# ---- design 1 ----
File: src/rtl/sprite_evaluator.sv
// rtl/sprite_evaluator.sv - per-scanline sprite evaluation: clears secondary OAM,
// scans 64 primary sprites for Y hits, copies up to 8 and flags overflow / sprite zero.
module sprite_evaluator #(
   parameter int VISIBLE_LINES  = 240,
   parameter int PRERENDER_LINE = 261
) (
   input  logic       clock,
   input  logic       reset,
   input  logic       clock_EN,
   input  logic       render_EN,
   input  logic       sprite_size_16,
   input  logic [8:0] scanline,
   input  logic [8:0] dot,
   output logic [7:0] oam_address,
   input  logic [7:0] oam_data,
   output logic       sec_write,
   output logic [4:0] sec_address,
   output logic [7:0] sec_dataIn,
   output logic [3:0] sprite_count,
   output logic       sprite_zero_next,
   output logic       sprite_overflow
);

   localparam logic [8:0] VIS_LINES = 9'(VISIBLE_LINES);
   localparam logic [8:0] PRE_LINE  = 9'(PRERENDER_LINE);

   typedef enum logic [2:0] {IDLE, CLEAR, EVAL_Y, COPY, FULL_SCAN, DONE} state_t;

   state_t     state, state_next;
   logic [5:0] n, n_next;
   logic [1:0] m, m_next;
   logic [3:0] count, count_next;
   logic       zero_d, ovf_d;

   logic       active;
   logic [9:0] diff, height;
   logic       in_range;

   assign active   = render_EN && (scanline < VIS_LINES);
   assign diff     = {1'b0, scanline} - {2'b00, oam_data};
   assign height   = sprite_size_16 ? 10'd16 : 10'd8;
   assign in_range = !diff[9] && (diff < height);

   assign sprite_count = count;

   always_ff @(posedge clock) begin
      if (reset) begin
         state            <= IDLE;
         n                <= '0;
         m                <= '0;
         count            <= '0;
         sprite_zero_next <= 1'b0;
         sprite_overflow  <= 1'b0;
      end else if (clock_EN) begin
         state            <= state_next;
         n                <= n_next;
         m                <= m_next;
         count            <= count_next;
         sprite_zero_next <= zero_d;
         sprite_overflow  <= ovf_d;
      end
   end

   always_comb begin
      state_next  = state;
      n_next      = n;
      m_next      = m;
      count_next  = count;
      zero_d      = sprite_zero_next;
      ovf_d       = sprite_overflow;
      oam_address = '0;
      sec_write   = 1'b0;
      sec_address = '0;
      sec_dataIn  = '0;

      case (state)
         CLEAR: begin
            // Dots 1..32 fill secondary OAM with FF; 33..64 wait for the scan start.
            if (dot >= 9'd1 && dot <= 9'd32) begin
               sec_write   = 1'b1;
               sec_address = 5'(dot - 9'd1);
               sec_dataIn  = 8'hFF;
            end
            if (dot == 9'd64) begin
               state_next = EVAL_Y;
               n_next     = '0;
               m_next     = '0;
               count_next = '0;
               zero_d     = 1'b0;
            end
         end
         EVAL_Y: begin
            oam_address = {n, 2'b00};
            if (in_range) begin
               sec_write   = 1'b1;
               sec_address = {count[2:0], 2'b00};
               sec_dataIn  = oam_data;
               if (n == 6'd0) zero_d = 1'b1;
               m_next     = 2'd1;
               state_next = COPY;
            end else begin
               n_next = n + 6'd1;
               if (n == 6'd63) state_next = DONE;
            end
         end
         COPY: begin
            oam_address = {n, m};
            sec_write   = 1'b1;
            sec_address = {count[2:0], m};
            sec_dataIn  = oam_data;
            m_next      = m + 2'd1;
            if (m == 2'd3) begin
               count_next = count + 4'd1;
               n_next     = n + 6'd1;
               // After sprite 63 there is no ninth candidate, so never enter the overflow scan.
               if (n == 6'd63)
                  state_next = DONE;
               else if (count == 4'd7)
                  state_next = FULL_SCAN;
               else
                  state_next = EVAL_Y;
            end
         end
         FULL_SCAN: begin
            oam_address = {n, 2'b00};
            if (in_range) begin
               ovf_d      = 1'b1;
               state_next = DONE;
            end else begin
               n_next = n + 6'd1;
               if (n == 6'd63) state_next = DONE;
            end
         end
         default: ;
      endcase

      // Truncation at dot 257 or a mid-line render disable freezes results and blocks writes.
      if (state != IDLE && (!active || dot == 9'd257)) begin
         state_next = active ? DONE : IDLE;
         n_next     = n;
         m_next     = m;
         count_next = count;
         zero_d     = sprite_zero_next;
         ovf_d      = sprite_overflow;
         sec_write  = 1'b0;
      end

      if (active && dot == 9'd0) state_next = CLEAR;

      if (scanline == PRE_LINE && dot == 9'd1) ovf_d = 1'b0;
   end

endmodule

File: config.mk
export PLATFORM = sky130hd
export DESIGN_NAME = sprite_evaluator
export DESIGN_NICKNAME = d
export VERILOG_FILES = /design/src/rtl/sprite_evaluator.sv
export SDC_FILE = /design/constraint.sdc
export NUM_CORES = 1
export LEC_CHECK = 0
export CAP_MARGIN = 20
export CORE_MARGIN = 10
export CORE_UTILIZATION = 25
export DETAILED_ROUTE_END_ITERATION = 6
export PLACE_DENSITY = 0.47
export SLEW_MARGIN = 20
export SYNTH_ARGS = -nofsm -noshare
export SYNTH_HDL_FRONTEND = slang
export SYNTH_SLANG_ARGS = --single-unit
File: constraint.sdc
create_clock -name clock -period 4.34 [get_ports clock]
set_clock_uncertainty 0.05 [all_clocks]
set_input_delay 0.868 -clock clock [delete_from_list [all_inputs] [get_ports clock]]
set_output_delay 0.868 -clock clock [all_outputs]
set_load 0.03 [all_outputs]
==> Slide: Implementation Results <==
Run Summary

Final layout
  • Sequential cell area: ~340 sq um
  • Share of layout cells above drive strength 1: 0.180
  • MI comb cells: 205
  • Seq/total area: 0.122
  • Layout non-clock buf frac: 0.262

Floorplan
  • FP Rows: 31
  • Die height: 106 microns
  • Boundary Pins: 59
  • CORE AREA: roughly 0.0072 sq mm

Power
  • Sequential share of power: 0.290
  • Pint: 396 uW
  • Clock share of power: 0.185

Detailed routing
  • ANT nets after route: 0
  • Vias per Instance: approximately 5

Worst setup path
  • Crit path max-delay family: simple AND/OR/NAND/NOR gates
  • Critical Path Stages: 6
  • Critical Path End: sec_address[0]

Yosys
  • Top cell area share: 0.184
  • Synth Register Bits: 17
  • Synth Area per Inst: around 7.4 sq um
  • Count of library flops with an enable pin: 0
  • Top cells, area: dfxtp_1, ha_1, nor2_1

Global route
  • Overflow after GRT: 0
  • First-pass GRT wire length: 10.6 mm

Clock network
  • CTS H-Tree Depth: 1
  • Hold_buf cts: 0

Outcome
  • Status: finished clean

STA
  • Relative slew slack: 0.536
  • Maximum clock rate: about 240 MHz

Placed design
  • Post-DP HPWL: 5.30 mm
## flip-flops by register name, summed over array words and instances (netlist names)
register and cells:
m 2, sprite_count 4, sprite_zero_next 1, n 6
state 3, sprite_overflow 1
## repair_timing
item                                    CTS  global route
resized                                  19             6
endpoints found under the setup margin   12            12
setup buffers                             1             1
pin swaps                                 6             6
gates cloned                              1             0
## routing by layer
| layer | part of all wire | track usage |
|---|---|---|
| met1 | 0.47 | 0.135 |
| met2 | 0.45 | 0.186 |
| met3 | 0.067 | 0.0362 |
| met4 | 0.010 | 0.0290 |
| met5 | 0 | 0 |
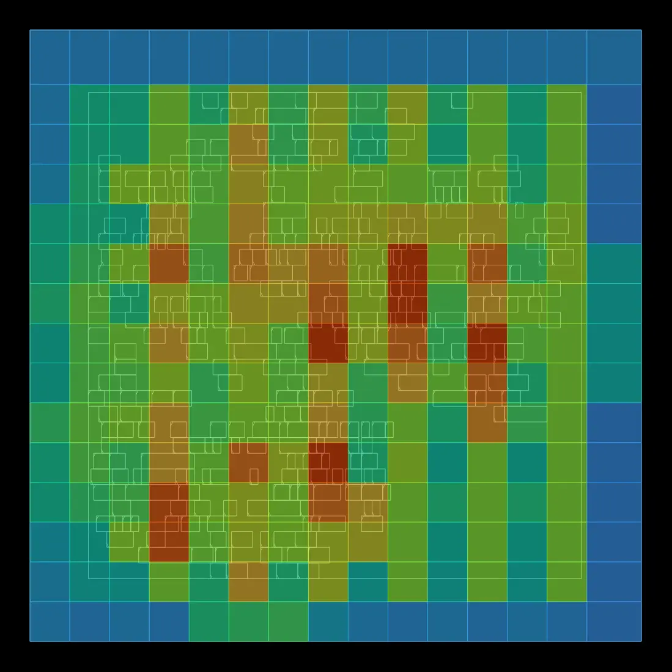
Figure 1: design 1, congestion heat map.
wire per inst: 15.2 microns
Tot GR Track Use: 0.111
global route hottest layer: met2

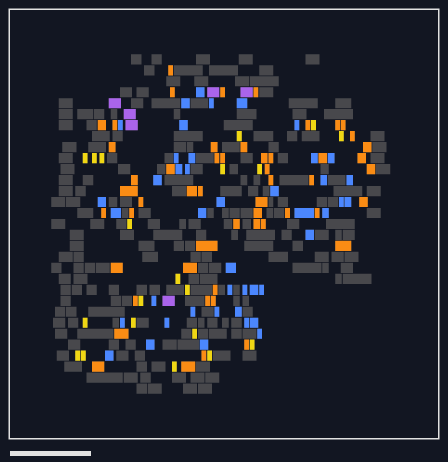
Figure 2: design 1, gate-type map.
Scale bar: 20 microns.
| color | family | cells |
|---|---|---|
| yellow | inv cells | 20 |
| orange | nor cells | 53 |
| purple | xor and xnor cells | 6 |
| blue | nand cells | 43 |
most numerous logic cell after layout: clkdlybuf4s50_1
combinational share of cell area: 0.529
Non-Filler Instances: 426


# ---- design 2 ----
## config.mk

```make
export PLATFORM = sky130hd
export DESIGN_NAME = spine_tx
export DESIGN_NICKNAME = d
export VERILOG_FILES = /design/src/rtl/spine_pkg.sv /design/src/rtl/spine_gate_pwm.sv /design/src/rtl/spine_tx.sv
export SDC_FILE = /design/constraint.sdc
export NUM_CORES = 1
export LEC_CHECK = 0
export CORE_UTILIZATION = 30
export DETAILED_ROUTE_END_ITERATION = 10
export DONT_BUFFER_PORTS = 1
export HOLD_SLACK_MARGIN = 0.03
export PLACE_DENSITY = 0.53
export REMOVE_ABC_BUFFERS = 1
export SLEW_MARGIN = 0
export SYNTH_ARGS = -nofsm -noshare
export SYNTH_HDL_FRONTEND = slang
export SYNTH_SLANG_ARGS = --single-unit
export TNS_END_PERCENT = 5
```

## constraint.sdc

```tcl
create_clock -name CLK12 -period 4.4 [get_ports CLK12]
set_clock_uncertainty 0.2 [all_clocks]
set_input_delay 0.44 -clock CLK12 [delete_from_list [all_inputs] [get_ports CLK12]]
set_output_delay 0.44 -clock CLK12 [all_outputs]
set_load 0.005 [all_outputs]
```

## src/rtl/spine_pkg.sv

```systemverilog
// spine_pkg
// Shared definitions for the DMX-over-spine transmitter slice.
//   spine_state_t         : framer state encoding
//   DMX_CLKS_PER_BIT_12M  : clocks per DMX bit at 12 MHz (250 kbaud)
//   DMX_BREAK_BITS        : BREAK length in bit times (88 us)
//   DMX_MAB_BITS          : mark-after-break length in bit times
//   DMX_STOP_BITS         : stop bits per slot (8N2)
//   PIN_IDLE              : level of every active-low output pin when inactive
package spine_pkg;

   typedef enum logic [2:0] {
      ST_IDLE  = 3'd0,
      ST_BREAK = 3'd1,
      ST_MAB   = 3'd2,
      ST_START = 3'd3,
      ST_DATA  = 3'd4,
      ST_STOP  = 3'd5
   } spine_state_t;

   localparam int DMX_CLKS_PER_BIT_12M = 48;
   localparam int DMX_BREAK_BITS       = 22;
   localparam int DMX_MAB_BITS         = 3;
   localparam int DMX_STOP_BITS        = 2;

   localparam logic PIN_IDLE = 1'b1;

endpackage

```

## src/rtl/spine_gate_pwm.sv

```systemverilog
// spine_gate_pwm
// Alternating power-gate modulator. A free-running counter of 2^GATE_W clocks
// defines one gate period; the two gates take turns, one period each. The
// requested duty is only picked up at the period wrap so a period is never
// cut short, and the last DEADTIME clocks of every period are forced off so
// the two gates can never overlap.
// Ports:
//   CLK12      in   system clock
//   RST        in   synchronous reset, active-high
//   enable     in   run enable; low forces both gates off, counter holds
//   gate_duty  in   requested on-time in clocks per period
//   DMX_GATE1  out  gate A, active-low (registered)
//   DMX_GATE2  out  gate B, active-low (registered)
module spine_gate_pwm
   import spine_pkg::*;
#(
   parameter int GATE_W   = 7,
   parameter int DEADTIME = 4
)(
   input  logic              CLK12,
   input  logic              RST,
   input  logic              enable,
   input  logic [GATE_W-1:0] gate_duty,
   output logic              DMX_GATE1,
   output logic              DMX_GATE2
);

   localparam int              ON_LIMIT_I = (1 << GATE_W) - DEADTIME;
   localparam logic [GATE_W:0] ON_LIMIT   = ON_LIMIT_I[GATE_W:0];

   logic [GATE_W-1:0] r_cnt;
   logic [GATE_W-1:0] r_dutyQ;
   logic              r_phase;
   logic              r_gate1;
   logic              r_gate2;

   logic [GATE_W-1:0] w_nCnt;
   logic [GATE_W-1:0] w_nDuty;
   logic              w_nPhase;
   logic              w_on;

   // Next counter/phase/duty. The gate drive is derived from these next
   // values so the registered pins line up with the registered counter.
   always_comb begin
      w_nCnt   = r_cnt;
      w_nPhase = r_phase;
      w_nDuty  = r_dutyQ;
      if (enable) begin
         w_nCnt = r_cnt + 1'b1;
         if (r_cnt == '1) begin
            w_nPhase = !r_phase;
            w_nDuty  = gate_duty;
         end
      end
      w_on = enable && (w_nCnt < w_nDuty) && ({1'b0, w_nCnt} < ON_LIMIT);
   end

   // Period state and registered, mutually exclusive active-low gate pins.
   always_ff @(posedge CLK12) begin
      if (RST) begin
         r_cnt   <= '0;
         r_phase <= 1'b0;
         r_dutyQ <= '0;
         r_gate1 <= PIN_IDLE;
         r_gate2 <= PIN_IDLE;
      end else begin
         r_cnt   <= w_nCnt;
         r_phase <= w_nPhase;
         r_dutyQ <= w_nDuty;
         r_gate1 <= !(w_on && w_nPhase);
         r_gate2 <= !(w_on && !w_nPhase);
      end
   end

   assign DMX_GATE1 = r_gate1;
   assign DMX_GATE2 = r_gate2;

endmodule

```

## src/rtl/spine_tx.sv

```systemverilog
// spine_tx
// DMX-over-spine transmitter. Frames a byte stream into DMX packets
// (BREAK, MAB, then 8N2 slots) and drives the data pair with a free-running
// carrier whenever the line is at mark; the line at space leaves both legs
// off. The gate modulator lives in spine_gate_pwm.
// Optional build macro SPINE_TX_SLOTCOUNT_EN adds the slot_count output.
// Ports:
//   CLK12       in   system clock
//   RST         in   synchronous reset, active-high
//   enable      in   global run enable
//   gate_duty   in   requested gate on-time, clocks per period
//   in_data     in   slot byte
//   in_valid    in   byte available
//   in_last     in   marks in_data as the final slot of the frame
//   in_ready    out  byte accepted when in_valid && in_ready
//   busy        out  frame in progress
//   DMX_GATE1/2 out  power gates, active-low
//   DMX_TX1/2   out  data pair legs, active-low
//   slot_count  out  bytes accepted in the current/last frame (macro only)
module spine_tx
   import spine_pkg::*;
#(
   parameter int CLKS_PER_BIT = DMX_CLKS_PER_BIT_12M,
   parameter int BREAK_BITS   = DMX_BREAK_BITS,
   parameter int MAB_BITS     = DMX_MAB_BITS,
   parameter int CARRIER_DIV  = 1,
   parameter int GATE_W       = 7,
   parameter int DEADTIME     = 4
)(
   input  logic              CLK12,
   input  logic              RST,
   input  logic              enable,
   input  logic [GATE_W-1:0] gate_duty,
   input  logic [7:0]        in_data,
   input  logic              in_valid,
   input  logic              in_last,
   output logic              in_ready,
   output logic              busy,
   output logic              DMX_GATE1,
   output logic              DMX_GATE2,
   output logic              DMX_TX1,
   output logic              DMX_TX2
`ifdef SPINE_TX_SLOTCOUNT_EN
   ,
   output logic [9:0]        slot_count
`endif
);

   localparam int BREAK_LEN = BREAK_BITS * CLKS_PER_BIT;
   localparam int MAB_LEN   = MAB_BITS * CLKS_PER_BIT;
   localparam int STOP_LEN  = DMX_STOP_BITS * CLKS_PER_BIT;
   localparam int MAX_A     = (BREAK_LEN > MAB_LEN) ? BREAK_LEN : MAB_LEN;
   localparam int MAX_LEN   = (MAX_A > STOP_LEN) ? MAX_A : STOP_LEN;
   localparam int CNT_W     = $clog2(MAX_LEN + 1);
   localparam int CAR_W     = (CARRIER_DIV > 1) ? $clog2(CARRIER_DIV) : 1;

   localparam logic [CNT_W-1:0] BREAK_END = CNT_W'(BREAK_LEN - 1);
   localparam logic [CNT_W-1:0] MAB_END   = CNT_W'(MAB_LEN - 1);
   localparam logic [CNT_W-1:0] BIT_END   = CNT_W'(CLKS_PER_BIT - 1);
   localparam logic [CNT_W-1:0] STOP_END  = CNT_W'(STOP_LEN - 1);
   localparam logic [CAR_W-1:0] CAR_END   = CAR_W'(CARRIER_DIV - 1);

   spine_state_t     r_state;
   spine_state_t     w_nState;
   logic [CNT_W-1:0] r_cnt;
   logic [CNT_W-1:0] w_nCnt;
   logic [2:0]       r_bitIdx;
   logic [2:0]       w_nBitIdx;
   logic [7:0]       r_shift;
   logic [7:0]       w_nShift;
   logic             r_last;
   logic             w_nLast;
   logic             r_hold;
   logic             w_nHold;
   logic             r_busy;
   logic             w_nBusy;
   logic             r_ready;
   logic             w_nReady;
   logic             w_nLine;
   logic             w_accept;
   logic [CAR_W-1:0] r_carCnt;
   logic [CAR_W-1:0] w_nCarCnt;
   logic             r_carrier;
   logic             w_nCarrier;
   logic             r_tx1;
   logic             r_tx2;

   assign w_accept = in_valid && r_ready;

   spine_gate_pwm #(
      .GATE_W   (GATE_W),
      .DEADTIME (DEADTIME)
   ) u_gate (
      .CLK12     (CLK12),
      .RST       (RST),
      .enable    (enable),
      .gate_duty (gate_duty),
      .DMX_GATE1 (DMX_GATE1),
      .DMX_GATE2 (DMX_GATE2)
   );

   // Carrier divider: free-running, independent of enable and the framer.
   always_comb begin
      w_nCarCnt  = r_carCnt + 1'b1;
      w_nCarrier = r_carrier;
      if (r_carCnt == CAR_END) begin
         w_nCarCnt  = '0;
         w_nCarrier = !r_carrier;
      end
   end

   // Framer next-state logic. The end of STOP is the slot boundary: a byte
   // accepted there starts the next slot with no gap; with nothing offered
   // the framer parks in STOP (hold-mark) until a byte arrives or enable
   // drops. An accepted handshake always wins over closing the frame so a
   // byte the source has handed over is never lost.
   always_comb begin
      w_nState  = r_state;
      w_nCnt    = r_cnt + 1'b1;
      w_nBitIdx = r_bitIdx;
      w_nShift  = r_shift;
      w_nLast   = r_last;
      w_nHold   = r_hold;
      w_nBusy   = r_busy;
      case (r_state)
         ST_IDLE: begin
            w_nCnt = '0;
            if (w_accept) begin
               w_nState = ST_BREAK;
               w_nShift = in_data;
               w_nLast  = in_last;
               w_nBusy  = 1'b1;
            end
         end
         ST_BREAK: begin
            if (r_cnt == BREAK_END) begin
               w_nState = ST_MAB;
               w_nCnt   = '0;
            end
         end
         ST_MAB: begin
            if (r_cnt == MAB_END) begin
               w_nState = ST_START;
               w_nCnt   = '0;
            end
         end
         ST_START: begin
            if (r_cnt == BIT_END) begin
               w_nState  = ST_DATA;
               w_nCnt    = '0;
               w_nBitIdx = 3'd0;
            end
         end
         ST_DATA: begin
            if (r_cnt == BIT_END) begin
               w_nCnt   = '0;
               w_nShift = {1'b0, r_shift[7:1]};
               if (r_bitIdx == 3'd7) begin
                  w_nState = ST_STOP;
               end else begin
                  w_nBitIdx = r_bitIdx + 3'd1;
               end
            end
         end
         ST_STOP: begin
            if (r_hold || (r_cnt == STOP_END)) begin
               if (w_accept) begin
                  w_nState = ST_START;
                  w_nCnt   = '0;
                  w_nShift = in_data;
                  w_nLast  = in_last;
                  w_nHold  = 1'b0;
               end else if (r_last || !enable) begin
                  w_nState = ST_IDLE;
                  w_nCnt   = '0;
                  w_nHold  = 1'b0;
                  w_nBusy  = 1'b0;
               end else begin
                  w_nCnt  = r_cnt;
                  w_nHold = 1'b1;
               end
            end
         end
         default: begin
            w_nState = ST_IDLE;
            w_nCnt   = '0;
            w_nHold  = 1'b0;
            w_nBusy  = 1'b0;
         end
      endcase
   end

   // Handshake and line level for the coming cycle, derived from the next
   // state so the registered pins match the registered state exactly.
   always_comb begin
      w_nReady = 1'b0;
      w_nLine  = 1'b1;
      case (w_nState)
         ST_IDLE: begin
            w_nReady = enable;
            w_nLine  = enable;
         end
         ST_BREAK: w_nLine = 1'b0;
         ST_MAB:   w_nLine = 1'b1;
         ST_START: w_nLine = 1'b0;
         ST_DATA:  w_nLine = w_nShift[0];
         ST_STOP: begin
            w_nLine  = 1'b1;
            w_nReady = enable && !w_nLast && (w_nHold || (w_nCnt == STOP_END));
         end
         default: begin
            w_nReady = 1'b0;
            w_nLine  = 1'b0;
         end
      endcase
   end

   // Framer, carrier and registered data-pair drive.
   always_ff @(posedge CLK12) begin
      if (RST) begin
         r_state   <= ST_IDLE;
         r_cnt     <= '0;
         r_bitIdx  <= 3'd0;
         r_shift   <= 8'd0;
         r_last    <= 1'b0;
         r_hold    <= 1'b0;
         r_busy    <= 1'b0;
         r_ready   <= 1'b0;
         r_carCnt  <= '0;
         r_carrier <= 1'b0;
         r_tx1     <= PIN_IDLE;
         r_tx2     <= PIN_IDLE;
      end else begin
         r_state   <= w_nState;
         r_cnt     <= w_nCnt;
         r_bitIdx  <= w_nBitIdx;
         r_shift   <= w_nShift;
         r_last    <= w_nLast;
         r_hold    <= w_nHold;
         r_busy    <= w_nBusy;
         r_ready   <= w_nReady;
         r_carCnt  <= w_nCarCnt;
         r_carrier <= w_nCarrier;
         r_tx1     <= !(w_nLine && w_nCarrier);
         r_tx2     <= !(w_nLine && !w_nCarrier);
      end
   end

   assign in_ready = r_ready;
   assign busy     = r_busy;
   assign DMX_TX1  = r_tx1;
   assign DMX_TX2  = r_tx2;

`ifdef SPINE_TX_SLOTCOUNT_EN
   logic [9:0] r_slotCount;

   // Slots of the current frame, start code included; a new frame restarts
   // the count at its first byte and the count survives frame close.
   always_ff @(posedge CLK12) begin
      if (RST) begin
         r_slotCount <= 10'd0;
      end else if (w_accept) begin
         if (r_state == ST_IDLE) begin
            r_slotCount <= 10'd1;
         end else if (r_slotCount != 10'h3FF) begin
            r_slotCount <= r_slotCount + 10'd1;
         end
      end
   end

   assign slot_count = r_slotCount;
`endif

endmodule

```

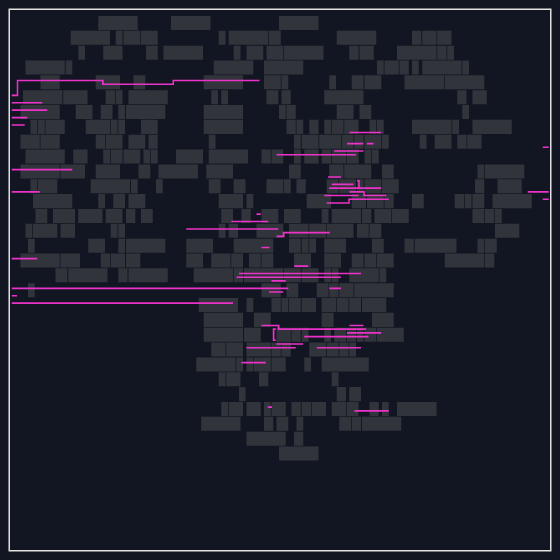
Figure 3: design 2, signal wires on met3.
nets with wire on the layer: 39
longest straight run: 50.4 microns
wire length on this layer: 409 microns
share of all routed wire: 6.3%
main direction: horizontal
total number of vias: 2422
M3 GR Usage: 0.0326
routed wire length: 6.49 mm

==> Slide: Implementation Results <==
Run Summary

Yosys
  • Compound Share, Synth: 0.206
  • Synthesized area: 0.00282 sq mm

Placed design
  • Place WS: 903 ps
  • GPL Wtd Cong: around 0.87

Power
  • Logic pwr share: 0.115

Floorplan
  • Chip area: 0.00979 sq mm
  • Boundary Pins: 26

Outcome
  • Status: finished clean

Detailed routing
  • Met1 WL: 3.05 mm

Final layout
  • Combinational gate area: 0.00169 sq mm

Clock network
  • Clock transition at path regs: around 100 ps
  • Insertion Delay late pin: 300 ps
  • TritonCTS clock tree: done

STA
  • Final hold viol count: 0
  • Final worst-path setup slack: 796 ps

Worst setup path
  • CP max stage delay: 580 ps
## layout make-up
class	instances	share of cell area
Multi-Input combinational cell	254	0.564
Timing Repair Buffer	2	0.0100
Tap cell	111	0.0463
Clock buffer	5	0.0229
Inverter	11	0.0138
Sequential cell	50	0.334
Clock inverter	3	0.00959
## how the worst max path moves through the flow
stage                  start  cells past startpoint       end
CTS                 r_cnt[0]                      8  in_ready
global route        r_cnt[0]                      8  in_ready
finish              r_cnt[0]                      8  in_ready
floorplan           r_cnt[0]                      8  in_ready
detailed placement  r_cnt[0]                      8  in_ready
global placement    r_cnt[0]                      8  in_ready

# ---- design 3 ----
Figure 4. Cell sizes after repair (design 3).
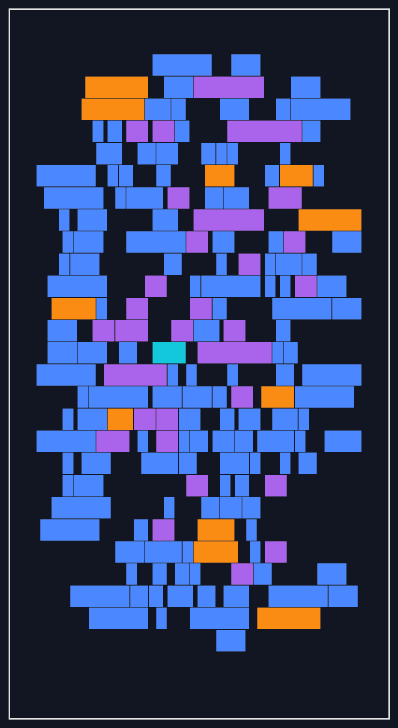
## src/rtl/bit_stream_pkg.sv

```systemverilog
// Shared definitions for the bit-stream frame synchroniser.
// Contents:
//   sync_state_e     - FSM state encoding, also driven out on the state port
//   DEF_*            - default sync word, frame length and verify/loss thresholds
package bit_stream_pkg;

  typedef enum logic [1:0] {
    HUNT   = 2'd0,
    VERIFY = 2'd1,
    LOCKED = 2'd2,
    CHECK  = 2'd3
  } sync_state_e;

  localparam int         DEF_SYNC_W     = 8;
  localparam logic [7:0] DEF_SYNC_PAT   = 8'b1011_0001;
  localparam int         DEF_FRAME_LEN  = 32;
  localparam int         DEF_VERIFY_CNT = 3;
  localparam int         DEF_LOSS_CNT   = 2;

endpackage

```

## src/rtl/bit_stream_sync_ctrl_if.sv

```systemverilog
// Bus between the serial source, the frame synchroniser and the deframer.
// Signals:
//   en, din      - bit-valid qualifier and serial data bit (source -> sync)
//   lock, state  - lock indicator and FSM state (sync -> deframer)
//   frame_start  - one-cycle pulse; the first payload bit follows
//   bit_idx      - position of the current bit within the frame
//   sync_err     - one-cycle pulse on a missed sync word while locked
// Modports: master = bit source / observer, slave = synchroniser.
interface bit_stream_sync_ctrl_if #(
  parameter int IDX_W = 5
);
  logic             en;
  logic             din;
  logic             lock;
  logic [1:0]       state;
  logic             frame_start;
  logic [IDX_W-1:0] bit_idx;
  logic             sync_err;

  modport master (
    output en, din,
    input  lock, state, frame_start, bit_idx, sync_err
  );

  modport slave (
    input  en, din,
    output lock, state, frame_start, bit_idx, sync_err
  );
endinterface

```

## src/rtl/bit_stream_match.sv

```systemverilog
// Sync-word detector: shifts accepted bits in MSB-first and flags the
// accepted bit that completes the sync word.
// Ports:
//   clk, rst_n - clock, synchronous active-low reset
//   en, din    - bit-valid qualifier and serial data bit
//   match_now  - combinational; high during the accepted bit that completes
//                SYNC_PAT, once at least SYNC_W bits have arrived since reset
module bit_stream_match
  import bit_stream_pkg::*;
#(
  parameter int                SYNC_W   = DEF_SYNC_W,
  parameter logic [SYNC_W-1:0] SYNC_PAT = DEF_SYNC_PAT
) (
  input  logic clk,
  input  logic rst_n,
  input  logic en,
  input  logic din,
  output logic match_now
);

  localparam int                FILL_W   = $clog2(SYNC_W) + 1;
  localparam logic [FILL_W-1:0] FILL_MAX = FILL_W'(SYNC_W - 1);

  logic [SYNC_W-1:0] sr_reg;
  logic [SYNC_W-1:0] sr_next;
  logic [FILL_W-1:0] fill_reg;

  // Newest bit enters at the LSB so the first-received bit ends up as MSB.
  assign sr_next[0] = din;
  generate
    for (genvar gi = 1; gi < SYNC_W; gi++) begin : g_shift
      assign sr_next[gi] = sr_reg[gi-1];
    end
  endgenerate

  always_ff @(posedge clk) begin
    if (!rst_n) begin
      sr_reg   <= '0;
      fill_reg <= '0;
    end else if (en) begin
      sr_reg <= sr_next;
      // Saturates once the register holds SYNC_W-1 real bits: the current
      // bit then completes a full window of genuine data.
      if (fill_reg != FILL_MAX) begin
        fill_reg <= fill_reg + 1'b1;
      end
    end
  end

  assign match_now = en && (sr_next == SYNC_PAT) && (fill_reg == FILL_MAX);

endmodule

```

## src/rtl/bit_stream_sync_ctrl.sv

```systemverilog
// Frame-synchronisation controller. Hunts for SYNC_PAT, verifies that it
// repeats every FRAME_LEN bits, then declares lock and supervises it,
// flagging missed sync words and dropping lock after LOSS_CNT consecutive
// misses.
// Ports:
//   clk, rst_n - clock, synchronous active-low reset
//   bus        - slave side of bit_stream_sync_ctrl_if (en/din in;
//                lock/state/frame_start/bit_idx/sync_err out, all registered)
module bit_stream_sync_ctrl
  import bit_stream_pkg::*;
#(
  parameter int                SYNC_W     = DEF_SYNC_W,
  parameter logic [SYNC_W-1:0] SYNC_PAT   = DEF_SYNC_PAT,
  parameter int                FRAME_LEN  = DEF_FRAME_LEN,
  parameter int                VERIFY_CNT = DEF_VERIFY_CNT,
  parameter int                LOSS_CNT   = DEF_LOSS_CNT
) (
  input  logic                  clk,
  input  logic                  rst_n,
  bit_stream_sync_ctrl_if.slave bus
);

  localparam int               IDX_W    = $clog2(FRAME_LEN);
  localparam int               HIT_W    = $clog2(VERIFY_CNT + 1);
  localparam int               MISS_W   = $clog2(LOSS_CNT + 1);
  localparam logic [IDX_W-1:0] LAST_IDX = IDX_W'(FRAME_LEN - 1);

  sync_state_e       state_reg;
  logic [IDX_W-1:0]  bit_cnt_reg;
  logic [IDX_W-1:0]  bit_cnt_next;
  logic [HIT_W-1:0]  hits_reg;
  logic [MISS_W-1:0] misses_reg;
  logic              lock_reg;
  logic              frame_start_reg;
  logic              sync_err_reg;
  logic              match_now;
  logic              checkpoint;

  bit_stream_match #(
    .SYNC_W   (SYNC_W),
    .SYNC_PAT (SYNC_PAT)
  ) u_match (
    .clk       (clk),
    .rst_n     (rst_n),
    .en        (bus.en),
    .din       (bus.din),
    .match_now (match_now)
  );

  // The last bit of each frame period is where the sync word must end.
  assign checkpoint   = (bit_cnt_reg == LAST_IDX);
  assign bit_cnt_next = checkpoint ? '0 : bit_cnt_reg + 1'b1;

  always_ff @(posedge clk) begin
    if (!rst_n) begin
      state_reg       <= HUNT;
      bit_cnt_reg     <= '0;
      hits_reg        <= '0;
      misses_reg      <= '0;
      lock_reg        <= 1'b0;
      frame_start_reg <= 1'b0;
      sync_err_reg    <= 1'b0;
    end else begin
      frame_start_reg <= 1'b0;
      sync_err_reg    <= 1'b0;
      if (bus.en) begin
        bit_cnt_reg <= bit_cnt_next;
        case (state_reg)
          HUNT: begin
            if (match_now) begin
              // Align the frame: the next accepted bit is payload bit 0.
              hits_reg    <= HIT_W'(1);
              bit_cnt_reg <= '0;
              if (VERIFY_CNT == 1) begin
                state_reg       <= LOCKED;
                lock_reg        <= 1'b1;
                frame_start_reg <= 1'b1;
              end else begin
                state_reg <= VERIFY;
              end
            end
          end
          VERIFY: begin
            // Off-period matches are deliberately ignored: no realignment.
            if (checkpoint) begin
              if (match_now) begin
                hits_reg <= hits_reg + 1'b1;
                if (int'(hits_reg) + 1 >= VERIFY_CNT) begin
                  state_reg       <= LOCKED;
                  lock_reg        <= 1'b1;
                  frame_start_reg <= 1'b1;
                end
              end else begin
                state_reg <= HUNT;
                hits_reg  <= '0;
              end
            end
          end
          LOCKED: begin
            if (checkpoint) begin
              if (match_now) begin
                frame_start_reg <= 1'b1;
              end else begin
                sync_err_reg <= 1'b1;
                if (LOSS_CNT == 1) begin
                  state_reg  <= HUNT;
                  lock_reg   <= 1'b0;
                  hits_reg   <= '0;
                  misses_reg <= '0;
                end else begin
                  state_reg  <= CHECK;
                  misses_reg <= MISS_W'(1);
                end
              end
            end
          end
          CHECK: begin
            if (checkpoint) begin
              if (match_now) begin
                state_reg       <= LOCKED;
                misses_reg      <= '0;
                frame_start_reg <= 1'b1;
              end else begin
                sync_err_reg <= 1'b1;
                misses_reg   <= misses_reg + 1'b1;
                if (int'(misses_reg) + 1 >= LOSS_CNT) begin
                  state_reg  <= HUNT;
                  lock_reg   <= 1'b0;
                  hits_reg   <= '0;
                  misses_reg <= '0;
                end
              end
            end
          end
          default: state_reg <= HUNT;
        endcase
      end
    end
  end

  assign bus.lock        = lock_reg;
  assign bus.state       = state_reg;
  assign bus.frame_start = frame_start_reg;
  assign bus.bit_idx     = bit_cnt_reg;
  assign bus.sync_err    = sync_err_reg;

endmodule

```

## src/flat_wrapper.sv

```systemverilog
// flat-port wrapper written by rule: the top's interface ports become plain ports
module bit_stream_sync_ctrl_flat import bit_stream_pkg::*;
#(
  parameter int                SYNC_W     = DEF_SYNC_W,
  parameter logic [SYNC_W-1:0] SYNC_PAT   = DEF_SYNC_PAT,
  parameter int                FRAME_LEN  = DEF_FRAME_LEN,
  parameter int                VERIFY_CNT = DEF_VERIFY_CNT,
  parameter int                LOSS_CNT   = DEF_LOSS_CNT
)
  (clk, rst_n, bus_en, bus_din, bus_lock, bus_state, bus_frame_start, bus_bit_idx, bus_sync_err);
  bit_stream_sync_ctrl_if #(.IDX_W((5))) bus_i ();
  input  logic clk;
  input  logic rst_n;
  input wire logic [$bits(bus_i.en)-1:0] bus_en;
  input wire logic [$bits(bus_i.din)-1:0] bus_din;
  output wire logic [$bits(bus_i.lock)-1:0] bus_lock;
  output wire logic [$bits(bus_i.state)-1:0] bus_state;
  output wire logic [$bits(bus_i.frame_start)-1:0] bus_frame_start;
  output wire logic [$bits(bus_i.bit_idx)-1:0] bus_bit_idx;
  output wire logic [$bits(bus_i.sync_err)-1:0] bus_sync_err;
  assign bus_i.en = bus_en;
  assign bus_i.din = bus_din;
  assign bus_lock = bus_i.lock;
  assign bus_state = bus_i.state;
  assign bus_frame_start = bus_i.frame_start;
  assign bus_bit_idx = bus_i.bit_idx;
  assign bus_sync_err = bus_i.sync_err;
  bit_stream_sync_ctrl #(.SYNC_W(SYNC_W), .SYNC_PAT(SYNC_PAT), .FRAME_LEN(FRAME_LEN), .VERIFY_CNT(VERIFY_CNT), .LOSS_CNT(LOSS_CNT)) u_core (.clk(clk), .rst_n(rst_n), .bus(bus_i));
endmodule
```

## config.mk

```make
export PLATFORM = sky130hd
export DESIGN_NAME = bit_stream_sync_ctrl_flat
export DESIGN_NICKNAME = d
export VERILOG_FILES = /design/src/rtl/bit_stream_pkg.sv /design/src/rtl/bit_stream_sync_ctrl_if.sv /design/src/rtl/bit_stream_match.sv /design/src/rtl/bit_stream_sync_ctrl.sv /design/src/flat_wrapper.sv
export SDC_FILE = /design/constraint.sdc
export NUM_CORES = 1
export LEC_CHECK = 0
export CORE_ASPECT_RATIO = 2
export CORE_MARGIN = 3
export CORE_UTILIZATION = 40
export CTS_BUF_LIST = sky130_fd_sc_hd__clkbuf_4
export CTS_CLUSTER_SIZE = 8
export DETAILED_ROUTE_END_ITERATION = 12
export GPL_TIMING_DRIVEN = 1
export PLACE_DENSITY = 0.61
export SYNTH_ARGS = -nofsm -noshare
export SYNTH_HDL_FRONTEND = slang
export SYNTH_SLANG_ARGS = --single-unit
export TNS_END_PERCENT = 20
```

## constraint.sdc

```tcl
create_clock -name clk -period 1.9 [get_ports clk]
set_input_delay 0.38 -clock clk [delete_from_list [all_inputs] [get_ports clk]]
set_output_delay 0.38 -clock clk [all_outputs]
set_load 0.02 [all_outputs]
```

==> Slide: Implementation Results <==
Run Summary

Outcome
  • Status: finished clean

Floorplan
  • N_taps: 30
  • Die height: a little under 90 microns
  • Boundary Pins: 14

Yosys
  • Top cell area share: 0.381

Power
  • Logic pwr share: 0.096
  • Pwr Density: around 530 mW/mm^2
  • P_leak: 0.000656 uW
  • Post-layout total power: approximately 890 uW

Clock network
  • Max clock buf depth: 2

STA
  • Final worst-path setup slack: 76.7 ps
  • Relative slew slack: 0.727

Worst setup path
  • Critical path endpoint category: flop
  • Setup crit start kind: flop
  • CP Launch Point: u_core.bus.bit_idx[1]
  • Critical path type: reg2reg
  • CP Cell Sequence: ha_4 > and3_4 > ha_4 > and2_1 > nand2_1 > or4b_1 > a21oi_1
  • R2r setup slk: approximately 77 ps

Final layout
  • Largest register FFs: 7
  • Share of layout cells above drive strength 1: 0.237
  • Sequential cell area: slightly above 500 sq um
  • Non-clk invs: 8

Detailed routing
  • WL met2: 1.60 mm
  • Top sig layer: met4
Notes on Figure 4 above:
| color | size | cells | share |
|---|---|---|---|
| purple | x3 and x4 | 30 | 17% |
| cyan | x6 and larger | 1 | 0.56% |
| blue | x1 and smaller | 135 | 76% |
| orange | x2 | 11 | 6.2% |
Area Growth Syn to Fin: 27.2%
Buffers excl. clock: 32

-- synth_stat cells, types with 2 or more instances --
library cell  instances
nor2b_1               2
clkbuf_1              5
nor4_1                4
o2111ai_1             2
nor3_1                2
dfxtp_1              25
nor2_1               14
nand3b_1              2
and2_1                2
nand2_1              16
mux2i_1               9
a21oi_1               8
a31oi_1               2
o311ai_1              2
and3_1                3
inv_1                 7
o21a_1                2
o31ai_1               2
nand3_1               7
o21ai_0               3
ha_1                  6

# ---- design 4 ----
==> config.mk <==
export PLATFORM = sky130hd
export DESIGN_NAME = trap_filter_ctrl_flat
export DESIGN_NICKNAME = d
export VERILOG_FILES = /design/src/rtl/settings_pkg.sv /design/src/rtl/trap_filter_ctrl_pkg.sv /design/src/rtl/trap_filter_ctrl_if.sv /design/src/rtl/trap_filter_ctrl_filt_tag_pipe.sv /design/src/rtl/trap_filter_ctrl.sv /design/src/flat_wrapper.sv
export SDC_FILE = /design/constraint.sdc
export NUM_CORES = 1
export LEC_CHECK = 0
export CORE_AREA = 2 2 84 86
export CTS_CLUSTER_DIAMETER = 30
export DETAILED_ROUTE_END_ITERATION = 8
export DIE_AREA = 0 0 86 88
export HOLD_SLACK_MARGIN = 0.12
export PLACE_DENSITY_LB_ADDON = 0.25
export RECOVER_POWER = 25
export SYNTH_ARGS = -nofsm -noshare
export SYNTH_HDL_FRONTEND = slang
export SYNTH_HIERARCHICAL = 1
export SYNTH_SLANG_ARGS = --single-unit
==> constraint.sdc <==
create_clock -name clk -period 5.2 [get_ports clk]
set_input_delay 1.04 -clock clk [delete_from_list [all_inputs] [get_ports clk]]
set_output_delay 1.04 -clock clk [all_outputs]
set_load 0.1 [all_outputs]
==> src/rtl/settings_pkg.sv <==
// rtl/settings_pkg.sv - shared data-path sizing for the pulse-processing chain
package settings_pkg;
  localparam int SIZE_FILTER_DATA = 16;
endpackage

==> src/rtl/trap_filter_ctrl_pkg.sv <==
// rtl/trap_filter_ctrl_pkg.sv - trapezoid filter controller constants and state type
package trap_filter_ctrl_pkg;
  localparam int FILTER_LATENCY = 4;
  localparam int CFG_W          = 8;

  typedef enum logic [2:0] {
    ST_IDLE,
    ST_CLEAR,
    ST_RUN,
    ST_FLUSH,
    ST_DRAIN
  } state_e;
endpackage

==> src/rtl/trap_filter_ctrl_if.sv <==
// rtl/trap_filter_ctrl_if.sv - sample in / result out streams of the filter controller
interface trap_filter_ctrl_if #(parameter int DW = settings_pkg::SIZE_FILTER_DATA);
  logic                 s_valid;
  logic                 s_ready;
  logic signed [DW-1:0] s_data;
  logic                 m_valid;
  logic signed [DW-1:0] m_data;
  logic                 m_last;

  modport slave  (input s_valid, s_data, output s_ready, m_valid, m_data, m_last);
  modport master (output s_valid, s_data, input s_ready, m_valid, m_data, m_last);
endinterface

==> src/rtl/trap_filter_ctrl_filt_tag_pipe.sv <==
// rtl/trap_filter_ctrl_filt_tag_pipe.sv - tag delay line matching the external filter latency
module filt_tag_pipe #(
  parameter int LAT = 4
) (
  input  logic clk,
  input  logic clr,
  input  logic tag_in,
  output logic tag_out
);
  logic [LAT-1:0] pipe_q, pipe_d;

  always_comb begin
    pipe_d    = pipe_q;
    pipe_d[0] = tag_in;
    for (int i = 1; i < LAT; i++) pipe_d[i] = pipe_q[i-1];
    if (clr) pipe_d = '0;
  end

  always_ff @(posedge clk) pipe_q <= pipe_d;

  assign tag_out = pipe_q[LAT-1];
endmodule

==> src/rtl/trap_filter_ctrl.sv <==
// rtl/trap_filter_ctrl.sv - run/flush/drain sequencing around an external shaping filter
module trap_filter_ctrl
  import trap_filter_ctrl_pkg::*;
#(
  parameter int DW  = settings_pkg::SIZE_FILTER_DATA,
  parameter int CW  = CFG_W,
  parameter int LAT = FILTER_LATENCY
) (
  input  logic                 clk,
  input  logic                 reset,
  input  logic                 start,
  input  logic [CW-1:0]        cfg_k,
  input  logic [CW-1:0]        cfg_l,
  input  logic                 stop,
  trap_filter_ctrl_if.slave    bus,
  output logic                 flt_clr,
  output logic signed [DW-1:0] flt_data,
  input  logic signed [DW-1:0] flt_result,
  output logic                 busy
);
  localparam int DCW = $clog2(LAT + 1);
  localparam logic [DCW-1:0] DRAIN_LAST = DCW'(LAT);

  state_e         state_q, state_d;
  logic [CW-1:0]  kq_q, kq_d, lq_q, lq_d;
  logic [CW:0]    n_q, n_d, fcnt_q, fcnt_d, warm;
  logic [DCW-1:0] dcnt_q, dcnt_d;
  logic           stop_pend_q, stop_pend_d;

  logic                 s_ready_c, flt_clr_c, m_last_c, m_valid_c, busy_c;
  logic signed [DW-1:0] flt_data_c, m_data_c;
  logic                 accept, tag_in, tag_out;

  assign warm = {1'b0, kq_q} + {1'b0, lq_q};

  always_comb begin
    state_d     = state_q;
    kq_d        = kq_q;
    lq_d        = lq_q;
    n_d         = n_q;
    fcnt_d      = fcnt_q;
    dcnt_d      = dcnt_q;
    stop_pend_d = stop_pend_q;
    s_ready_c   = 1'b0;
    flt_clr_c   = 1'b0;
    flt_data_c  = '0;
    m_last_c    = 1'b0;
    busy_c      = (state_q != ST_IDLE);
    accept      = 1'b0;
    tag_in      = 1'b0;

    case (state_q)
      ST_IDLE: begin
        if (start) begin
          kq_d    = (cfg_k == '0) ? CW'(1) : cfg_k;
          lq_d    = (cfg_l == '0) ? CW'(1) : cfg_l;
          state_d = ST_CLEAR;
        end
      end
      ST_CLEAR: begin
        flt_clr_c   = 1'b1;
        n_d         = '0;
        fcnt_d      = '0;
        dcnt_d      = '0;
        stop_pend_d = stop;
        state_d     = ST_RUN;
      end
      ST_RUN: begin
        // A stop caught during CLEAR closes the run before any sample is taken.
        s_ready_c = ~stop_pend_q;
        if (s_ready_c && bus.s_valid) begin
          flt_data_c = bus.s_data;
          accept     = 1'b1;
        end
        if (stop || stop_pend_q) begin
          stop_pend_d = 1'b0;
          state_d     = ST_FLUSH;
        end
      end
      ST_FLUSH: begin
        accept = 1'b1;
        fcnt_d = fcnt_q + 1'b1;
        if (fcnt_q == warm - 1'b1) state_d = ST_DRAIN;
      end
      ST_DRAIN: begin
        if (dcnt_q == DRAIN_LAST) begin
          m_last_c = 1'b1;
          state_d  = ST_IDLE;
        end else begin
          dcnt_d = dcnt_q + 1'b1;
        end
      end
      default: state_d = ST_IDLE;
    endcase

    // Results before the window has filled with real samples are not valid.
    if (accept) begin
      tag_in = (n_q >= warm);
      if (n_q < warm) n_d = n_q + 1'b1;
    end

    m_valid_c = tag_out;
    m_data_c  = tag_out ? flt_result : '0;

    if (reset) begin
      s_ready_c  = 1'b0;
      flt_clr_c  = 1'b1;
      flt_data_c = '0;
      m_valid_c  = 1'b0;
      m_data_c   = '0;
      m_last_c   = 1'b0;
      busy_c     = 1'b0;
    end
  end

  always_ff @(posedge clk) begin
    if (reset) begin
      state_q     <= ST_IDLE;
      kq_q        <= '0;
      lq_q        <= '0;
      n_q         <= '0;
      fcnt_q      <= '0;
      dcnt_q      <= '0;
      stop_pend_q <= 1'b0;
    end else begin
      state_q     <= state_d;
      kq_q        <= kq_d;
      lq_q        <= lq_d;
      n_q         <= n_d;
      fcnt_q      <= fcnt_d;
      dcnt_q      <= dcnt_d;
      stop_pend_q <= stop_pend_d;
    end
  end

  filt_tag_pipe #(.LAT(LAT)) u_tag_pipe (
    .clk     (clk),
    .clr     (reset || (state_q == ST_CLEAR)),
    .tag_in  (tag_in),
    .tag_out (tag_out)
  );

  assign bus.s_ready = s_ready_c;
  assign bus.m_valid = m_valid_c;
  assign bus.m_data  = m_data_c;
  assign bus.m_last  = m_last_c;
  assign flt_clr     = flt_clr_c;
  assign flt_data    = flt_data_c;
  assign busy        = busy_c;
endmodule
==> src/flat_wrapper.sv <==
// flat-port wrapper written by rule: the top's interface ports become plain ports
module trap_filter_ctrl_flat import trap_filter_ctrl_pkg::*;
#(
  parameter int DW  = settings_pkg::SIZE_FILTER_DATA,
  parameter int CW  = CFG_W,
  parameter int LAT = FILTER_LATENCY
)
  (clk, reset, start, cfg_k, cfg_l, stop, flt_clr, flt_data, flt_result, busy, bus_s_valid, bus_s_data, bus_s_ready, bus_m_valid, bus_m_data, bus_m_last);
  trap_filter_ctrl_if #(.DW(DW)) bus_i ();
  input  logic clk;
  input  logic reset;
  input  logic start;
  input  logic [CW-1:0] cfg_k;
  input  logic [CW-1:0] cfg_l;
  input  logic stop;
  output logic flt_clr;
  output logic signed [DW-1:0] flt_data;
  input  logic signed [DW-1:0] flt_result;
  output logic busy;
  input wire logic [$bits(bus_i.s_valid)-1:0] bus_s_valid;
  input wire logic [$bits(bus_i.s_data)-1:0] bus_s_data;
  output wire logic [$bits(bus_i.s_ready)-1:0] bus_s_ready;
  output wire logic [$bits(bus_i.m_valid)-1:0] bus_m_valid;
  output wire logic [$bits(bus_i.m_data)-1:0] bus_m_data;
  output wire logic [$bits(bus_i.m_last)-1:0] bus_m_last;
  assign bus_i.s_valid = bus_s_valid;
  assign bus_i.s_data = bus_s_data;
  assign bus_s_ready = bus_i.s_ready;
  assign bus_m_valid = bus_i.m_valid;
  assign bus_m_data = bus_i.m_data;
  assign bus_m_last = bus_i.m_last;
  trap_filter_ctrl #(.DW(DW), .CW(CW), .LAT(LAT)) u_core (.clk(clk), .reset(reset), .start(start), .cfg_k(cfg_k), .cfg_l(cfg_l), .stop(stop), .bus(bus_i), .flt_clr(flt_clr), .flt_data(flt_data), .flt_result(flt_result), .busy(busy));
endmodule
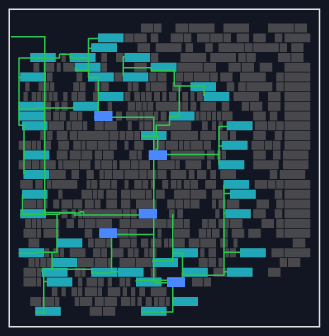
Figure 5: design 4, clock wires, drivers and flops.
[blue] clock-net drivers | count: 5
[green] clock wires | length: 578 microns
[cyan] flip-flops | count: 45
flops lie: all over the die
Clock net power: 312 uW
Insertion Delay late pin: 300 ps

==> power by group <==
| group | internal (uW) | switching, uW | total [uW] |
|---|---|---|---|
| combinational | 190 | 247 | 438 |
| clock | 191 | 121 | 312 |
| sequential | 363 | 18.2 | 381 |
==> placed cells by master, fill, tap and decap left out, types with 17 or more instances in the layout <==
cell,instances
buf_12,34
nor2_1,22
nand3_1,17
and3_1,24
and2_1,19
nand2_1,55
dfxtp_1,45
a21oi_1,36
clkdlybuf4s50_1,50
ha_1,21
==> Slide: Implementation Results <==
Run Summary

Outcome
  • Status: finished clean

Global route
  • Met2 Use GR: 0.403
  • First-pass GRT wire length: ~14 mm
  • Tot GR Track Use: 0.229

Job
  • Max_cap viols: 0
  • Tool warnings: 27

Final layout
  • Final instance area: roughly 0.0046 sq mm
  • Seq/total area: 0.195
  • Antenna Diode Count: 0

Worst setup path
  • CP required: around 4200 ps
  • Critical path type: in2out
  • Critical Path Stages: 6

Detailed routing
  • Wire per inst: about 15 microns

STA
  • Final critical-path required period: about 4000 ps

Placed design
  • Dpl cells: 561

Power
  • P_leak: about 0.0019 uW

Floorplan
  • CORE AREA: 0.00664 sq mm

# ---- design 5 ----
Figure 6. Clock wires, drivers and flops (design 5).
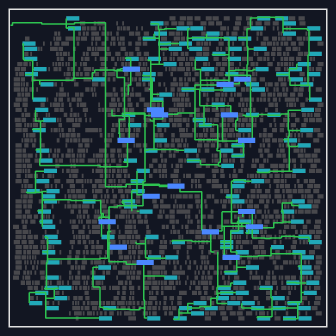
**config.mk**
```make
export PLATFORM = sky130hd
export DESIGN_NAME = hilo_seq_unit_flat
export DESIGN_NICKNAME = d
export VERILOG_FILES = /design/src/rtl/hilo_seq_unit_pkg.sv /design/src/rtl/hilo_seq_unit_if.sv /design/src/rtl/hilo_seq_unit_div_step.sv /design/src/rtl/hilo_seq_unit.sv /design/src/flat_wrapper.sv
export SDC_FILE = /design/constraint.sdc
export NUM_CORES = 1
export LEC_CHECK = 0
export CORE_UTILIZATION = 50
export DETAILED_ROUTE_END_ITERATION = 7
export PLACE_DENSITY = 0.71
export SLEW_MARGIN = 40
export SYNTH_ARGS = -nofsm -noshare
export SYNTH_HDL_FRONTEND = slang
export SYNTH_SLANG_ARGS = --single-unit
```
**constraint.sdc**
```tcl
create_clock -name clock -period 3.9 [get_ports clock]
set_clock_uncertainty 0.05 [all_clocks]
set_input_delay 0.78 -clock clock [delete_from_list [all_inputs] [get_ports clock]]
set_output_delay 0.78 -clock clock [all_outputs]
set_load 0.01 [all_outputs]
```
**src/rtl/hilo_seq_unit_pkg.sv**
```systemverilog
// rtl/hilo_seq_unit_pkg.sv - ALU op codes and multiply/divide sequencer state type
package hilo_seq_unit_pkg;

  localparam logic [3:0] ALU_MULT  = 4'h8;
  localparam logic [3:0] ALU_MULTU = 4'h9;
  localparam logic [3:0] ALU_DIV   = 4'hA;
  localparam logic [3:0] ALU_DIVU  = 4'hB;
  localparam logic [3:0] ALU_MTHI  = 4'hC;
  localparam logic [3:0] ALU_MTLO  = 4'hD;

  typedef enum logic [1:0] {
    MDU_IDLE,
    MDU_MUL,
    MDU_DIV,
    MDU_FIX
  } mdu_state_t;

  function automatic logic is_muldiv(input logic [3:0] op);
    return (op == ALU_MULT) || (op == ALU_MULTU) || (op == ALU_DIV) || (op == ALU_DIVU);
  endfunction

  function automatic logic is_div_op(input logic [3:0] op);
    return (op == ALU_DIV) || (op == ALU_DIVU);
  endfunction

  function automatic logic is_signed_op(input logic [3:0] op);
    return (op == ALU_MULT) || (op == ALU_DIV);
  endfunction

endpackage

```
**src/rtl/hilo_seq_unit_if.sv**
```systemverilog
// rtl/hilo_seq_unit_if.sv - request/result bundle between execute stage and HI/LO sequencer
interface hilo_seq_unit_if #(
  parameter int WIDTH = 32
);
  logic             start;
  logic [3:0]       control;
  logic [WIDTH-1:0] numberA;
  logic [WIDTH-1:0] numberB;
  logic             busy;
  logic             done;
  logic             divZero;
  logic [WIDTH-1:0] hi;
  logic [WIDTH-1:0] lo;

  modport master (
    output start, control, numberA, numberB,
    input  busy, done, divZero, hi, lo
  );

  modport slave (
    input  start, control, numberA, numberB,
    output busy, done, divZero, hi, lo
  );
endinterface

```
**src/rtl/hilo_seq_unit_div_step.sv**
```systemverilog
// rtl/hilo_seq_unit_div_step.sv - one combinational restoring-division step
module div_step #(
  parameter int WIDTH = 32
) (
  input  logic [WIDTH-1:0] remainder,
  input  logic [WIDTH-1:0] quotient,
  input  logic [WIDTH-1:0] divisor,
  output logic [WIDTH-1:0] rem_next,
  output logic [WIDTH-1:0] quot_next
);

  logic [WIDTH:0]   shifted;
  logic [WIDTH+1:0] diff;
  logic             fits;

  // Extra top bit catches the borrow since shifted can exceed WIDTH bits.
  assign shifted   = {remainder, quotient[WIDTH-1]};
  assign diff      = {1'b0, shifted} - {2'b00, divisor};
  assign fits      = ~diff[WIDTH+1];
  assign rem_next  = fits ? diff[WIDTH-1:0] : shifted[WIDTH-1:0];
  assign quot_next = {quotient[WIDTH-2:0], fits};

endmodule

```
**src/rtl/hilo_seq_unit.sv**
```systemverilog
// rtl/hilo_seq_unit.sv - multi-cycle MULT/DIV sequencer owning the HI/LO registers
module hilo_seq_unit
  import hilo_seq_unit_pkg::*;
#(
  parameter int WIDTH = 32
) (
  input logic           clock,
  input logic           reset,
  hilo_seq_unit_if.slave bus
);

  localparam int CW = $clog2(WIDTH);
  localparam logic [CW-1:0] LAST = CW'(WIDTH - 1);

  mdu_state_t         state;
  logic [CW-1:0]      count;
  logic [WIDTH-1:0]   mcand;
  logic [2*WIDTH-1:0] acc;
  logic               neg_res;
  logic               neg_rem;
  logic               op_div;
  logic               div_zero;
  logic [WIDTH-1:0]   hi_q;
  logic [WIDTH-1:0]   lo_q;
  logic               busy_q;
  logic               done_q;
  logic               dz_q;

  logic               sign_a;
  logic               sign_b;
  logic [WIDTH-1:0]   a_abs;
  logic [WIDTH-1:0]   b_abs;
  logic [WIDTH:0]     mul_sum;
  logic [2*WIDTH-1:0] mul_next;
  logic [WIDTH-1:0]   rem_next;
  logic [WIDTH-1:0]   quot_next;
  logic [2*WIDTH-1:0] prod_fixed;
  logic [WIDTH-1:0]   quot_fixed;
  logic [WIDTH-1:0]   rem_fixed;

  assign sign_a = is_signed_op(bus.control) & bus.numberA[WIDTH-1];
  assign sign_b = is_signed_op(bus.control) & bus.numberB[WIDTH-1];
  assign a_abs  = sign_a ? (~bus.numberA + 1'b1) : bus.numberA;
  assign b_abs  = sign_b ? (~bus.numberB + 1'b1) : bus.numberB;

  // acc holds {partial product, remaining multiplier} for MUL and
  // {partial remainder, dividend/quotient} for DIV.
  assign mul_sum  = {1'b0, acc[2*WIDTH-1:WIDTH]} + (acc[0] ? {1'b0, mcand} : {(WIDTH+1){1'b0}});
  assign mul_next = {mul_sum, acc[WIDTH-1:1]};

  div_step #(.WIDTH(WIDTH)) u_div_step (
    .remainder (acc[2*WIDTH-1:WIDTH]),
    .quotient  (acc[WIDTH-1:0]),
    .divisor   (mcand),
    .rem_next  (rem_next),
    .quot_next (quot_next)
  );

  assign prod_fixed = neg_res ? (~acc + 1'b1) : acc;
  assign quot_fixed = neg_res ? (~acc[WIDTH-1:0] + 1'b1) : acc[WIDTH-1:0];
  assign rem_fixed  = neg_rem ? (~acc[2*WIDTH-1:WIDTH] + 1'b1) : acc[2*WIDTH-1:WIDTH];

  always_ff @(posedge clock) begin
    if (reset) begin
      state    <= MDU_IDLE;
      count    <= '0;
      mcand    <= '0;
      acc      <= '0;
      neg_res  <= 1'b0;
      neg_rem  <= 1'b0;
      op_div   <= 1'b0;
      div_zero <= 1'b0;
      hi_q     <= '0;
      lo_q     <= '0;
      busy_q   <= 1'b0;
      done_q   <= 1'b0;
      dz_q     <= 1'b0;
    end else begin
      done_q <= 1'b0;
      dz_q   <= 1'b0;
      case (state)
        MDU_IDLE: begin
          if (bus.start) begin
            if (is_muldiv(bus.control)) begin
              state    <= is_div_op(bus.control) ? MDU_DIV : MDU_MUL;
              count    <= '0;
              busy_q   <= 1'b1;
              mcand    <= b_abs;
              acc      <= {{WIDTH{1'b0}}, a_abs};
              neg_res  <= sign_a ^ sign_b;
              neg_rem  <= sign_a;
              op_div   <= is_div_op(bus.control);
              div_zero <= (bus.numberB == '0);
            end else if (bus.control == ALU_MTHI) begin
              hi_q <= bus.numberA;
            end else if (bus.control == ALU_MTLO) begin
              lo_q <= bus.numberA;
            end
          end
        end
        MDU_MUL: begin
          acc   <= mul_next;
          count <= count + 1'b1;
          if (count == LAST) state <= MDU_FIX;
        end
        MDU_DIV: begin
          acc   <= {rem_next, quot_next};
          count <= count + 1'b1;
          if (count == LAST) state <= MDU_FIX;
        end
        MDU_FIX: begin
          if (op_div) begin
            // A zero divisor leaves |A| as remainder, so the sign fix restores numberA.
            lo_q <= div_zero ? {WIDTH{1'b1}} : quot_fixed;
            hi_q <= rem_fixed;
          end else begin
            {hi_q, lo_q} <= prod_fixed;
          end
          state  <= MDU_IDLE;
          busy_q <= 1'b0;
          done_q <= 1'b1;
          dz_q   <= op_div & div_zero;
        end
        default: state <= MDU_IDLE;
      endcase
    end
  end

  assign bus.busy    = busy_q;
  assign bus.done    = done_q;
  assign bus.divZero = dz_q;
  assign bus.hi      = hi_q;
  assign bus.lo      = lo_q;

endmodule
```
**src/flat_wrapper.sv**
```systemverilog
// flat-port wrapper written by rule: the top's interface ports become plain ports
module hilo_seq_unit_flat import hilo_seq_unit_pkg::*;
#(
  parameter int WIDTH = 32
)
  (clock, reset, bus_start, bus_control, bus_numberA, bus_numberB, bus_busy, bus_done, bus_divZero, bus_hi, bus_lo);
  hilo_seq_unit_if #(.WIDTH(WIDTH)) bus_i ();
  input logic clock;
  input logic reset;
  input wire logic [$bits(bus_i.start)-1:0] bus_start;
  input wire logic [$bits(bus_i.control)-1:0] bus_control;
  input wire logic [$bits(bus_i.numberA)-1:0] bus_numberA;
  input wire logic [$bits(bus_i.numberB)-1:0] bus_numberB;
  output wire logic [$bits(bus_i.busy)-1:0] bus_busy;
  output wire logic [$bits(bus_i.done)-1:0] bus_done;
  output wire logic [$bits(bus_i.divZero)-1:0] bus_divZero;
  output wire logic [$bits(bus_i.hi)-1:0] bus_hi;
  output wire logic [$bits(bus_i.lo)-1:0] bus_lo;
  assign bus_i.start = bus_start;
  assign bus_i.control = bus_control;
  assign bus_i.numberA = bus_numberA;
  assign bus_i.numberB = bus_numberB;
  assign bus_busy = bus_i.busy;
  assign bus_done = bus_i.done;
  assign bus_divZero = bus_i.divZero;
  assign bus_hi = bus_i.hi;
  assign bus_lo = bus_i.lo;
  hilo_seq_unit #(.WIDTH(WIDTH)) u_core (.clock(clock), .reset(reset), .bus(bus_i));
endmodule
```
==> Slide: Implementation Results <==
Run Summary

Final layout
  • Most frequent cells in the layout: nor2_1, a21oi_1, nand2_1, dfxtp_1, o21ai_0
  • Filler instances: 2600
  • Final nets: 2162
  • Most numerous logic cell after layout: nor2_1
  • Final core occ: 0.609

Outcome
  • Status: finished clean

Worst hold path
  • Min-delay worst type: reg2reg

Placed design
  • GPL Wtd Cong: 0.996
  • Dpl cells: approximately 2400

Detailed routing
  • DRT Pass-1 Iters: 6

Global route
  • Antenna violations before repair: 0

STA
  • WHS: 400 ps

Worst setup path
  • CP bufs+invs: 4
  • Slowest cell on crit path: a2111oi_0

Yosys
  • Synth Area per Inst: around 7.3 sq um

Clock network
  • Max clock buf depth: 2
  • Insertion Delay late pin: 460 ps
## Picture notes: Figure 6
[green] clock wires | length: 2710 microns
[blue] clock-net drivers | count: 17
[cyan] flip-flops | count: 174
routed clock nets: 18

area by class of cell:
type	instances	area (sq um)	area share
clock inverters	14	146	0.00884
clock buffers	17	425	0.0257
inverters	57	214	0.0129
repair buffers	225	2050	0.124
flip-flops and latches	174	3480	0.210
well taps	372	465	0.0281
multi-input cells	1538	9770	0.590
worst paths after layout:
path              slack (ps)              start  cells past startpoint                end
setup / recovery         270      u_core.acc[0]                     15     u_core.acc[61]
hold / removal           400  u_core.bus.lo[16]                      2  u_core.bus.lo[16]
setup reg to reg         270      u_core.acc[0]                     15     u_core.acc[61]
hold reg to reg          400  u_core.bus.lo[16]                      2  u_core.bus.lo[16]

# ---- design 6 ----
Figure 7. Gate-type map (design 6).
Scale bar: 20 microns.
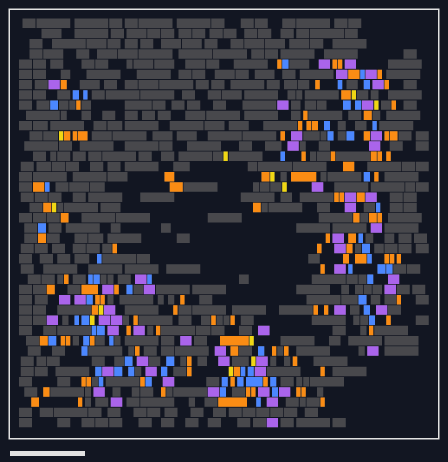
Figure 8. Signal wires on met3 (design 6).
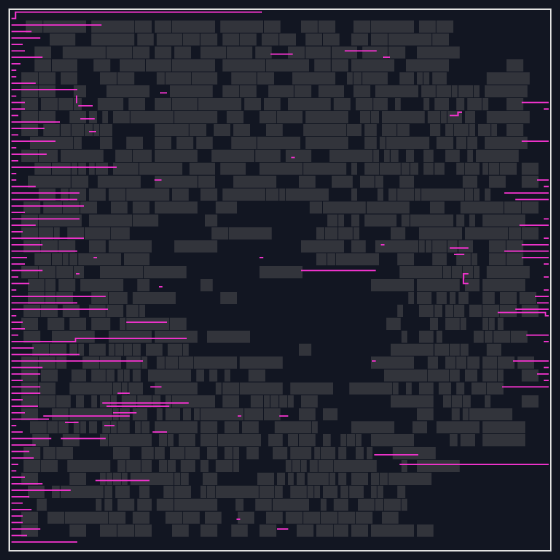
File: src/rtl/branch_resolve_unit.sv
// branch_resolve_unit
//   Branch resolution between the execute stage and fetch control. Holds the
//   architectural flag register {V,C,S,Z}, accepts one branch request per
//   valid/ready handshake, and one cycle later emits registered resolve,
//   redirect and link pulses. After a taken branch the unit holds br_ready low
//   for FLUSH_CYCLES extra cycles while fetch refills. Saturating taken /
//   not-taken counters are kept for statistics.
//
// Ports
//   clk, rst_n                 clock (rising edge), async active-low reset
//   alu_result/carry/ovf       ALU outputs: flag source, or live condition source
//   flag_we                    latch {V,C,S,Z} from the ALU inputs
//   br_valid/br_ready          request handshake
//   br_opcode/br_pc/br_target  branch request fields
//   redirect_valid/redirect_pc one-cycle fetch redirect, target held between pulses
//   link_we/link_data          one-cycle link write of br_pc+4, value held between pulses
//   resolved                   one-cycle pulse per finished branch
//   flags                      {V,C,S,Z}
//   stat_clr                   synchronous clear of the counters (wins over increment)
//   taken_cnt/ntaken_cnt       saturating statistics counters
module branch_resolve_unit #(
  parameter int DATA_W       = 32,
  parameter int PC_W         = 32,
  parameter int FLUSH_CYCLES = 2,
  parameter int CNT_W        = 16,
  parameter int FLAG_MODE    = 1
) (
  input  logic              clk,
  input  logic              rst_n,
  input  logic [DATA_W-1:0] alu_result,
  input  logic              alu_carry,
  input  logic              alu_ovf,
  input  logic              flag_we,
  input  logic              br_valid,
  output logic              br_ready,
  input  logic [5:0]        br_opcode,
  input  logic [PC_W-1:0]   br_pc,
  input  logic [PC_W-1:0]   br_target,
  output logic              redirect_valid,
  output logic [PC_W-1:0]   redirect_pc,
  output logic              link_we,
  output logic [PC_W-1:0]   link_data,
  output logic              resolved,
  output logic [3:0]        flags,
  input  logic              stat_clr,
  output logic [CNT_W-1:0]  taken_cnt,
  output logic [CNT_W-1:0]  ntaken_cnt
);

  typedef enum logic [1:0] {S_IDLE, S_RESOLVE, S_FLUSH} state_t;

  localparam int             FCW       = (FLUSH_CYCLES > 1) ? $clog2(FLUSH_CYCLES + 1) : 1;
  localparam logic [FCW-1:0] FLUSH_LD  = FCW'(FLUSH_CYCLES);
  localparam bit             HAS_FLUSH = (FLUSH_CYCLES > 0);

  localparam logic [5:0] OP_BLT  = 6'b001000;
  localparam logic [5:0] OP_BZ   = 6'b001001;
  localparam logic [5:0] OP_BNZ  = 6'b001010;
  localparam logic [5:0] OP_BR   = 6'b001011;
  localparam logic [5:0] OP_B    = 6'b001100;
  localparam logic [5:0] OP_BL   = 6'b001101;
  localparam logic [5:0] OP_BCY  = 6'b001110;
  localparam logic [5:0] OP_BNCY = 6'b001111;
  localparam logic [5:0] OP_BOV  = 6'b010000;
  localparam logic [5:0] OP_BGE  = 6'b010001;

  function automatic logic [CNT_W-1:0] sat_inc(input logic [CNT_W-1:0] v);
    return (&v) ? v : v + CNT_W'(1);
  endfunction

  // f = {V,C,S,Z}; unknown opcodes resolve as not taken
  function automatic logic cond_eval(input logic [5:0] op, input logic [3:0] f);
    logic z, s, c, v;
    {v, c, s, z} = f;
    case (op)
      OP_BLT:              return s & ~z;
      OP_BZ:               return z;
      OP_BNZ:              return ~z;
      OP_BR, OP_B, OP_BL:  return 1'b1;
      OP_BCY:              return c;
      OP_BNCY:             return ~c;
      OP_BOV:              return v;
      OP_BGE:              return ~s;
      default:             return 1'b0;
    endcase
  endfunction

  state_t         state, state_nxt;
  logic [FCW-1:0] fcnt;
  logic [3:0]     flag_q;
  logic [3:0]     live_flags;
  logic [3:0]     cond_flags;
  logic           acc_p0;
  logic           taken_p0;
  logic           link_p0;
  logic           vld_p1;
  logic           redir_p1;
  logic           link_we_p1;
  logic [PC_W-1:0] redir_pc_p1;
  logic [PC_W-1:0] link_data_p1;
  logic [CNT_W-1:0] tcnt_q, ncnt_q;

  // ---- p0: acceptance and condition evaluation ----
  // In flag mode the register value is read before this edge's flag_we update,
  // so a same-cycle flag write is not seen by the branch being accepted.
  assign live_flags = {alu_ovf, alu_carry, alu_result[DATA_W-1], (alu_result == '0)};
  assign cond_flags = (FLAG_MODE != 0) ? flag_q : live_flags;
  assign acc_p0     = br_valid & br_ready;
  assign taken_p0   = cond_eval(br_opcode, cond_flags);
  assign link_p0    = (br_opcode == OP_BL);

  always_ff @(posedge clk or negedge rst_n) begin
    if (!rst_n) begin
      flag_q <= 4'b0000;
    end else if (flag_we) begin
      flag_q <= live_flags;
    end
  end

  // ---- p1: registered pulses, visible during the RESOLVE cycle ----
  always_ff @(posedge clk or negedge rst_n) begin
    if (!rst_n) begin
      vld_p1       <= 1'b0;
      redir_p1     <= 1'b0;
      link_we_p1   <= 1'b0;
      redir_pc_p1  <= '0;
      link_data_p1 <= '0;
    end else begin
      vld_p1     <= acc_p0;
      redir_p1   <= acc_p0 & taken_p0;
      link_we_p1 <= acc_p0 & link_p0;
      if (acc_p0 && taken_p0) redir_pc_p1  <= br_target;
      if (acc_p0 && link_p0)  link_data_p1 <= br_pc + PC_W'(4);
    end
  end

  // ---- control: state register, flush counter, statistics ----
  always_ff @(posedge clk or negedge rst_n) begin
    if (!rst_n) begin
      state <= S_IDLE;
    end else begin
      state <= state_nxt;
    end
  end

  always_ff @(posedge clk or negedge rst_n) begin
    if (!rst_n) begin
      fcnt <= '0;
    end else if (state == S_RESOLVE && redir_p1) begin
      fcnt <= FLUSH_LD;
    end else if (state == S_FLUSH) begin
      fcnt <= fcnt - FCW'(1);
    end
  end

  // The RESOLVE cycle is where the outcome is counted; clear wins over it.
  always_ff @(posedge clk or negedge rst_n) begin
    if (!rst_n) begin
      tcnt_q <= '0;
      ncnt_q <= '0;
    end else if (stat_clr) begin
      tcnt_q <= '0;
      ncnt_q <= '0;
    end else if (state == S_RESOLVE) begin
      if (redir_p1) tcnt_q <= sat_inc(tcnt_q);
      else          ncnt_q <= sat_inc(ncnt_q);
    end
  end

  always_comb begin
    state_nxt = state;
    case (state)
      S_IDLE:    if (acc_p0) state_nxt = S_RESOLVE;
      S_RESOLVE: state_nxt = (redir_p1 && HAS_FLUSH) ? S_FLUSH : S_IDLE;
      S_FLUSH:   if (fcnt <= FCW'(1)) state_nxt = S_IDLE;
      default:   state_nxt = S_IDLE;
    endcase
  end

  // Ready is gated by rst_n so it is low for the whole reset window and high
  // in the first cycle after release.
  always_comb begin
    br_ready = 1'b0;
    if (rst_n && state == S_IDLE) br_ready = 1'b1;
  end

  assign resolved       = vld_p1;
  assign redirect_valid = redir_p1;
  assign redirect_pc    = redir_pc_p1;
  assign link_we        = link_we_p1;
  assign link_data      = link_data_p1;
  assign flags          = flag_q;
  assign taken_cnt      = tcnt_q;
  assign ntaken_cnt     = ncnt_q;

endmodule

File: config.mk
export PLATFORM = sky130hd
export DESIGN_NAME = branch_resolve_unit
export DESIGN_NICKNAME = d
export VERILOG_FILES = /design/src/rtl/branch_resolve_unit.sv
export SDC_FILE = /design/constraint.sdc
export NUM_CORES = 1
export LEC_CHECK = 0
export CORE_MARGIN = 2
export CORE_UTILIZATION = 44
export CTS_CLUSTER_SIZE = 12
export DETAILED_ROUTE_END_ITERATION = 7
export PLACE_DENSITY = 0.85
export SYNTH_ARGS = -nofsm -noshare
export SYNTH_HDL_FRONTEND = slang
export SYNTH_SLANG_ARGS = --single-unit
File: constraint.sdc
create_clock -name clk -period 2.8 [get_ports clk]
set_clock_uncertainty 0.2 [all_clocks]
set_input_delay 0.42 -clock clk [delete_from_list [all_inputs] [get_ports clk]]
set_output_delay 0.42 -clock clk [all_outputs]
set_load 0.02 [all_outputs]
==> Slide: Implementation Results <==
Run Summary

Outcome
  • Status: finished with violations
  • Failing checks: hold timing

Global route
  • Met1 Use GR: 0.254
  • Tot GR Track Use: 0.222
  • First-pass GRT wire length: 22.6 mm
  • Vias in the first global route: 4677

Final layout
  • Clock-cell share of area: 0.0341
  • MI comb cells: ~350
  • Combinational share of cell area: 0.314

Clock network
  • TritonCTS clock tree: done
  • Post-cts sizing count: 0

STA
  • Final critical-path required period: 2500 ps
  • Final hold viol count: 38
  • WHS: -13.2 ps
  • Worst Tran Pin Value: 665 ps

Detailed routing
  • WL met2: 7.49 mm
  • DRC violation count after routing: 0

Yosys
  • Largest logic family: simple AND/OR/NAND/NOR gates
  • Yosys simple share: 0.196
Notes on Figure 7 above:
| color | family | cells |
|---|---|---|
| purple | xor and xnor cells | 53 |
| yellow | inv cells | 12 |
| orange | nor cells | 104 |
| blue | nand cells | 60 |

Notes on Figure 8 above:
nets with wire on the layer: 132
wire length on this layer: 868 microns
longest straight run: 51.8 microns
share of all routed wire: 6.1%
main direction: horizontal

==> cell families (layout without fill, tap and decap cells) <==
kind of cell / after synthesis / after routing
flops: 107 / 107
xor+xnor: 53 / 53
simple gates: 191 / 191
mux: 40 / 40
buf+inv: 28 / 249
fa+ha+maj: 4 / 4
compound gates: 61 / 61
==> power by group <==
| group | internal, uW | total [uW] | switching, uW | leakage (uW) |
|---|---|---|---|---|
| logic | 651 | 1160 | 510 | 0.00181 |
| registers | 1730 | 1850 | 118 | 0.00142 |
| clock network | 600 | 1180 | 576 | 0.000128 |
| total | 2980 | 4190 | 1200 | 0.00336 |

# ---- design 7 ----
===== src/rtl/draw_rect_img.sv =====
// Overlays a keyed bitmap image on the VGA stream at a position latched once per frame.
// Three-stage pipeline: address/hit, ROM read, composite.
module draw_rect_img #(
  parameter int unsigned RECT_WIDTH  = 48,
  parameter int unsigned RECT_HEIGHT = 64,
  parameter logic [11:0] KEY_COLOR   = 12'hF0F
) (
  input  logic        clk,
  input  logic        rst,
  input  logic [10:0] hcount_in,
  input  logic [10:0] vcount_in,
  input  logic        hsync_in,
  input  logic        hblnk_in,
  input  logic        vsync_in,
  input  logic        vblnk_in,
  input  logic [11:0] rgb_in,
  input  logic [11:0] xpos,
  input  logic [11:0] ypos,
  input  logic [11:0] rgb_pixel,
  output logic [11:0] pixel_addr,
  output logic [10:0] hcount_out,
  output logic [10:0] vcount_out,
  output logic        hsync_out,
  output logic        hblnk_out,
  output logic        vsync_out,
  output logic        vblnk_out,
  output logic [11:0] rgb_out
);

  typedef struct packed {
    logic [10:0] hc;
    logic [10:0] vc;
    logic        hs;
    logic        hb;
    logic        vs;
    logic        vb;
    logic [11:0] rgb;
  } timing_t;

  logic [11:0] x_lat_q, y_lat_q;
  logic        vblnk_prev_q;
  logic [11:0] addr_q;
  logic        hit1_q, hit2_q;
  timing_t     t_in, t1_q, t2_q, t3_q;

  logic [12:0] hc13, vc13, x13, y13, x_end, y_end;
  logic [11:0] col, row;
  logic        hit_d;
  logic [11:0] rgb_d;

  assign t_in = '{hc: hcount_in, vc: vcount_in, hs: hsync_in, hb: hblnk_in,
                  vs: vsync_in, vb: vblnk_in, rgb: rgb_in};

  // Bounds evaluated at 13 bits so a rectangle near 12'hFFF cannot wrap into view.
  always_comb begin
    hc13  = {2'b00, hcount_in};
    vc13  = {2'b00, vcount_in};
    x13   = {1'b0, x_lat_q};
    y13   = {1'b0, y_lat_q};
    x_end = x13 + 13'(RECT_WIDTH);
    y_end = y13 + 13'(RECT_HEIGHT);
    col   = {1'b0, hcount_in} - x_lat_q;
    row   = {1'b0, vcount_in} - y_lat_q;
    hit_d = !hblnk_in && !vblnk_in && (hc13 >= x13) && (hc13 < x_end)
            && (vc13 >= y13) && (vc13 < y_end);
  end

  always_comb begin
    rgb_d = t2_q.rgb;
    if (t2_q.hb || t2_q.vb) begin
      rgb_d = 12'h000;
    end else if (hit2_q && (rgb_pixel != KEY_COLOR)) begin
      rgb_d = rgb_pixel;
    end
  end

  always_ff @(posedge clk) begin
    if (rst) begin
      x_lat_q      <= '0;
      y_lat_q      <= '0;
      vblnk_prev_q <= 1'b0;
      addr_q       <= '0;
      hit1_q       <= 1'b0;
      hit2_q       <= 1'b0;
      t1_q         <= '0;
      t2_q         <= '0;
      t3_q         <= '0;
    end else begin
      vblnk_prev_q <= vblnk_in;
      // Position only moves at the start of vertical blanking to avoid tearing.
      if (vblnk_in && !vblnk_prev_q) begin
        x_lat_q <= xpos;
        y_lat_q <= ypos;
      end
      if (hit_d) addr_q <= {row[5:0], col[5:0]};
      hit1_q <= hit_d;
      t1_q   <= t_in;
      hit2_q <= hit1_q;
      t2_q   <= t1_q;
      t3_q   <= '{hc: t2_q.hc, vc: t2_q.vc, hs: t2_q.hs, hb: t2_q.hb,
                  vs: t2_q.vs, vb: t2_q.vb, rgb: rgb_d};
    end
  end

  assign pixel_addr = addr_q;
  assign hcount_out = t3_q.hc;
  assign vcount_out = t3_q.vc;
  assign hsync_out  = t3_q.hs;
  assign hblnk_out  = t3_q.hb;
  assign vsync_out  = t3_q.vs;
  assign vblnk_out  = t3_q.vb;
  assign rgb_out    = t3_q.rgb;

endmodule


===== config.mk =====
export PLATFORM = sky130hd
export DESIGN_NAME = draw_rect_img
export DESIGN_NICKNAME = d
export VERILOG_FILES = /design/src/rtl/draw_rect_img.sv
export SDC_FILE = /design/constraint.sdc
export NUM_CORES = 1
export LEC_CHECK = 0
export ABC_AREA = 1
export CAP_MARGIN = 20
export CORE_ASPECT_RATIO = 0.75
export CORE_MARGIN = 2
export CORE_UTILIZATION = 55
export DETAILED_ROUTE_END_ITERATION = 16
export GPL_ROUTABILITY_DRIVEN = 0
export PLACE_DENSITY = 0.85
export SYNTH_ARGS = -nofsm -noshare
export SYNTH_HDL_FRONTEND = slang
export SYNTH_SLANG_ARGS = --single-unit

===== constraint.sdc =====
create_clock -name clk -period 4 [get_ports clk]
set_clock_uncertainty 0.05 [all_clocks]
set_input_delay 0.6 -clock clk [delete_from_list [all_inputs] [get_ports clk]]
set_output_delay 0.6 -clock clk [all_outputs]
set_load 0.02 [all_outputs]

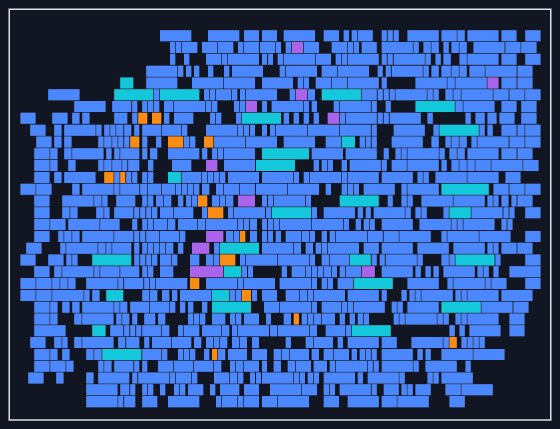
Figure 9: design 7, cell sizes after repair.
| color | size | cells | share |
|---|---|---|---|
| cyan | x6 and larger | 28 | 3.2% |
| blue | x1 and smaller | 830 | 94% |
| orange | x2 | 16 | 1.8% |
| purple | x3 and x4 | 11 | 1.2% |

==> Slide: Implementation Results <==
Run Summary

Final layout
  • Non-Filler Instances: 1021
  • Share of layout cells above drive strength 1: 0.0621
  • Clock buffer count: 19
  • Final nets: between 900 and 1000

Worst setup path
  • Crit path arrival time: 3070 ps
  • R2r setup slk: ~1300 ps
  • CP max stage delay: 470 ps
  • Crit path max-delay family: simple AND/OR/NAND/NOR gates
  • Critical path type: in2reg
  • CP bufs+invs: 3

Yosys
  • Yosys cell count: 750
  • XOR-XNOR Cells, Area Fraction: 0.0190
  • Synth Register Bits: 152
  • Yosys chip area: 0.00598 sq mm
  • Synthesized instance count: 750

Global route
  • Largest net degree at the start of global routing: between 100 and 150
  • First-pass GRT wire length: 21.7 mm
  • Met1 Use GR: 0.291
  • Met2 Use GR: 0.391

Clock network
  • Clk root buf: clkbuf_16
  • Clock transition at path regs: 70 ps
  • Clock sink count: 152

Outcome
  • Status: finished clean

Power
  • Sw Pwr: between 900 and 1000 uW
  • Pwr Density: 466 mW/mm^2

Placed design
  • Place WS: 908 ps

Detailed routing
  • Met3 wire len: approximately 980 microns
  • Top sig layer: met4
  • Iter 0 DRT Violations: 356

STA
  • Final critical-path required period: 2830 ps
synthesized netlist by cell type, drive strengths merged:
cell,instances,area (sq um)
o21ai,46,230
nand4,8,65.1
clkinv,2,7.51
a21oi,47,235
nand3b,1,7.51
o21a,1,7.51
dfxtp,152,3040
o31ai,2,15.0
nor4,1,6.26
a311oi,1,8.76
xnor2,1,8.76
inv,161,604
nor2,157,619
buf,10,55.1
clkbuf,15,56.3
xor2,12,105
ha,36,450
fa,2,40.0
nand2,67,264
nand3,22,125
nor3,6,30.0

# ---- design 8 ----
<file path="src/rtl/lock_controller_pkg.sv">
// Shared types and ASCII constants for the keypad lock controller.
package lock_pkg;

    typedef enum logic [2:0] {
        StEntry,
        StCheck,
        StResp,
        StUnlocked,
        StLockout
    } state_e;

    localparam logic [7:0] ZERO      = 8'h30;
    localparam logic [7:0] NINE      = 8'h39;
    localparam logic [7:0] STAR      = 8'h2A;
    localparam logic [7:0] ST_OK     = 8'h4F;
    localparam logic [7:0] ST_FAIL   = 8'h58;
    localparam logic [7:0] ST_LOCK   = 8'h4C;
    localparam logic [7:0] ST_RELOCK = 8'h52;

    function automatic logic is_digit(input logic [7:0] b);
        return (b >= ZERO) && (b <= NINE);
    endfunction

endpackage

</file>
<file path="src/rtl/lock_controller_if.sv">
// UART-side and actuator-side signals of the lock controller.
interface lock_controller_if #(
    parameter int unsigned MAX_FAIL = 3
) ();
    localparam int unsigned FAIL_W = $clog2(MAX_FAIL + 1);

    logic [7:0]        rx_data;
    logic              rx_done;
    logic              tx_busy;
    logic [7:0]        tx_data;
    logic              tx_start;
    logic              unlocked;
    logic              lockout;
    logic [FAIL_W-1:0] fail_count;

    modport master (
        output rx_data, rx_done, tx_busy,
        input  tx_data, tx_start, unlocked, lockout, fail_count
    );

    modport slave (
        input  rx_data, rx_done, tx_busy,
        output tx_data, tx_start, unlocked, lockout, fail_count
    );
endinterface

</file>
<file path="src/rtl/lock_controller_hold_timer.sv">
// Down-counter shared by the unlock hold and the lockout period.
module hold_timer #(
    parameter int unsigned WIDTH = 13
) (
    input  logic             clk,
    input  logic             reset,
    input  logic             i_load,
    input  logic [WIDTH-1:0] i_load_val,
    output logic             o_expire
);

    logic [WIDTH-1:0] r_count;
    logic             r_armed;

    always_ff @(posedge clk or posedge reset) begin
        if (reset) begin
            r_count <= '0;
            r_armed <= 1'b0;
        end else if (i_load) begin
            r_count <= i_load_val;
            r_armed <= 1'b1;
        end else if (r_armed) begin
            if (r_count == '0) begin
                r_armed <= 1'b0;
            end else begin
                r_count <= r_count - 1'b1;
            end
        end
    end

    // Loaded with N-1 so the pulse lands on the N-th cycle after the load edge.
    assign o_expire = r_armed && (r_count == '0);

endmodule

</file>
<file path="src/rtl/lock_controller.sv">
// Keypad lock sequencer: collects 4-digit entries, checks the code, drives
// unlock/lockout and reports each outcome as one status byte.
module lock_controller
    import lock_pkg::*;
#(
    parameter logic [31:0] CODE           = 32'h31343136,
    parameter int unsigned MAX_FAIL       = 3,
    parameter int unsigned UNLOCK_CYCLES  = 5000,
    parameter int unsigned LOCKOUT_CYCLES = 1000
) (
    input  logic              clk,
    input  logic              reset,
    lock_controller_if.slave  bus
);

    localparam int unsigned FAIL_W    = $clog2(MAX_FAIL + 1);
    localparam int unsigned TIMER_MAX = (UNLOCK_CYCLES > LOCKOUT_CYCLES) ?
                                        UNLOCK_CYCLES : LOCKOUT_CYCLES;
    localparam int unsigned TIMER_W   = $clog2(TIMER_MAX);
    localparam logic [TIMER_W-1:0] UNLOCK_LOAD  = TIMER_W'(UNLOCK_CYCLES - 1);
    localparam logic [TIMER_W-1:0] LOCKOUT_LOAD = TIMER_W'(LOCKOUT_CYCLES - 1);

    state_e            r_state;
    logic [1:0]        r_count;
    logic [31:0]       r_entry;
    logic [7:0]        r_status;
    logic [7:0]        r_tx_data;
    logic              r_tx_start;
    logic              r_unlocked;
    logic              r_lockout;
    logic [FAIL_W-1:0] r_fail_count;

    logic               w_send;
    logic               w_load;
    logic [TIMER_W-1:0] w_load_val;
    logic               w_expire;
    logic               w_star;

    assign w_send     = (r_state == StResp) && !bus.tx_busy;
    assign w_load     = w_send && ((r_status == ST_OK) || (r_status == ST_LOCK));
    assign w_load_val = (r_status == ST_OK) ? UNLOCK_LOAD : LOCKOUT_LOAD;
    assign w_star     = bus.rx_done && (bus.rx_data == STAR);

    hold_timer #(
        .WIDTH (TIMER_W)
    ) u_timer (
        .clk        (clk),
        .reset      (reset),
        .i_load     (w_load),
        .i_load_val (w_load_val),
        .o_expire   (w_expire)
    );

    always_ff @(posedge clk or posedge reset) begin
        if (reset) begin
            r_state      <= StEntry;
            r_count      <= '0;
            r_entry      <= '0;
            r_status     <= '0;
            r_tx_data    <= '0;
            r_tx_start   <= 1'b0;
            r_unlocked   <= 1'b0;
            r_lockout    <= 1'b0;
            r_fail_count <= '0;
        end else begin
            r_tx_start <= 1'b0;
            case (r_state)
                StEntry: begin
                    if (bus.rx_done && is_digit(bus.rx_data)) begin
                        r_entry <= {r_entry[23:0], bus.rx_data};
                        r_count <= r_count + 1'b1;
                        if (r_count == 2'd3) r_state <= StCheck;
                    end else if (w_star) begin
                        r_count <= '0;
                        r_entry <= '0;
                    end
                end
                StCheck: begin
                    r_count <= '0;
                    r_state <= StResp;
                    if (r_entry == CODE) begin
                        r_unlocked   <= 1'b1;
                        r_fail_count <= '0;
                        r_status     <= ST_OK;
                    end else if (int'(r_fail_count) + 1 >= int'(MAX_FAIL)) begin
                        r_lockout    <= 1'b1;
                        r_fail_count <= '0;
                        r_status     <= ST_LOCK;
                    end else begin
                        r_fail_count <= r_fail_count + 1'b1;
                        r_status     <= ST_FAIL;
                    end
                end
                StResp: begin
                    if (w_send) begin
                        r_tx_start <= 1'b1;
                        r_tx_data  <= r_status;
                        if (r_status == ST_OK) begin
                            r_state <= StUnlocked;
                        end else if (r_status == ST_LOCK) begin
                            r_state <= StLockout;
                        end else begin
                            r_state <= StEntry;
                        end
                    end
                end
                StUnlocked: begin
                    if (w_expire || w_star) begin
                        r_unlocked <= 1'b0;
                        r_status   <= ST_RELOCK;
                        r_state    <= StResp;
                    end
                end
                StLockout: begin
                    if (w_expire) begin
                        r_lockout <= 1'b0;
                        r_state   <= StEntry;
                    end
                end
                default: r_state <= StEntry;
            endcase
        end
    end

    assign bus.tx_data    = r_tx_data;
    assign bus.tx_start   = r_tx_start;
    assign bus.unlocked   = r_unlocked;
    assign bus.lockout    = r_lockout;
    assign bus.fail_count = r_fail_count;

endmodule

</file>
<file path="src/flat_wrapper.sv">
// flat-port wrapper written by rule: the top's interface ports become plain ports
module lock_controller_flat import lock_pkg::*;
#(
    parameter logic [31:0] CODE           = 32'h31343136,
    parameter int unsigned MAX_FAIL       = 3,
    parameter int unsigned UNLOCK_CYCLES  = 5000,
    parameter int unsigned LOCKOUT_CYCLES = 1000
)
  (clk, reset, bus_rx_data, bus_rx_done, bus_tx_busy, bus_tx_data, bus_tx_start, bus_unlocked, bus_lockout, bus_fail_count);
  lock_controller_if #(.MAX_FAIL(MAX_FAIL)) bus_i ();
  input  logic clk;
  input  logic reset;
  input wire logic [$bits(bus_i.rx_data)-1:0] bus_rx_data;
  input wire logic [$bits(bus_i.rx_done)-1:0] bus_rx_done;
  input wire logic [$bits(bus_i.tx_busy)-1:0] bus_tx_busy;
  output wire logic [$bits(bus_i.tx_data)-1:0] bus_tx_data;
  output wire logic [$bits(bus_i.tx_start)-1:0] bus_tx_start;
  output wire logic [$bits(bus_i.unlocked)-1:0] bus_unlocked;
  output wire logic [$bits(bus_i.lockout)-1:0] bus_lockout;
  output wire logic [$bits(bus_i.fail_count)-1:0] bus_fail_count;
  assign bus_i.rx_data = bus_rx_data;
  assign bus_i.rx_done = bus_rx_done;
  assign bus_i.tx_busy = bus_tx_busy;
  assign bus_tx_data = bus_i.tx_data;
  assign bus_tx_start = bus_i.tx_start;
  assign bus_unlocked = bus_i.unlocked;
  assign bus_lockout = bus_i.lockout;
  assign bus_fail_count = bus_i.fail_count;
  lock_controller #(.CODE(CODE), .MAX_FAIL(MAX_FAIL), .UNLOCK_CYCLES(UNLOCK_CYCLES), .LOCKOUT_CYCLES(LOCKOUT_CYCLES)) u_core (.clk(clk), .reset(reset), .bus(bus_i));
endmodule
</file>
<file path="config.mk">
export PLATFORM = sky130hd
export DESIGN_NAME = lock_controller_flat
export DESIGN_NICKNAME = d
export VERILOG_FILES = /design/src/rtl/lock_controller_pkg.sv /design/src/rtl/lock_controller_if.sv /design/src/rtl/lock_controller_hold_timer.sv /design/src/rtl/lock_controller.sv /design/src/flat_wrapper.sv
export SDC_FILE = /design/constraint.sdc
export NUM_CORES = 1
export LEC_CHECK = 0
export ABC_AREA = 1
export CORE_ASPECT_RATIO = 0.8
export CORE_MARGIN = 5
export CORE_UTILIZATION = 60
export DETAILED_ROUTE_END_ITERATION = 16
export PLACE_DENSITY_LB_ADDON = 0.2
export SKIP_CTS_REPAIR_TIMING = 1
export SLEW_MARGIN = 20
export SYNTH_ARGS = -nofsm -noshare
export SYNTH_HDL_FRONTEND = slang
export SYNTH_HIERARCHICAL = 1
export SYNTH_SLANG_ARGS = --single-unit
</file>
<file path="constraint.sdc">
create_clock -name clk -period 3 [get_ports clk]
set_input_delay 0.3 -clock clk [delete_from_list [all_inputs] [get_ports clk]]
set_output_delay 0.3 -clock clk [all_outputs]
set_load 0.01 [all_outputs]
</file>
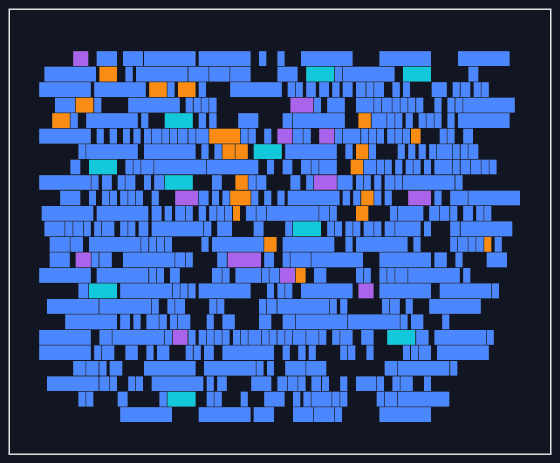
Figure 10: design 8, cell sizes after repair.
| color | size | cells | share |
|---|---|---|---|
| blue | x1 and smaller | 432 | 91% |
| cyan | x6 and larger | 10 | 2.1% |
| purple | x3 and x4 | 12 | 2.5% |
| orange | x2 | 20 | 4.2% |

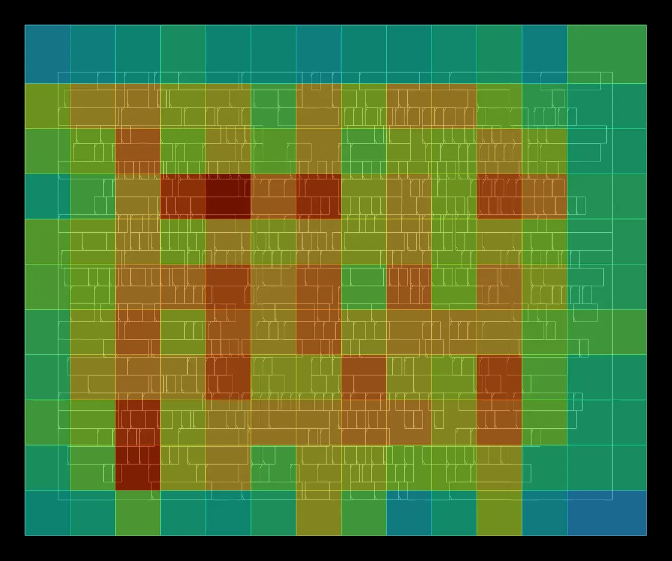
Figure 11: design 8, congestion heat map.
met2 Use GR: 0.322
final core occ: 0.712
M3 GR Usage: 0.0571

==> Slide: Implementation Results <==
Run Summary

Worst setup path
  • Maximum fanout along the worst path: 13
  • R2r setup slk: 1080 ps

Yosys
  • Count of library flops with an enable pin: 0
  • MUX share of area: 0.00289
  • Count of different cell masters after synthesis: 35
  • Post-synth top area cell: dfrtp_1
  • Largest logic family: simple AND/OR/NAND/NOR gates
  • Synthesized instance count: 434
  • Yosys cell count: 434
  • Synth Area per Inst: 7.97 sq um

Final layout
  • Area Growth Syn to Fin: 13.7%
  • Clock-cell share of area: 0.0433
  • Non-Filler Instances: approximately 550
  • Most numerous logic cell after layout: nand2_1
  • Seq/total area: 0.433
  • Filler instances: 458
  • Combinational gate area: 0.00143 sq mm
  • Most frequent cells in the layout: nand2_1, inv_1, dfrtp_1, nor2_1, nand3_1
  • Buffers excl. clock: 27

Clock network
  • Insertion Delay late pin: 350 ps
  • Cts bufs inserted: 9

STA
  • TNS Setup: 0 ps
  • Worst Tran Pin Value: about 700 ps
  • Final critical-path required period: 1920 ps
  • Count of pins over their slew limit: 0
  • Setup violations, final: 0
  • Maximum clock rate: between 500 and 600 MHz

Placed design
  • Dpl cells: 536
  • Placed standard-cell area: 0.00376 sq mm
  • Post-DP HPWL: 5.05 mm
  • # port buffers: 22

Power
  • Pwr Density: 931 mW/mm^2
  • P_leak: between 0.002 and 0.0025 uW
  • Sequential share of power: 0.433
  • Seq pwr: 1590 uW
  • Clock share of power: 0.178

Outcome
  • Status: finished clean

Global route
  • First-pass GRT wire length: approximately 12 mm
  • Largest net degree at the start of global routing: 34

Floorplan
  • Boundary Pins: 25
  • Chip area: between 0.007 and 0.008 sq mm
  • N_taps: 78

Detailed routing
  • Top sig layer: met4
  • Wire per inst: about 13 microns
  • Routed wire length: 7.01 mm
## registers in the layout (all words and copies together), names as in the netlist
signal                  cells
u_core/r_entry             32
u_core/r_state              3
u_core/r_status             6
u_core/u_timer/r_armed      1
u_core/bus.lockout          1
u_core/bus.unlocked         1
u_core/bus.tx_data          6
u_core/bus.tx_start         1
u_core/u_timer/r_count     13
u_core/bus.fail_count       2
u_core/r_count              2
## per-stage QoR
stage / worst slack, ps / util
2_1_floorplan: 1170 / -
3_3_place_gp: 1050 / 0.681
3_5_place_dp: 997 / 0.681
6_report: 1080 / 0.712
5_1_grt: 851 / 0.712
4_1_cts: 1100 / 0.712

# ---- design 9 ----
### config.mk
export PLATFORM = sky130hd
export DESIGN_NAME = alu_arbiter
export DESIGN_NICKNAME = d
export VERILOG_FILES = /design/src/rtl/alu_pkg.sv /design/src/rtl/alu.sv /design/src/rtl/alu_arbiter.sv
export SDC_FILE = /design/constraint.sdc
export NUM_CORES = 1
export LEC_CHECK = 0
export CAP_MARGIN = 10
export CORE_MARGIN = 2
export CORE_UTILIZATION = 39
export CTS_BUF_LIST = sky130_fd_sc_hd__clkbuf_4 sky130_fd_sc_hd__clkbuf_8
export DETAILED_ROUTE_END_ITERATION = 6
export PLACE_DENSITY = 0.62
export SYNTH_ARGS = -nofsm -noshare
export SYNTH_HDL_FRONTEND = slang
export SYNTH_SLANG_ARGS = --single-unit
### constraint.sdc
create_clock -name i_clk -period 7.5 [get_ports i_clk]
set_input_delay 1.5 -clock i_clk [delete_from_list [all_inputs] [get_ports i_clk]]
set_output_delay 1.5 -clock i_clk [all_outputs]
set_load 0.01 [all_outputs]
### src/rtl/alu_pkg.sv
// Shared ALU definitions: operand width, op encoding.
// Used by the ALU, the arbiter and the instruction decoder.
package alu_pkg;

  localparam int XLEN     = 32;
  localparam int ALU_OP_W = 4;

  typedef enum logic [ALU_OP_W-1:0] {
    ALU_ADD  = 4'b0000,
    ALU_SUB  = 4'b0001,
    ALU_SLL  = 4'b0010,
    ALU_SLT  = 4'b0011,
    ALU_SLTU = 4'b0100,
    ALU_XOR  = 4'b0101,
    ALU_SRL  = 4'b0110,
    ALU_OR   = 4'b0111,
    ALU_AND  = 4'b1000,
    ALU_SRA  = 4'b1001
  } alu_op_t;

endpackage

### src/rtl/alu.sv
// Combinational RV32 integer ALU.
// Unknown op codes produce zero.
module alu
  import alu_pkg::*;
(
  input  logic [XLEN-1:0]     i_a,
  input  logic [XLEN-1:0]     i_b,
  input  logic [ALU_OP_W-1:0] i_op,
  output logic [XLEN-1:0]     o_y
);

  logic [4:0] w_shamt;

  assign w_shamt = i_b[4:0];

  always_comb begin
    o_y = '0;
    case (i_op)
      ALU_ADD:  o_y = i_a + i_b;
      ALU_SUB:  o_y = i_a - i_b;
      ALU_SLL:  o_y = i_a << w_shamt;
      ALU_SLT:  o_y = {{(XLEN-1){1'b0}},
                       $signed(i_a) < $signed(i_b)};
      ALU_SLTU: o_y = {{(XLEN-1){1'b0}}, i_a < i_b};
      ALU_XOR:  o_y = i_a ^ i_b;
      ALU_SRL:  o_y = i_a >> w_shamt;
      ALU_OR:   o_y = i_a | i_b;
      ALU_AND:  o_y = i_a & i_b;
      ALU_SRA:  o_y = $unsigned($signed(i_a) >>> w_shamt);
      default:  o_y = '0;
    endcase
  end

endmodule

### src/rtl/alu_arbiter.sv
// Round-robin arbiter sharing one ALU among NUM_REQ requesters,
// with a single-entry tagged result register.
module alu_arbiter
  import alu_pkg::*;
#(
  parameter int NUM_REQ = 2,
  parameter int ID_W    = $clog2(NUM_REQ)
) (
  input  logic                         i_clk,
  input  logic                         i_rst,
  input  logic [NUM_REQ-1:0]           i_req_valid,
  input  logic [NUM_REQ*XLEN-1:0]      i_req_operand_a,
  input  logic [NUM_REQ*XLEN-1:0]      i_req_operand_b,
  input  logic [NUM_REQ*ALU_OP_W-1:0]  i_req_alu_op,
  output logic [NUM_REQ-1:0]           o_req_ready,
  output logic                         o_rsp_valid,
  output logic [XLEN-1:0]              o_rsp_data,
  output logic [ID_W-1:0]              o_rsp_id,
  input  logic                         i_rsp_ready
);

  logic [ID_W-1:0]     r_rr_ptr;
  logic                r_rsp_valid;
  logic [XLEN-1:0]     r_rsp_data;
  logic [ID_W-1:0]     r_rsp_id;

  logic                w_gnt_vld;
  logic [ID_W-1:0]     w_gnt;
  logic                w_slot_free;
  logic                w_accept;
  logic [XLEN-1:0]     w_a;
  logic [XLEN-1:0]     w_b;
  logic [ALU_OP_W-1:0] w_op;
  logic [XLEN-1:0]     w_y;

  // Walk the search order backwards so the last hit is the highest priority.
  always_comb begin
    w_gnt_vld = 1'b0;
    w_gnt     = '0;
    for (int i = NUM_REQ - 1; i >= 0; i--) begin
      if (i_req_valid[(int'(r_rr_ptr) + i) % NUM_REQ]) begin
        w_gnt_vld = 1'b1;
        w_gnt     = ID_W'((int'(r_rr_ptr) + i) % NUM_REQ);
      end
    end
  end

  assign w_slot_free = !r_rsp_valid || i_rsp_ready;
  assign w_accept    = w_gnt_vld && w_slot_free && !i_rst;

  always_comb begin
    o_req_ready = '0;
    if (w_accept) o_req_ready[w_gnt] = 1'b1;
  end

  // With no grant w_gnt is zero, so requester 0 feeds the ALU harmlessly.
  assign w_a  = i_req_operand_a[XLEN*int'(w_gnt) +: XLEN];
  assign w_b  = i_req_operand_b[XLEN*int'(w_gnt) +: XLEN];
  assign w_op = i_req_alu_op[ALU_OP_W*int'(w_gnt) +: ALU_OP_W];

  alu u_alu (
    .i_a  (w_a),
    .i_b  (w_b),
    .i_op (w_op),
    .o_y  (w_y)
  );

  always_ff @(posedge i_clk or posedge i_rst) begin
    if (i_rst) begin
      r_rr_ptr    <= '0;
      r_rsp_valid <= 1'b0;
      r_rsp_data  <= '0;
      r_rsp_id    <= '0;
    end else if (w_accept) begin
      r_rsp_valid <= 1'b1;
      r_rsp_data  <= w_y;
      r_rsp_id    <= w_gnt;
      r_rr_ptr    <= ID_W'((int'(w_gnt) + 1) % NUM_REQ);
    end else if (i_rsp_ready && r_rsp_valid) begin
      r_rsp_valid <= 1'b0;
    end
  end

  assign o_rsp_valid = r_rsp_valid;
  assign o_rsp_data  = r_rsp_data;
  assign o_rsp_id    = r_rsp_id;

endmodule
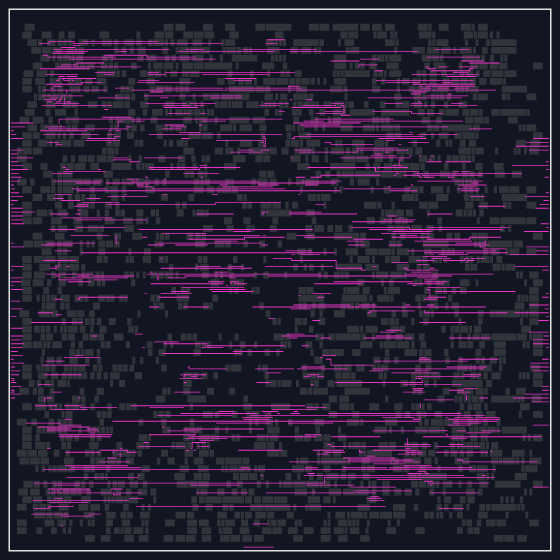
Figure 12: design 9, signal wires on met3.
main direction: horizontal
wire length on this layer: 8200 microns
share of all routed wire: 11%
routed wire length: 75.8 mm
total number of vias: 17800
M3 GR Usage: 0.0725

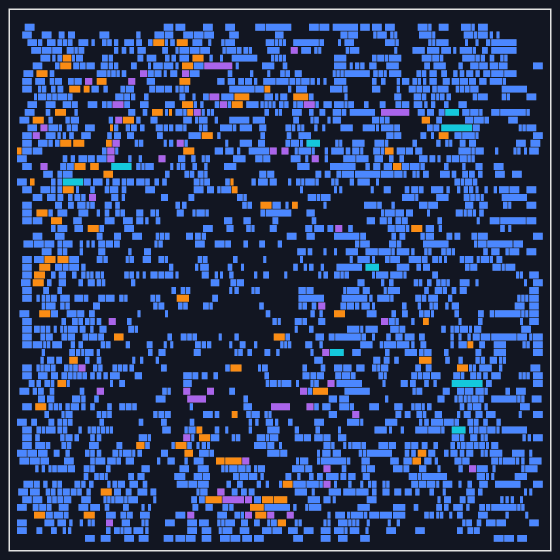
Figure 13: design 9, cell sizes after repair.
| color | size | cells | share |
|---|---|---|---|
| cyan | x6 and larger | 9 | 0.43% |
| orange | x2 | 85 | 4.1% |
| purple | x3 and x4 | 53 | 2.5% |
| blue | x1 and smaller | 1950 | 93% |

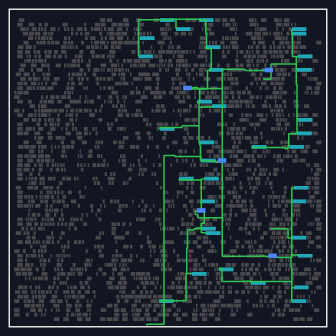
Figure 14: design 9, clock wires, drivers and flops.
[cyan] flip-flops | count: 35
[blue] clock-net drivers | count: 5
[green] clock wires | length: 993 microns
routed clock nets: 6

==> Slide: Implementation Results <==
Run Summary

Final layout
  • Clock-cell share of area: 0.00880
  • Non-Filler Instances: about 2500
  • Non-clk invs: 111
  • Most frequent cells in the layout: nand2_1, clkdlybuf4s50_1, a21oi_1, o21ai_0, nor2_1
  • Combinational share of cell area: 0.736
  • Filler instances: 3548

Power
  • Clock net power: between 200 and 250 uW
  • Worst vdd rail ir drop: approximately 0.000083 V
  • P_leak: 0.00633 uW
  • Clock share of power: 0.101

Yosys
  • Most instantiated cells after synthesis: nand2_1, a21oi_1, o21ai_0
  • Post-synth top area cell: ha_1
  • Yosys cell count: 2044
  • Synthesized area: 0.0134 sq mm
  • Synth Seq Share: 0.0652
  • Top cells, area: ha_1, nand2_1, mux2i_1

Clock network
  • Insertion Delay late pin: ~360 ps

Detailed routing
  • DRC violation count after routing: 1
  • ANT nets after route: 0

Placed design
  • Dpl cells: 2537
  • # port buffers: between 150 and 200

Global route
  • First-pass GRT wire length: 110 mm
  • Antenna violations before repair: 2
  • Met2 Use GR: 0.632
  • Met1 Use GR: 0.562

Outcome
  • Failing checks: DRC
  • Status: finished with violations

Floorplan
  • Die height: 190 microns
  • Chip area: about 0.036 sq mm

STA
  • Count of pins over their slew limit: 0
==> final timing paths <==
kind                                     start        endpoint  slack [ps]  cells past startpoint
worst max-delay path            i_req_valid[1]  o_rsp_data[26]        1080                     16
worst max register to register        r_rr_ptr  o_rsp_data[18]        2460                     12
worst min-delay path             o_rsp_data[4]   o_rsp_data[4]         480                      2
max in group asynchronous                i_rst   o_rsp_data[0]        5460                      3
worst min register to register   o_rsp_data[4]   o_rsp_data[4]         480                      2
min in group asynchronous                i_rst     o_rsp_valid        1630                      3

# ---- design 10 ----
==> config.mk <==
export PLATFORM = sky130hd
export DESIGN_NAME = gray_cnt_rx
export DESIGN_NICKNAME = d
export VERILOG_FILES = /design/src/rtl/gray_cnt_rx.sv
export SDC_FILE = /design/constraint.sdc
export NUM_CORES = 1
export LEC_CHECK = 0
export CAP_MARGIN = 40
export CORE_MARGIN = 4
export CORE_UTILIZATION = 40
export DETAILED_ROUTE_END_ITERATION = 8
export HOLD_SLACK_MARGIN = 0.05
export MAX_ROUTING_LAYER = met4
export PLACE_DENSITY = 0.63
export SLEW_MARGIN = 30
export SYNTH_ARGS = -nofsm -noshare
export SYNTH_HDL_FRONTEND = slang
export SYNTH_SLANG_ARGS = --single-unit
==> constraint.sdc <==
create_clock -name clk -period 4 [get_ports clk]
set_input_delay 0.4 -clock clk [delete_from_list [all_inputs] [get_ports clk]]
set_output_delay 0.4 -clock clk [all_outputs]
set_load 0.05 [all_outputs]
==> src/rtl/gray_cnt_rx.sv <==
// Receives a gray-coded count from a foreign clock domain and turns its advance into
// a backlog of increments that downstream logic consumes one at a time over a valid/ready handshake.
module gray_cnt_rx #(
  parameter int unsigned W           = 8,
  parameter int unsigned SYNC_STAGES = 2,
  parameter int unsigned BW          = 8
) (
  input  logic          clk,
  input  logic          rst,
  input  logic [W-1:0]  gray_in,
  output logic [W-1:0]  cnt,
  output logic [W-1:0]  delta,
  output logic          inc_valid,
  input  logic          inc_ready,
  output logic [BW-1:0] backlog,
  output logic          err,
  output logic          ovf
);

  localparam int unsigned IW = $clog2(SYNC_STAGES + 1);
  localparam int unsigned SW = BW + W + 1;
  localparam logic [SW-1:0] BL_MAX = SW'({BW{1'b1}});

  typedef enum logic [1:0] {
    ST_INIT  = 2'd0,
    ST_PRIME = 2'd1,
    ST_RUN   = 2'd2
  } state_e;

  state_e                          state_q, state_d;
  logic [IW-1:0]                   init_cnt_q, init_cnt_d;
  logic [SYNC_STAGES-1:0][W-1:0]   sync_q, sync_d;
  logic [W-1:0]                    prev_gray_q, prev_gray_d;
  logic [W-1:0]                    cnt_q, cnt_d;
  logic [W-1:0]                    delta_q, delta_d;
  logic [BW-1:0]                   backlog_q, backlog_d;
  logic                            inc_valid_q, inc_valid_d;
  logic                            err_q, err_d;
  logic                            ovf_q, ovf_d;

  logic [W-1:0]                    gray_s;
  logic [W-1:0]                    bin_c;
  logic                            multi_flip_c;
  logic                            xfer_c;
  logic [SW-1:0]                   bl_sum_c;

  // Only the last synchronizer stage is allowed to feed logic
  assign sync_d = {sync_q[SYNC_STAGES-2:0], gray_in};
  assign gray_s = sync_q[SYNC_STAGES-1];

  // Gray to binary: each binary bit is the XOR of all gray bits at or above it
  always_comb begin
    bin_c = '0;
    for (int i = 0; i < int'(W); i++) begin
      bin_c[i] = ^(gray_s >> i);
    end
  end

  assign multi_flip_c = $countones(gray_s ^ prev_gray_q) > 1;

  // Synchronizer fill, start-value capture, then continuous decoding
  always_comb begin
    state_d     = state_q;
    init_cnt_d  = init_cnt_q;
    prev_gray_d = prev_gray_q;
    cnt_d       = cnt_q;
    delta_d     = '0;
    err_d       = err_q;
    case (state_q)
      ST_INIT: begin
        if (init_cnt_q == IW'(SYNC_STAGES - 1)) begin
          state_d = ST_PRIME;
        end else begin
          init_cnt_d = init_cnt_q + IW'(1);
        end
      end
      ST_PRIME: begin
        cnt_d       = bin_c;
        prev_gray_d = gray_s;
        state_d     = ST_RUN;
      end
      ST_RUN: begin
        cnt_d       = bin_c;
        delta_d     = bin_c - cnt_q;
        prev_gray_d = gray_s;
        if (multi_flip_c) begin
          err_d = 1'b1;
        end
      end
      default: begin
        state_d = ST_INIT;
      end
    endcase
  end

  // Backlog absorbs the last delta and retires one accepted increment in the same cycle
  assign xfer_c   = inc_valid_q & inc_ready;
  assign bl_sum_c = SW'(backlog_q) + SW'(delta_q) - SW'(xfer_c);

  always_comb begin
    backlog_d = bl_sum_c[BW-1:0];
    ovf_d     = ovf_q;
    if (bl_sum_c > BL_MAX) begin
      backlog_d = '1;
      ovf_d     = 1'b1;
    end
    inc_valid_d = (backlog_d != '0);
  end

  always_ff @(posedge clk or posedge rst) begin
    if (rst) begin
      state_q     <= ST_INIT;
      init_cnt_q  <= '0;
      sync_q      <= '0;
      prev_gray_q <= '0;
      cnt_q       <= '0;
      delta_q     <= '0;
      backlog_q   <= '0;
      inc_valid_q <= 1'b0;
      err_q       <= 1'b0;
      ovf_q       <= 1'b0;
    end else begin
      state_q     <= state_d;
      init_cnt_q  <= init_cnt_d;
      sync_q      <= sync_d;
      prev_gray_q <= prev_gray_d;
      cnt_q       <= cnt_d;
      delta_q     <= delta_d;
      backlog_q   <= backlog_d;
      inc_valid_q <= inc_valid_d;
      err_q       <= err_d;
      ovf_q       <= ovf_d;
    end
  end

  assign cnt       = cnt_q;
  assign delta     = delta_q;
  assign backlog   = backlog_q;
  assign inc_valid = inc_valid_q;
  assign err       = err_q;
  assign ovf       = ovf_q;

endmodule

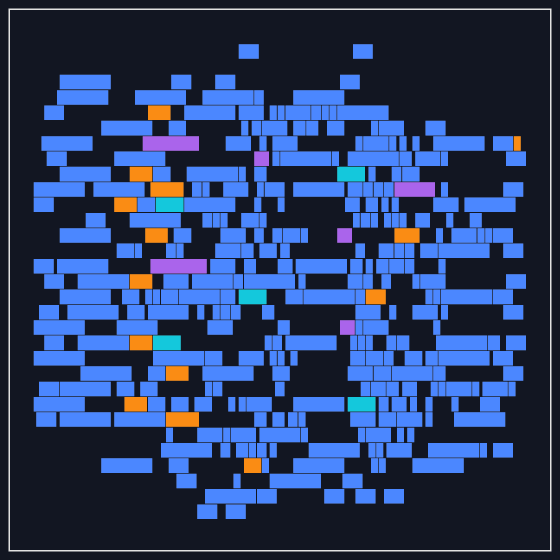
Figure 15: design 10, cell sizes after repair.
| color | size | cells | share |
|---|---|---|---|
| cyan | x6 and larger | 5 | 1.5% |
| orange | x2 | 14 | 4.2% |
| purple | x3 and x4 | 6 | 1.8% |
| blue | x1 and smaller | 309 | 93% |

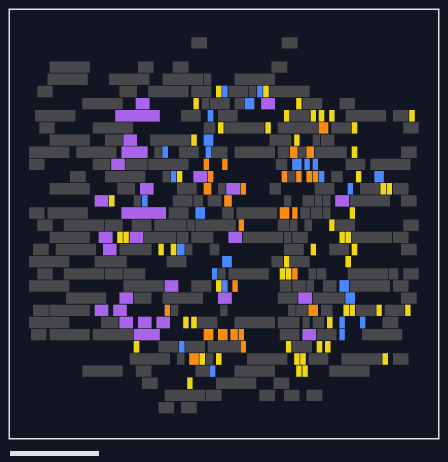
Figure 16: design 10, gate-type map.
Scale bar: 20 microns.
| color | family | cells |
|---|---|---|
| yellow | inv cells | 54 |
| purple | xor and xnor cells | 27 |
| blue | nand cells | 27 |
| orange | nor cells | 26 |
most numerous logic cell after layout: dfrtp_1
Non-Filler Instances: 433
combinational share of cell area: 0.413

cell families (layout without fill, tap and decap cells):
logic type,count (synthesis),count (layout),share of synthesized area
simple gates,59,59,0.0906
buf+inv,58,99,0.0731
flops,54,54,0.439
compound gates,48,48,0.103
fa+ha+maj,37,37,0.165
xor+xnor,27,27,0.0939
mux,10,10,0.0358
power groups by stage:
stage / registers, uW / clock network, uW / logic [uW]
final: 717 / 297 / 1780
after CTS: 721 / 315 / 1800
after floorplan: 1010 / 0 / 1090
after detailed placement: 730 / 0 / 1790
after global routing: 732 / 330 / 2010
after global placement: 728 / 0 / 1760
==> Slide: Implementation Results <==
Run Summary

Power
  • Sequential share of power: 0.257
  • Sw frac: 0.469
  • Logic pwr share: 0.637

Detailed routing
  • Vias per Instance: 4.61
  • DRT Pass-1 Iters: 4
  • WL met2: 2.43 mm
  • DRC violation count after routing: 0

Final layout
  • Buffers excl. clock: 38
  • Final nets: 382
  • FFs & Latches: 54
  • Final instance area: between 0.003 and 0.004 sq mm

Worst setup path
  • Worst r2r path cells: 10
  • Crit path arrival time: 3530 ps
  • Critical Path End: err
  • CP max stage delay: 540 ps
  • RR Startpoint: gray_s[1]
  • R2r setup slk: 670 ps
  • Setup crit start kind: flop

Global route
  • Antenna violations before repair: 0
  • Vias in the first global route: about 2000
  • Global route hottest layer: met2
  • First-pass GRT wire length: 9.07 mm
  • Overflow after GRT: 0
  • M3 GR Usage: 0.0274

STA
  • Maximum clock rate: 301 MHz
  • Setup violations, final: 0
  • Final critical-path required period: 3330 ps
  • Worst Tran Pin Value: between 700 and 800 ps

Outcome
  • Status: finished clean

Yosys
  • Top cell area share: 0.439
  • Synth Seq Share: 0.439
  • Count of library flops with an enable pin: 0
  • Most instantiated cells after synthesis: dfrtp_1, inv_1, ha_1

Worst hold path
  • Hold path cells: 0

Placed design
  • Placed standard-cell area: 0.00356 sq mm

Clock network
  • Post-CTS Setup Bufs: 0
  • Clock sink count: about 54

Floorplan
  • Die height: 95.7 microns
  • FP Core Util: 0.418
  • Chip area: 0.00917 sq mm

# ---- design 11 ----
Figure 17. Signal wires on met3 (design 11).
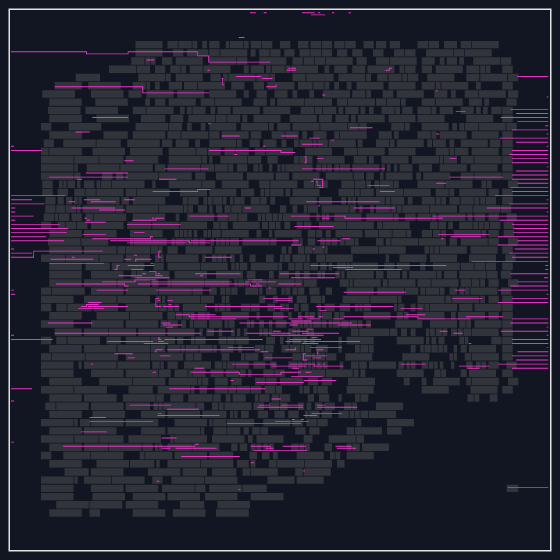
Figure 18. Cell sizes after repair (design 11).
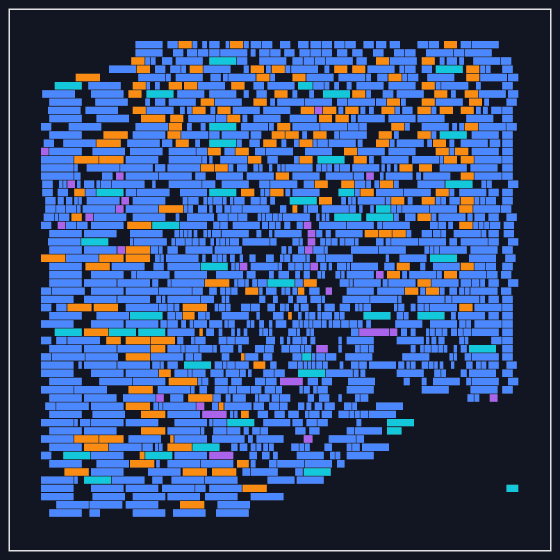
==> src/rtl/mig_eval_sequencer.sv <==
// Majority-inverter-graph evaluator: time-shares one MAJ3 unit across a programmed
// node list, sweeping all 128 minterms of a 7-input function into a truth table.
module mig_eval_sequencer #(
  parameter int unsigned NUM_NODES = 8,
  parameter int unsigned SELW      = 5
) (
  input  logic         clk,
  input  logic         rst_n,
  input  logic         prog_we,
  input  logic [4:0]   prog_addr,
  input  logic [17:0]  prog_data,
  input  logic [4:0]   node_count,
  input  logic         out_inv,
  input  logic         start,
  output logic         busy,
  output logic         done,
  output logic         err,
  output logic         tt_valid,
  output logic [127:0] tt_out
);

  localparam int unsigned OPW     = SELW + 1;
  localparam int unsigned ENTRY_W = 3 * OPW;
  localparam int unsigned SRC_W   = 1 << SELW;
  localparam int unsigned RES_W   = SRC_W - 8;
  localparam int unsigned AW      = (NUM_NODES > 1) ? $clog2(NUM_NODES) : 1;
  localparam int unsigned DEPTH   = 1 << AW;

  typedef enum logic [1:0] {
    IDLE = 2'd0,
    EVAL = 2'd1,
    FIN  = 2'd2
  } state_e;

  state_e state_q, state_d;

  logic [ENTRY_W-1:0] prog_mem [DEPTH];

  logic [4:0]       cnt_q, cnt_d;
  logic [4:0]       k_q, k_d;
  logic [6:0]       m_q, m_d;
  logic             inv_q, inv_d;
  logic [RES_W-1:0] res_q, res_d;
  logic             busy_q, busy_d;
  logic             done_q, done_d;
  logic             err_q, err_d;
  logic             tt_valid_q, tt_valid_d;
  logic [127:0]     tt_out_q, tt_out_d;

  logic [ENTRY_W-1:0] entry_c;
  logic [SRC_W-1:0]   src_c;
  logic [SELW-1:0]    sel_c [3];
  logic [2:0]         opv_c;
  logic [2:0]         opbad_c;
  logic               node_val_c;
  logic               op_err_c;
  logic               last_node_c;
  logic               bad_count_c;

  // Program store has no reset; writes only land while idle and in range.
  always_ff @(posedge clk) begin
    if (prog_we && (state_q == IDLE) && (32'(prog_addr) < NUM_NODES)) begin
      prog_mem[prog_addr[AW-1:0]] <= prog_data;
    end
  end

  // Operand source vector: {node results, x6..x0, constant 0}, indexed by sel.
  always_comb begin
    entry_c = prog_mem[k_q[AW-1:0]];
    src_c   = {res_q, m_q, 1'b0};
    for (int i = 0; i < 3; i++) begin
      sel_c[i]   = entry_c[i*OPW +: SELW];
      opv_c[i]   = src_c[sel_c[i]] ^ entry_c[i*OPW + SELW];
      opbad_c[i] = (sel_c[i] >= SELW'(8)) && ((sel_c[i] - SELW'(8)) >= SELW'(k_q));
    end
    node_val_c  = (opv_c[0] & opv_c[1]) | (opv_c[0] & opv_c[2]) | (opv_c[1] & opv_c[2]);
    op_err_c    = |opbad_c;
    last_node_c = (k_q == (cnt_q - 5'd1));
    bad_count_c = (node_count == 5'd0) || (32'(node_count) > NUM_NODES);
  end

  always_ff @(posedge clk or negedge rst_n) begin
    if (!rst_n) begin
      state_q <= IDLE;
    end else begin
      state_q <= state_d;
    end
  end

  always_comb begin
    state_d = state_q;
    case (state_q)
      IDLE: begin
        if (start) begin
          state_d = bad_count_c ? FIN : EVAL;
        end
      end
      EVAL: begin
        if (op_err_c || (last_node_c && (m_q == 7'd127))) begin
          state_d = FIN;
        end
      end
      FIN:     state_d = IDLE;
      default: state_d = IDLE;
    endcase
  end

  always_comb begin
    cnt_d      = cnt_q;
    inv_d      = inv_q;
    m_d        = m_q;
    k_d        = k_q;
    res_d      = res_q;
    tt_out_d   = tt_out_q;
    err_d      = err_q;
    tt_valid_d = tt_valid_q;
    case (state_q)
      IDLE: begin
        if (start) begin
          cnt_d      = node_count;
          inv_d      = out_inv;
          m_d        = '0;
          k_d        = '0;
          tt_valid_d = 1'b0;
          err_d      = bad_count_c;
        end
      end
      EVAL: begin
        if (op_err_c) begin
          err_d = 1'b1;
        end else begin
          res_d[k_q] = node_val_c;
          if (last_node_c) begin
            tt_out_d[m_q] = node_val_c ^ inv_q;
            k_d           = '0;
            if (m_q != 7'd127) begin
              m_d = m_q + 7'd1;
            end
          end else begin
            k_d = k_q + 5'd1;
          end
        end
      end
      default: ;
    endcase
    // Status flags line up with the cycle the FSM spends in FIN.
    busy_d = (state_d == EVAL);
    done_d = (state_d == FIN);
    if (state_d == FIN) begin
      tt_valid_d = ~err_d;
    end
  end

  always_ff @(posedge clk or negedge rst_n) begin
    if (!rst_n) begin
      cnt_q      <= '0;
      inv_q      <= 1'b0;
      m_q        <= '0;
      k_q        <= '0;
      res_q      <= '0;
      tt_out_q   <= '0;
      busy_q     <= 1'b0;
      done_q     <= 1'b0;
      err_q      <= 1'b0;
      tt_valid_q <= 1'b0;
    end else begin
      cnt_q      <= cnt_d;
      inv_q      <= inv_d;
      m_q        <= m_d;
      k_q        <= k_d;
      res_q      <= res_d;
      tt_out_q   <= tt_out_d;
      busy_q     <= busy_d;
      done_q     <= done_d;
      err_q      <= err_d;
      tt_valid_q <= tt_valid_d;
    end
  end

  assign busy     = busy_q;
  assign done     = done_q;
  assign err      = err_q;
  assign tt_valid = tt_valid_q;
  assign tt_out   = tt_out_q;

endmodule

==> config.mk <==
export PLATFORM = sky130hd
export DESIGN_NAME = mig_eval_sequencer
export DESIGN_NICKNAME = d
export VERILOG_FILES = /design/src/rtl/mig_eval_sequencer.sv
export SDC_FILE = /design/constraint.sdc
export NUM_CORES = 1
export LEC_CHECK = 0
export CAP_MARGIN = 20
export CORE_MARGIN = 10
export CORE_UTILIZATION = 60
export CTS_CLUSTER_SIZE = 20
export DETAILED_ROUTE_END_ITERATION = 10
export HOLD_SLACK_MARGIN = 0.02
export PLACE_DENSITY = 0.84
export SYNTH_ARGS = -nofsm -noshare
export SYNTH_HDL_FRONTEND = slang
export SYNTH_SLANG_ARGS = --single-unit
==> constraint.sdc <==
create_clock -name clk -period 9.85 [get_ports clk]
set_clock_uncertainty 0.1 [all_clocks]
set_input_delay 2.4625 -clock clk [delete_from_list [all_inputs] [get_ports clk]]
set_output_delay 2.4625 -clock clk [all_outputs]
set_load 0.01 [all_outputs]
==> Slide: Implementation Results <==
Run Summary

Yosys
  • Synth Register Bits: approximately 320
  • Ys flop type: dfrtp_1
  • MUX share of area: 0.0951
  • Yosys chip area: 0.0151 sq mm
  • Top cell area share: 0.291
  • Top-count cell post-synth: dfrtp_1
  • Count of library flops with an enable pin: 144
  • Count of different cell masters after synthesis: around 64

STA
  • RSZ-0062 raised after global routing: no

Outcome
  • Status: finished clean

Final layout
  • Seq/total area: 0.487
  • Most frequent cells in the layout: dfrtp_1, clkdlybuf4s50_1, o21ai_0, edfxtp_1, o31ai_2
  • Non-clk invs: 26

Worst setup path
  • Critical Path End: tt_out[43]
  • Critical Path Stages: 13
  • CP max stage delay: 880 ps

Clock network
  • Clock transition at path regs: around 60 ps
  • Post-CTS Setup Bufs: 0

Floorplan
  • FP Core Util: 0.606
  • Boundary Pins: 165
  • Die height: 179 microns

Placed design
  • Post-DP HPWL: 25.9 mm

Worst hold path
  • WHS Endpoint: cnt_q[4]

Global route
  • Antenna violations before repair: 1
About Figure 17:
wire length on this layer: 3180 microns
longest straight run: 48.1 microns
share of all routed wire: 8.0%
main direction: horizontal

About Figure 18:
| color | size | cells | share |
|---|---|---|---|
| purple | x3 and x4 | 28 | 2.1% |
| blue | x1 and smaller | 1093 | 83% |
| cyan | x6 and larger | 42 | 3.2% |
| orange | x2 | 158 | 12% |
Buffers excl. clock: 186
final worst-path setup slack: 3630 ps
final instance area: 0.0179 sq mm
Area Growth Syn to Fin: 18.7%

layer usage:
| metal | track usage | routed length, microns | vias up |
|---|---|---|---|
| met5 | 0 | 0 | - |
| met4 | 0.0854 | 1470 | 0 |
| met3 | 0.0444 | 3180 | 111 |
| met2 | 0.408 | 19300 | 525 |
| met1 | 0.316 | 15700 | 5311 |
| li1 | - | - | 4721 |
registers in the layout (all words and copies together), names as in the netlist:
name	count
inv_q	1
m_q	7
busy	1
cnt_q	5
tt_out	128
res_q	24
prog_mem	144
k_q	5
done	1
tt_valid	1
err	1
state_q	2


==> screenshots <==
Congestion heat map.
picture 1
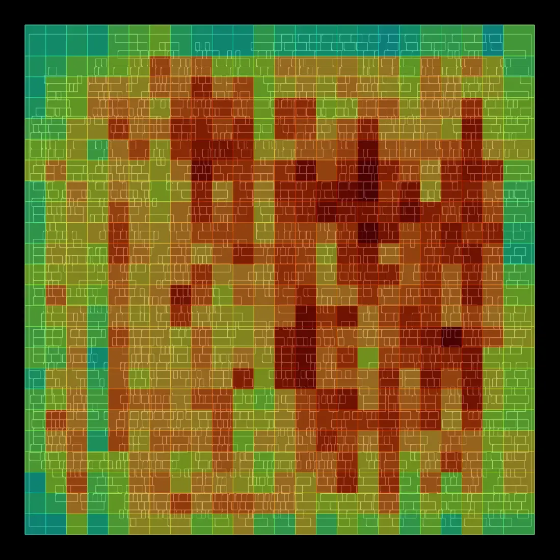
picture 2
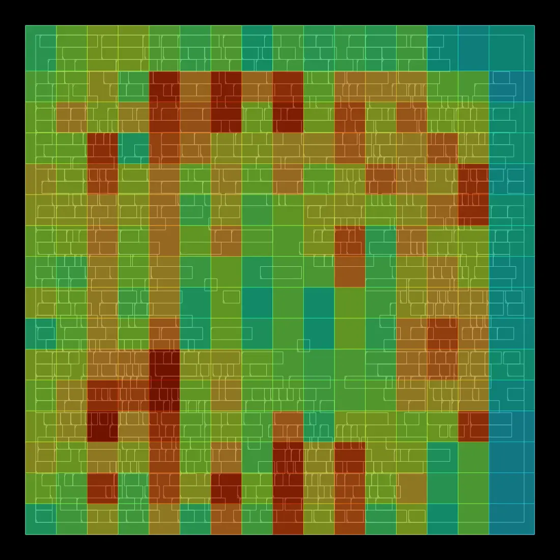
picture 3
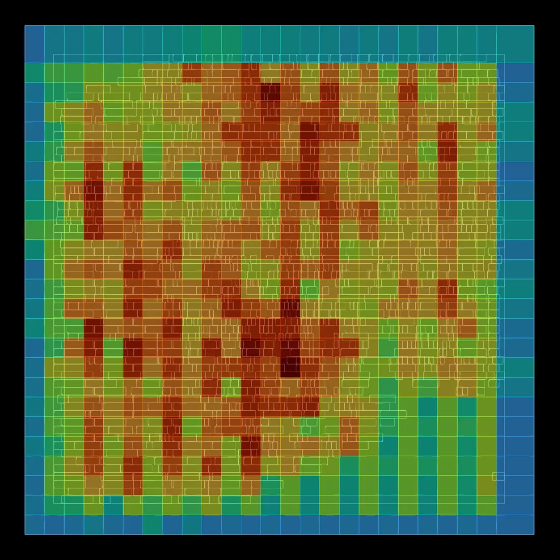
picture 4
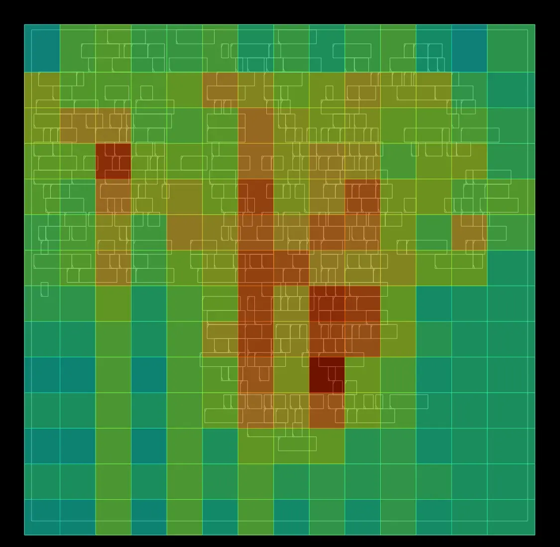
picture 5
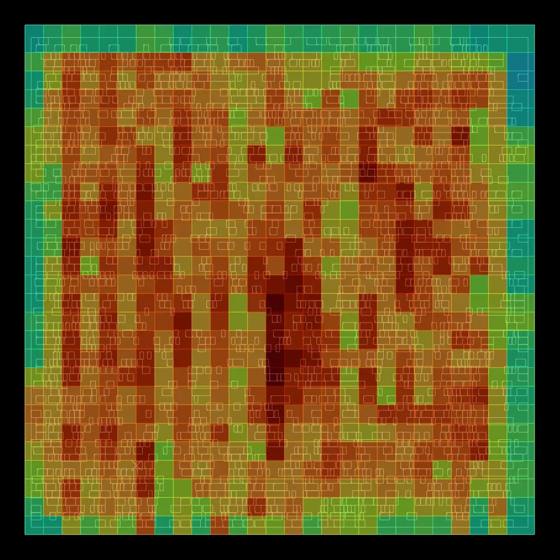
picture 6
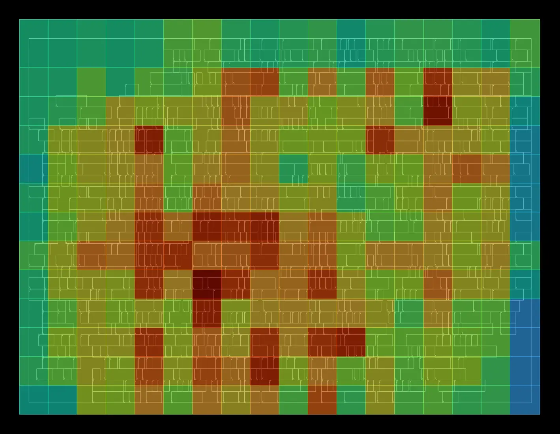
picture 2: design 6
picture 5: design 9
picture 6: design 7
picture 4: design 2
picture 1: design 5
picture 3: design 11
The one with the lowest track usage is picture 4.
The one with the highest track usage is picture 5.


==> gallery <==
Signal wires on met3.
Plate I
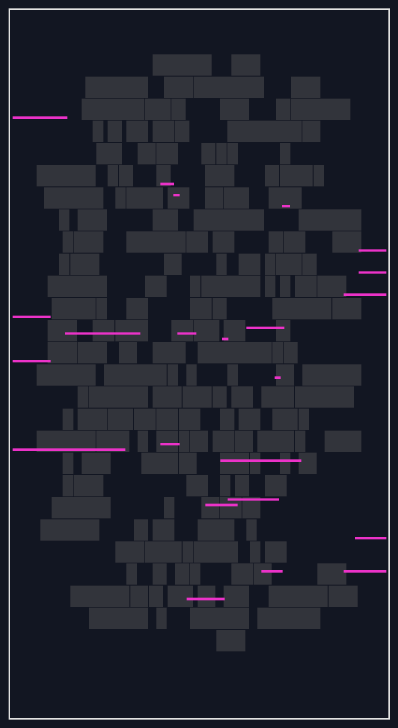
Plate II
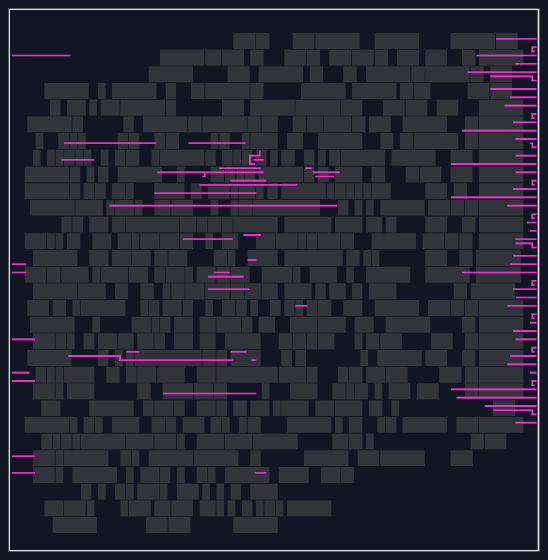
Plate III
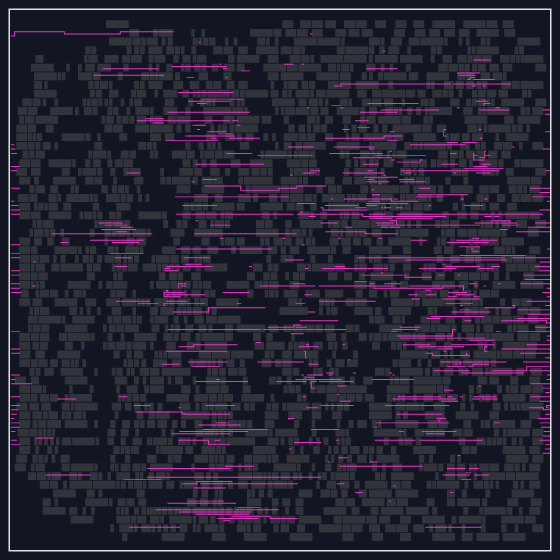
Plate IV
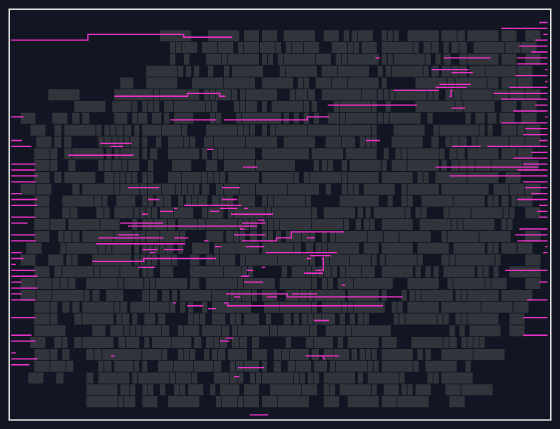
Plate V
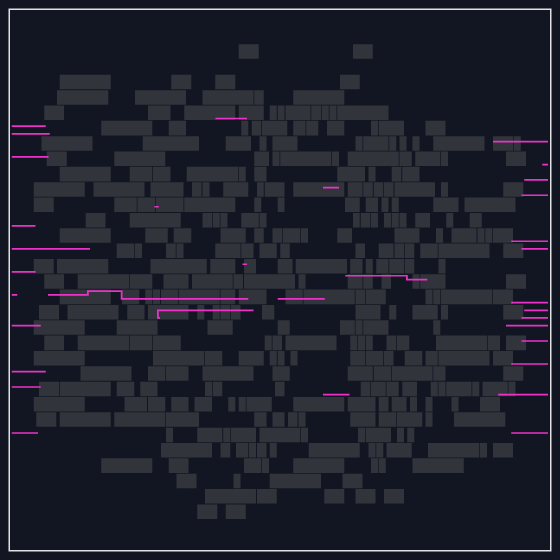
Plate VI
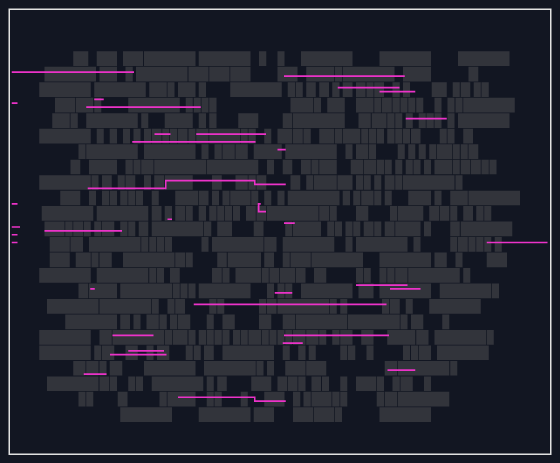
Plate II comes from design 4.
Plate IV comes from design 7.
Plate III comes from design 5.
Plate VI comes from design 8.
Plate I comes from design 3.
Plate V comes from design 10.

Power is estimated from default activity; no workload was simulated.
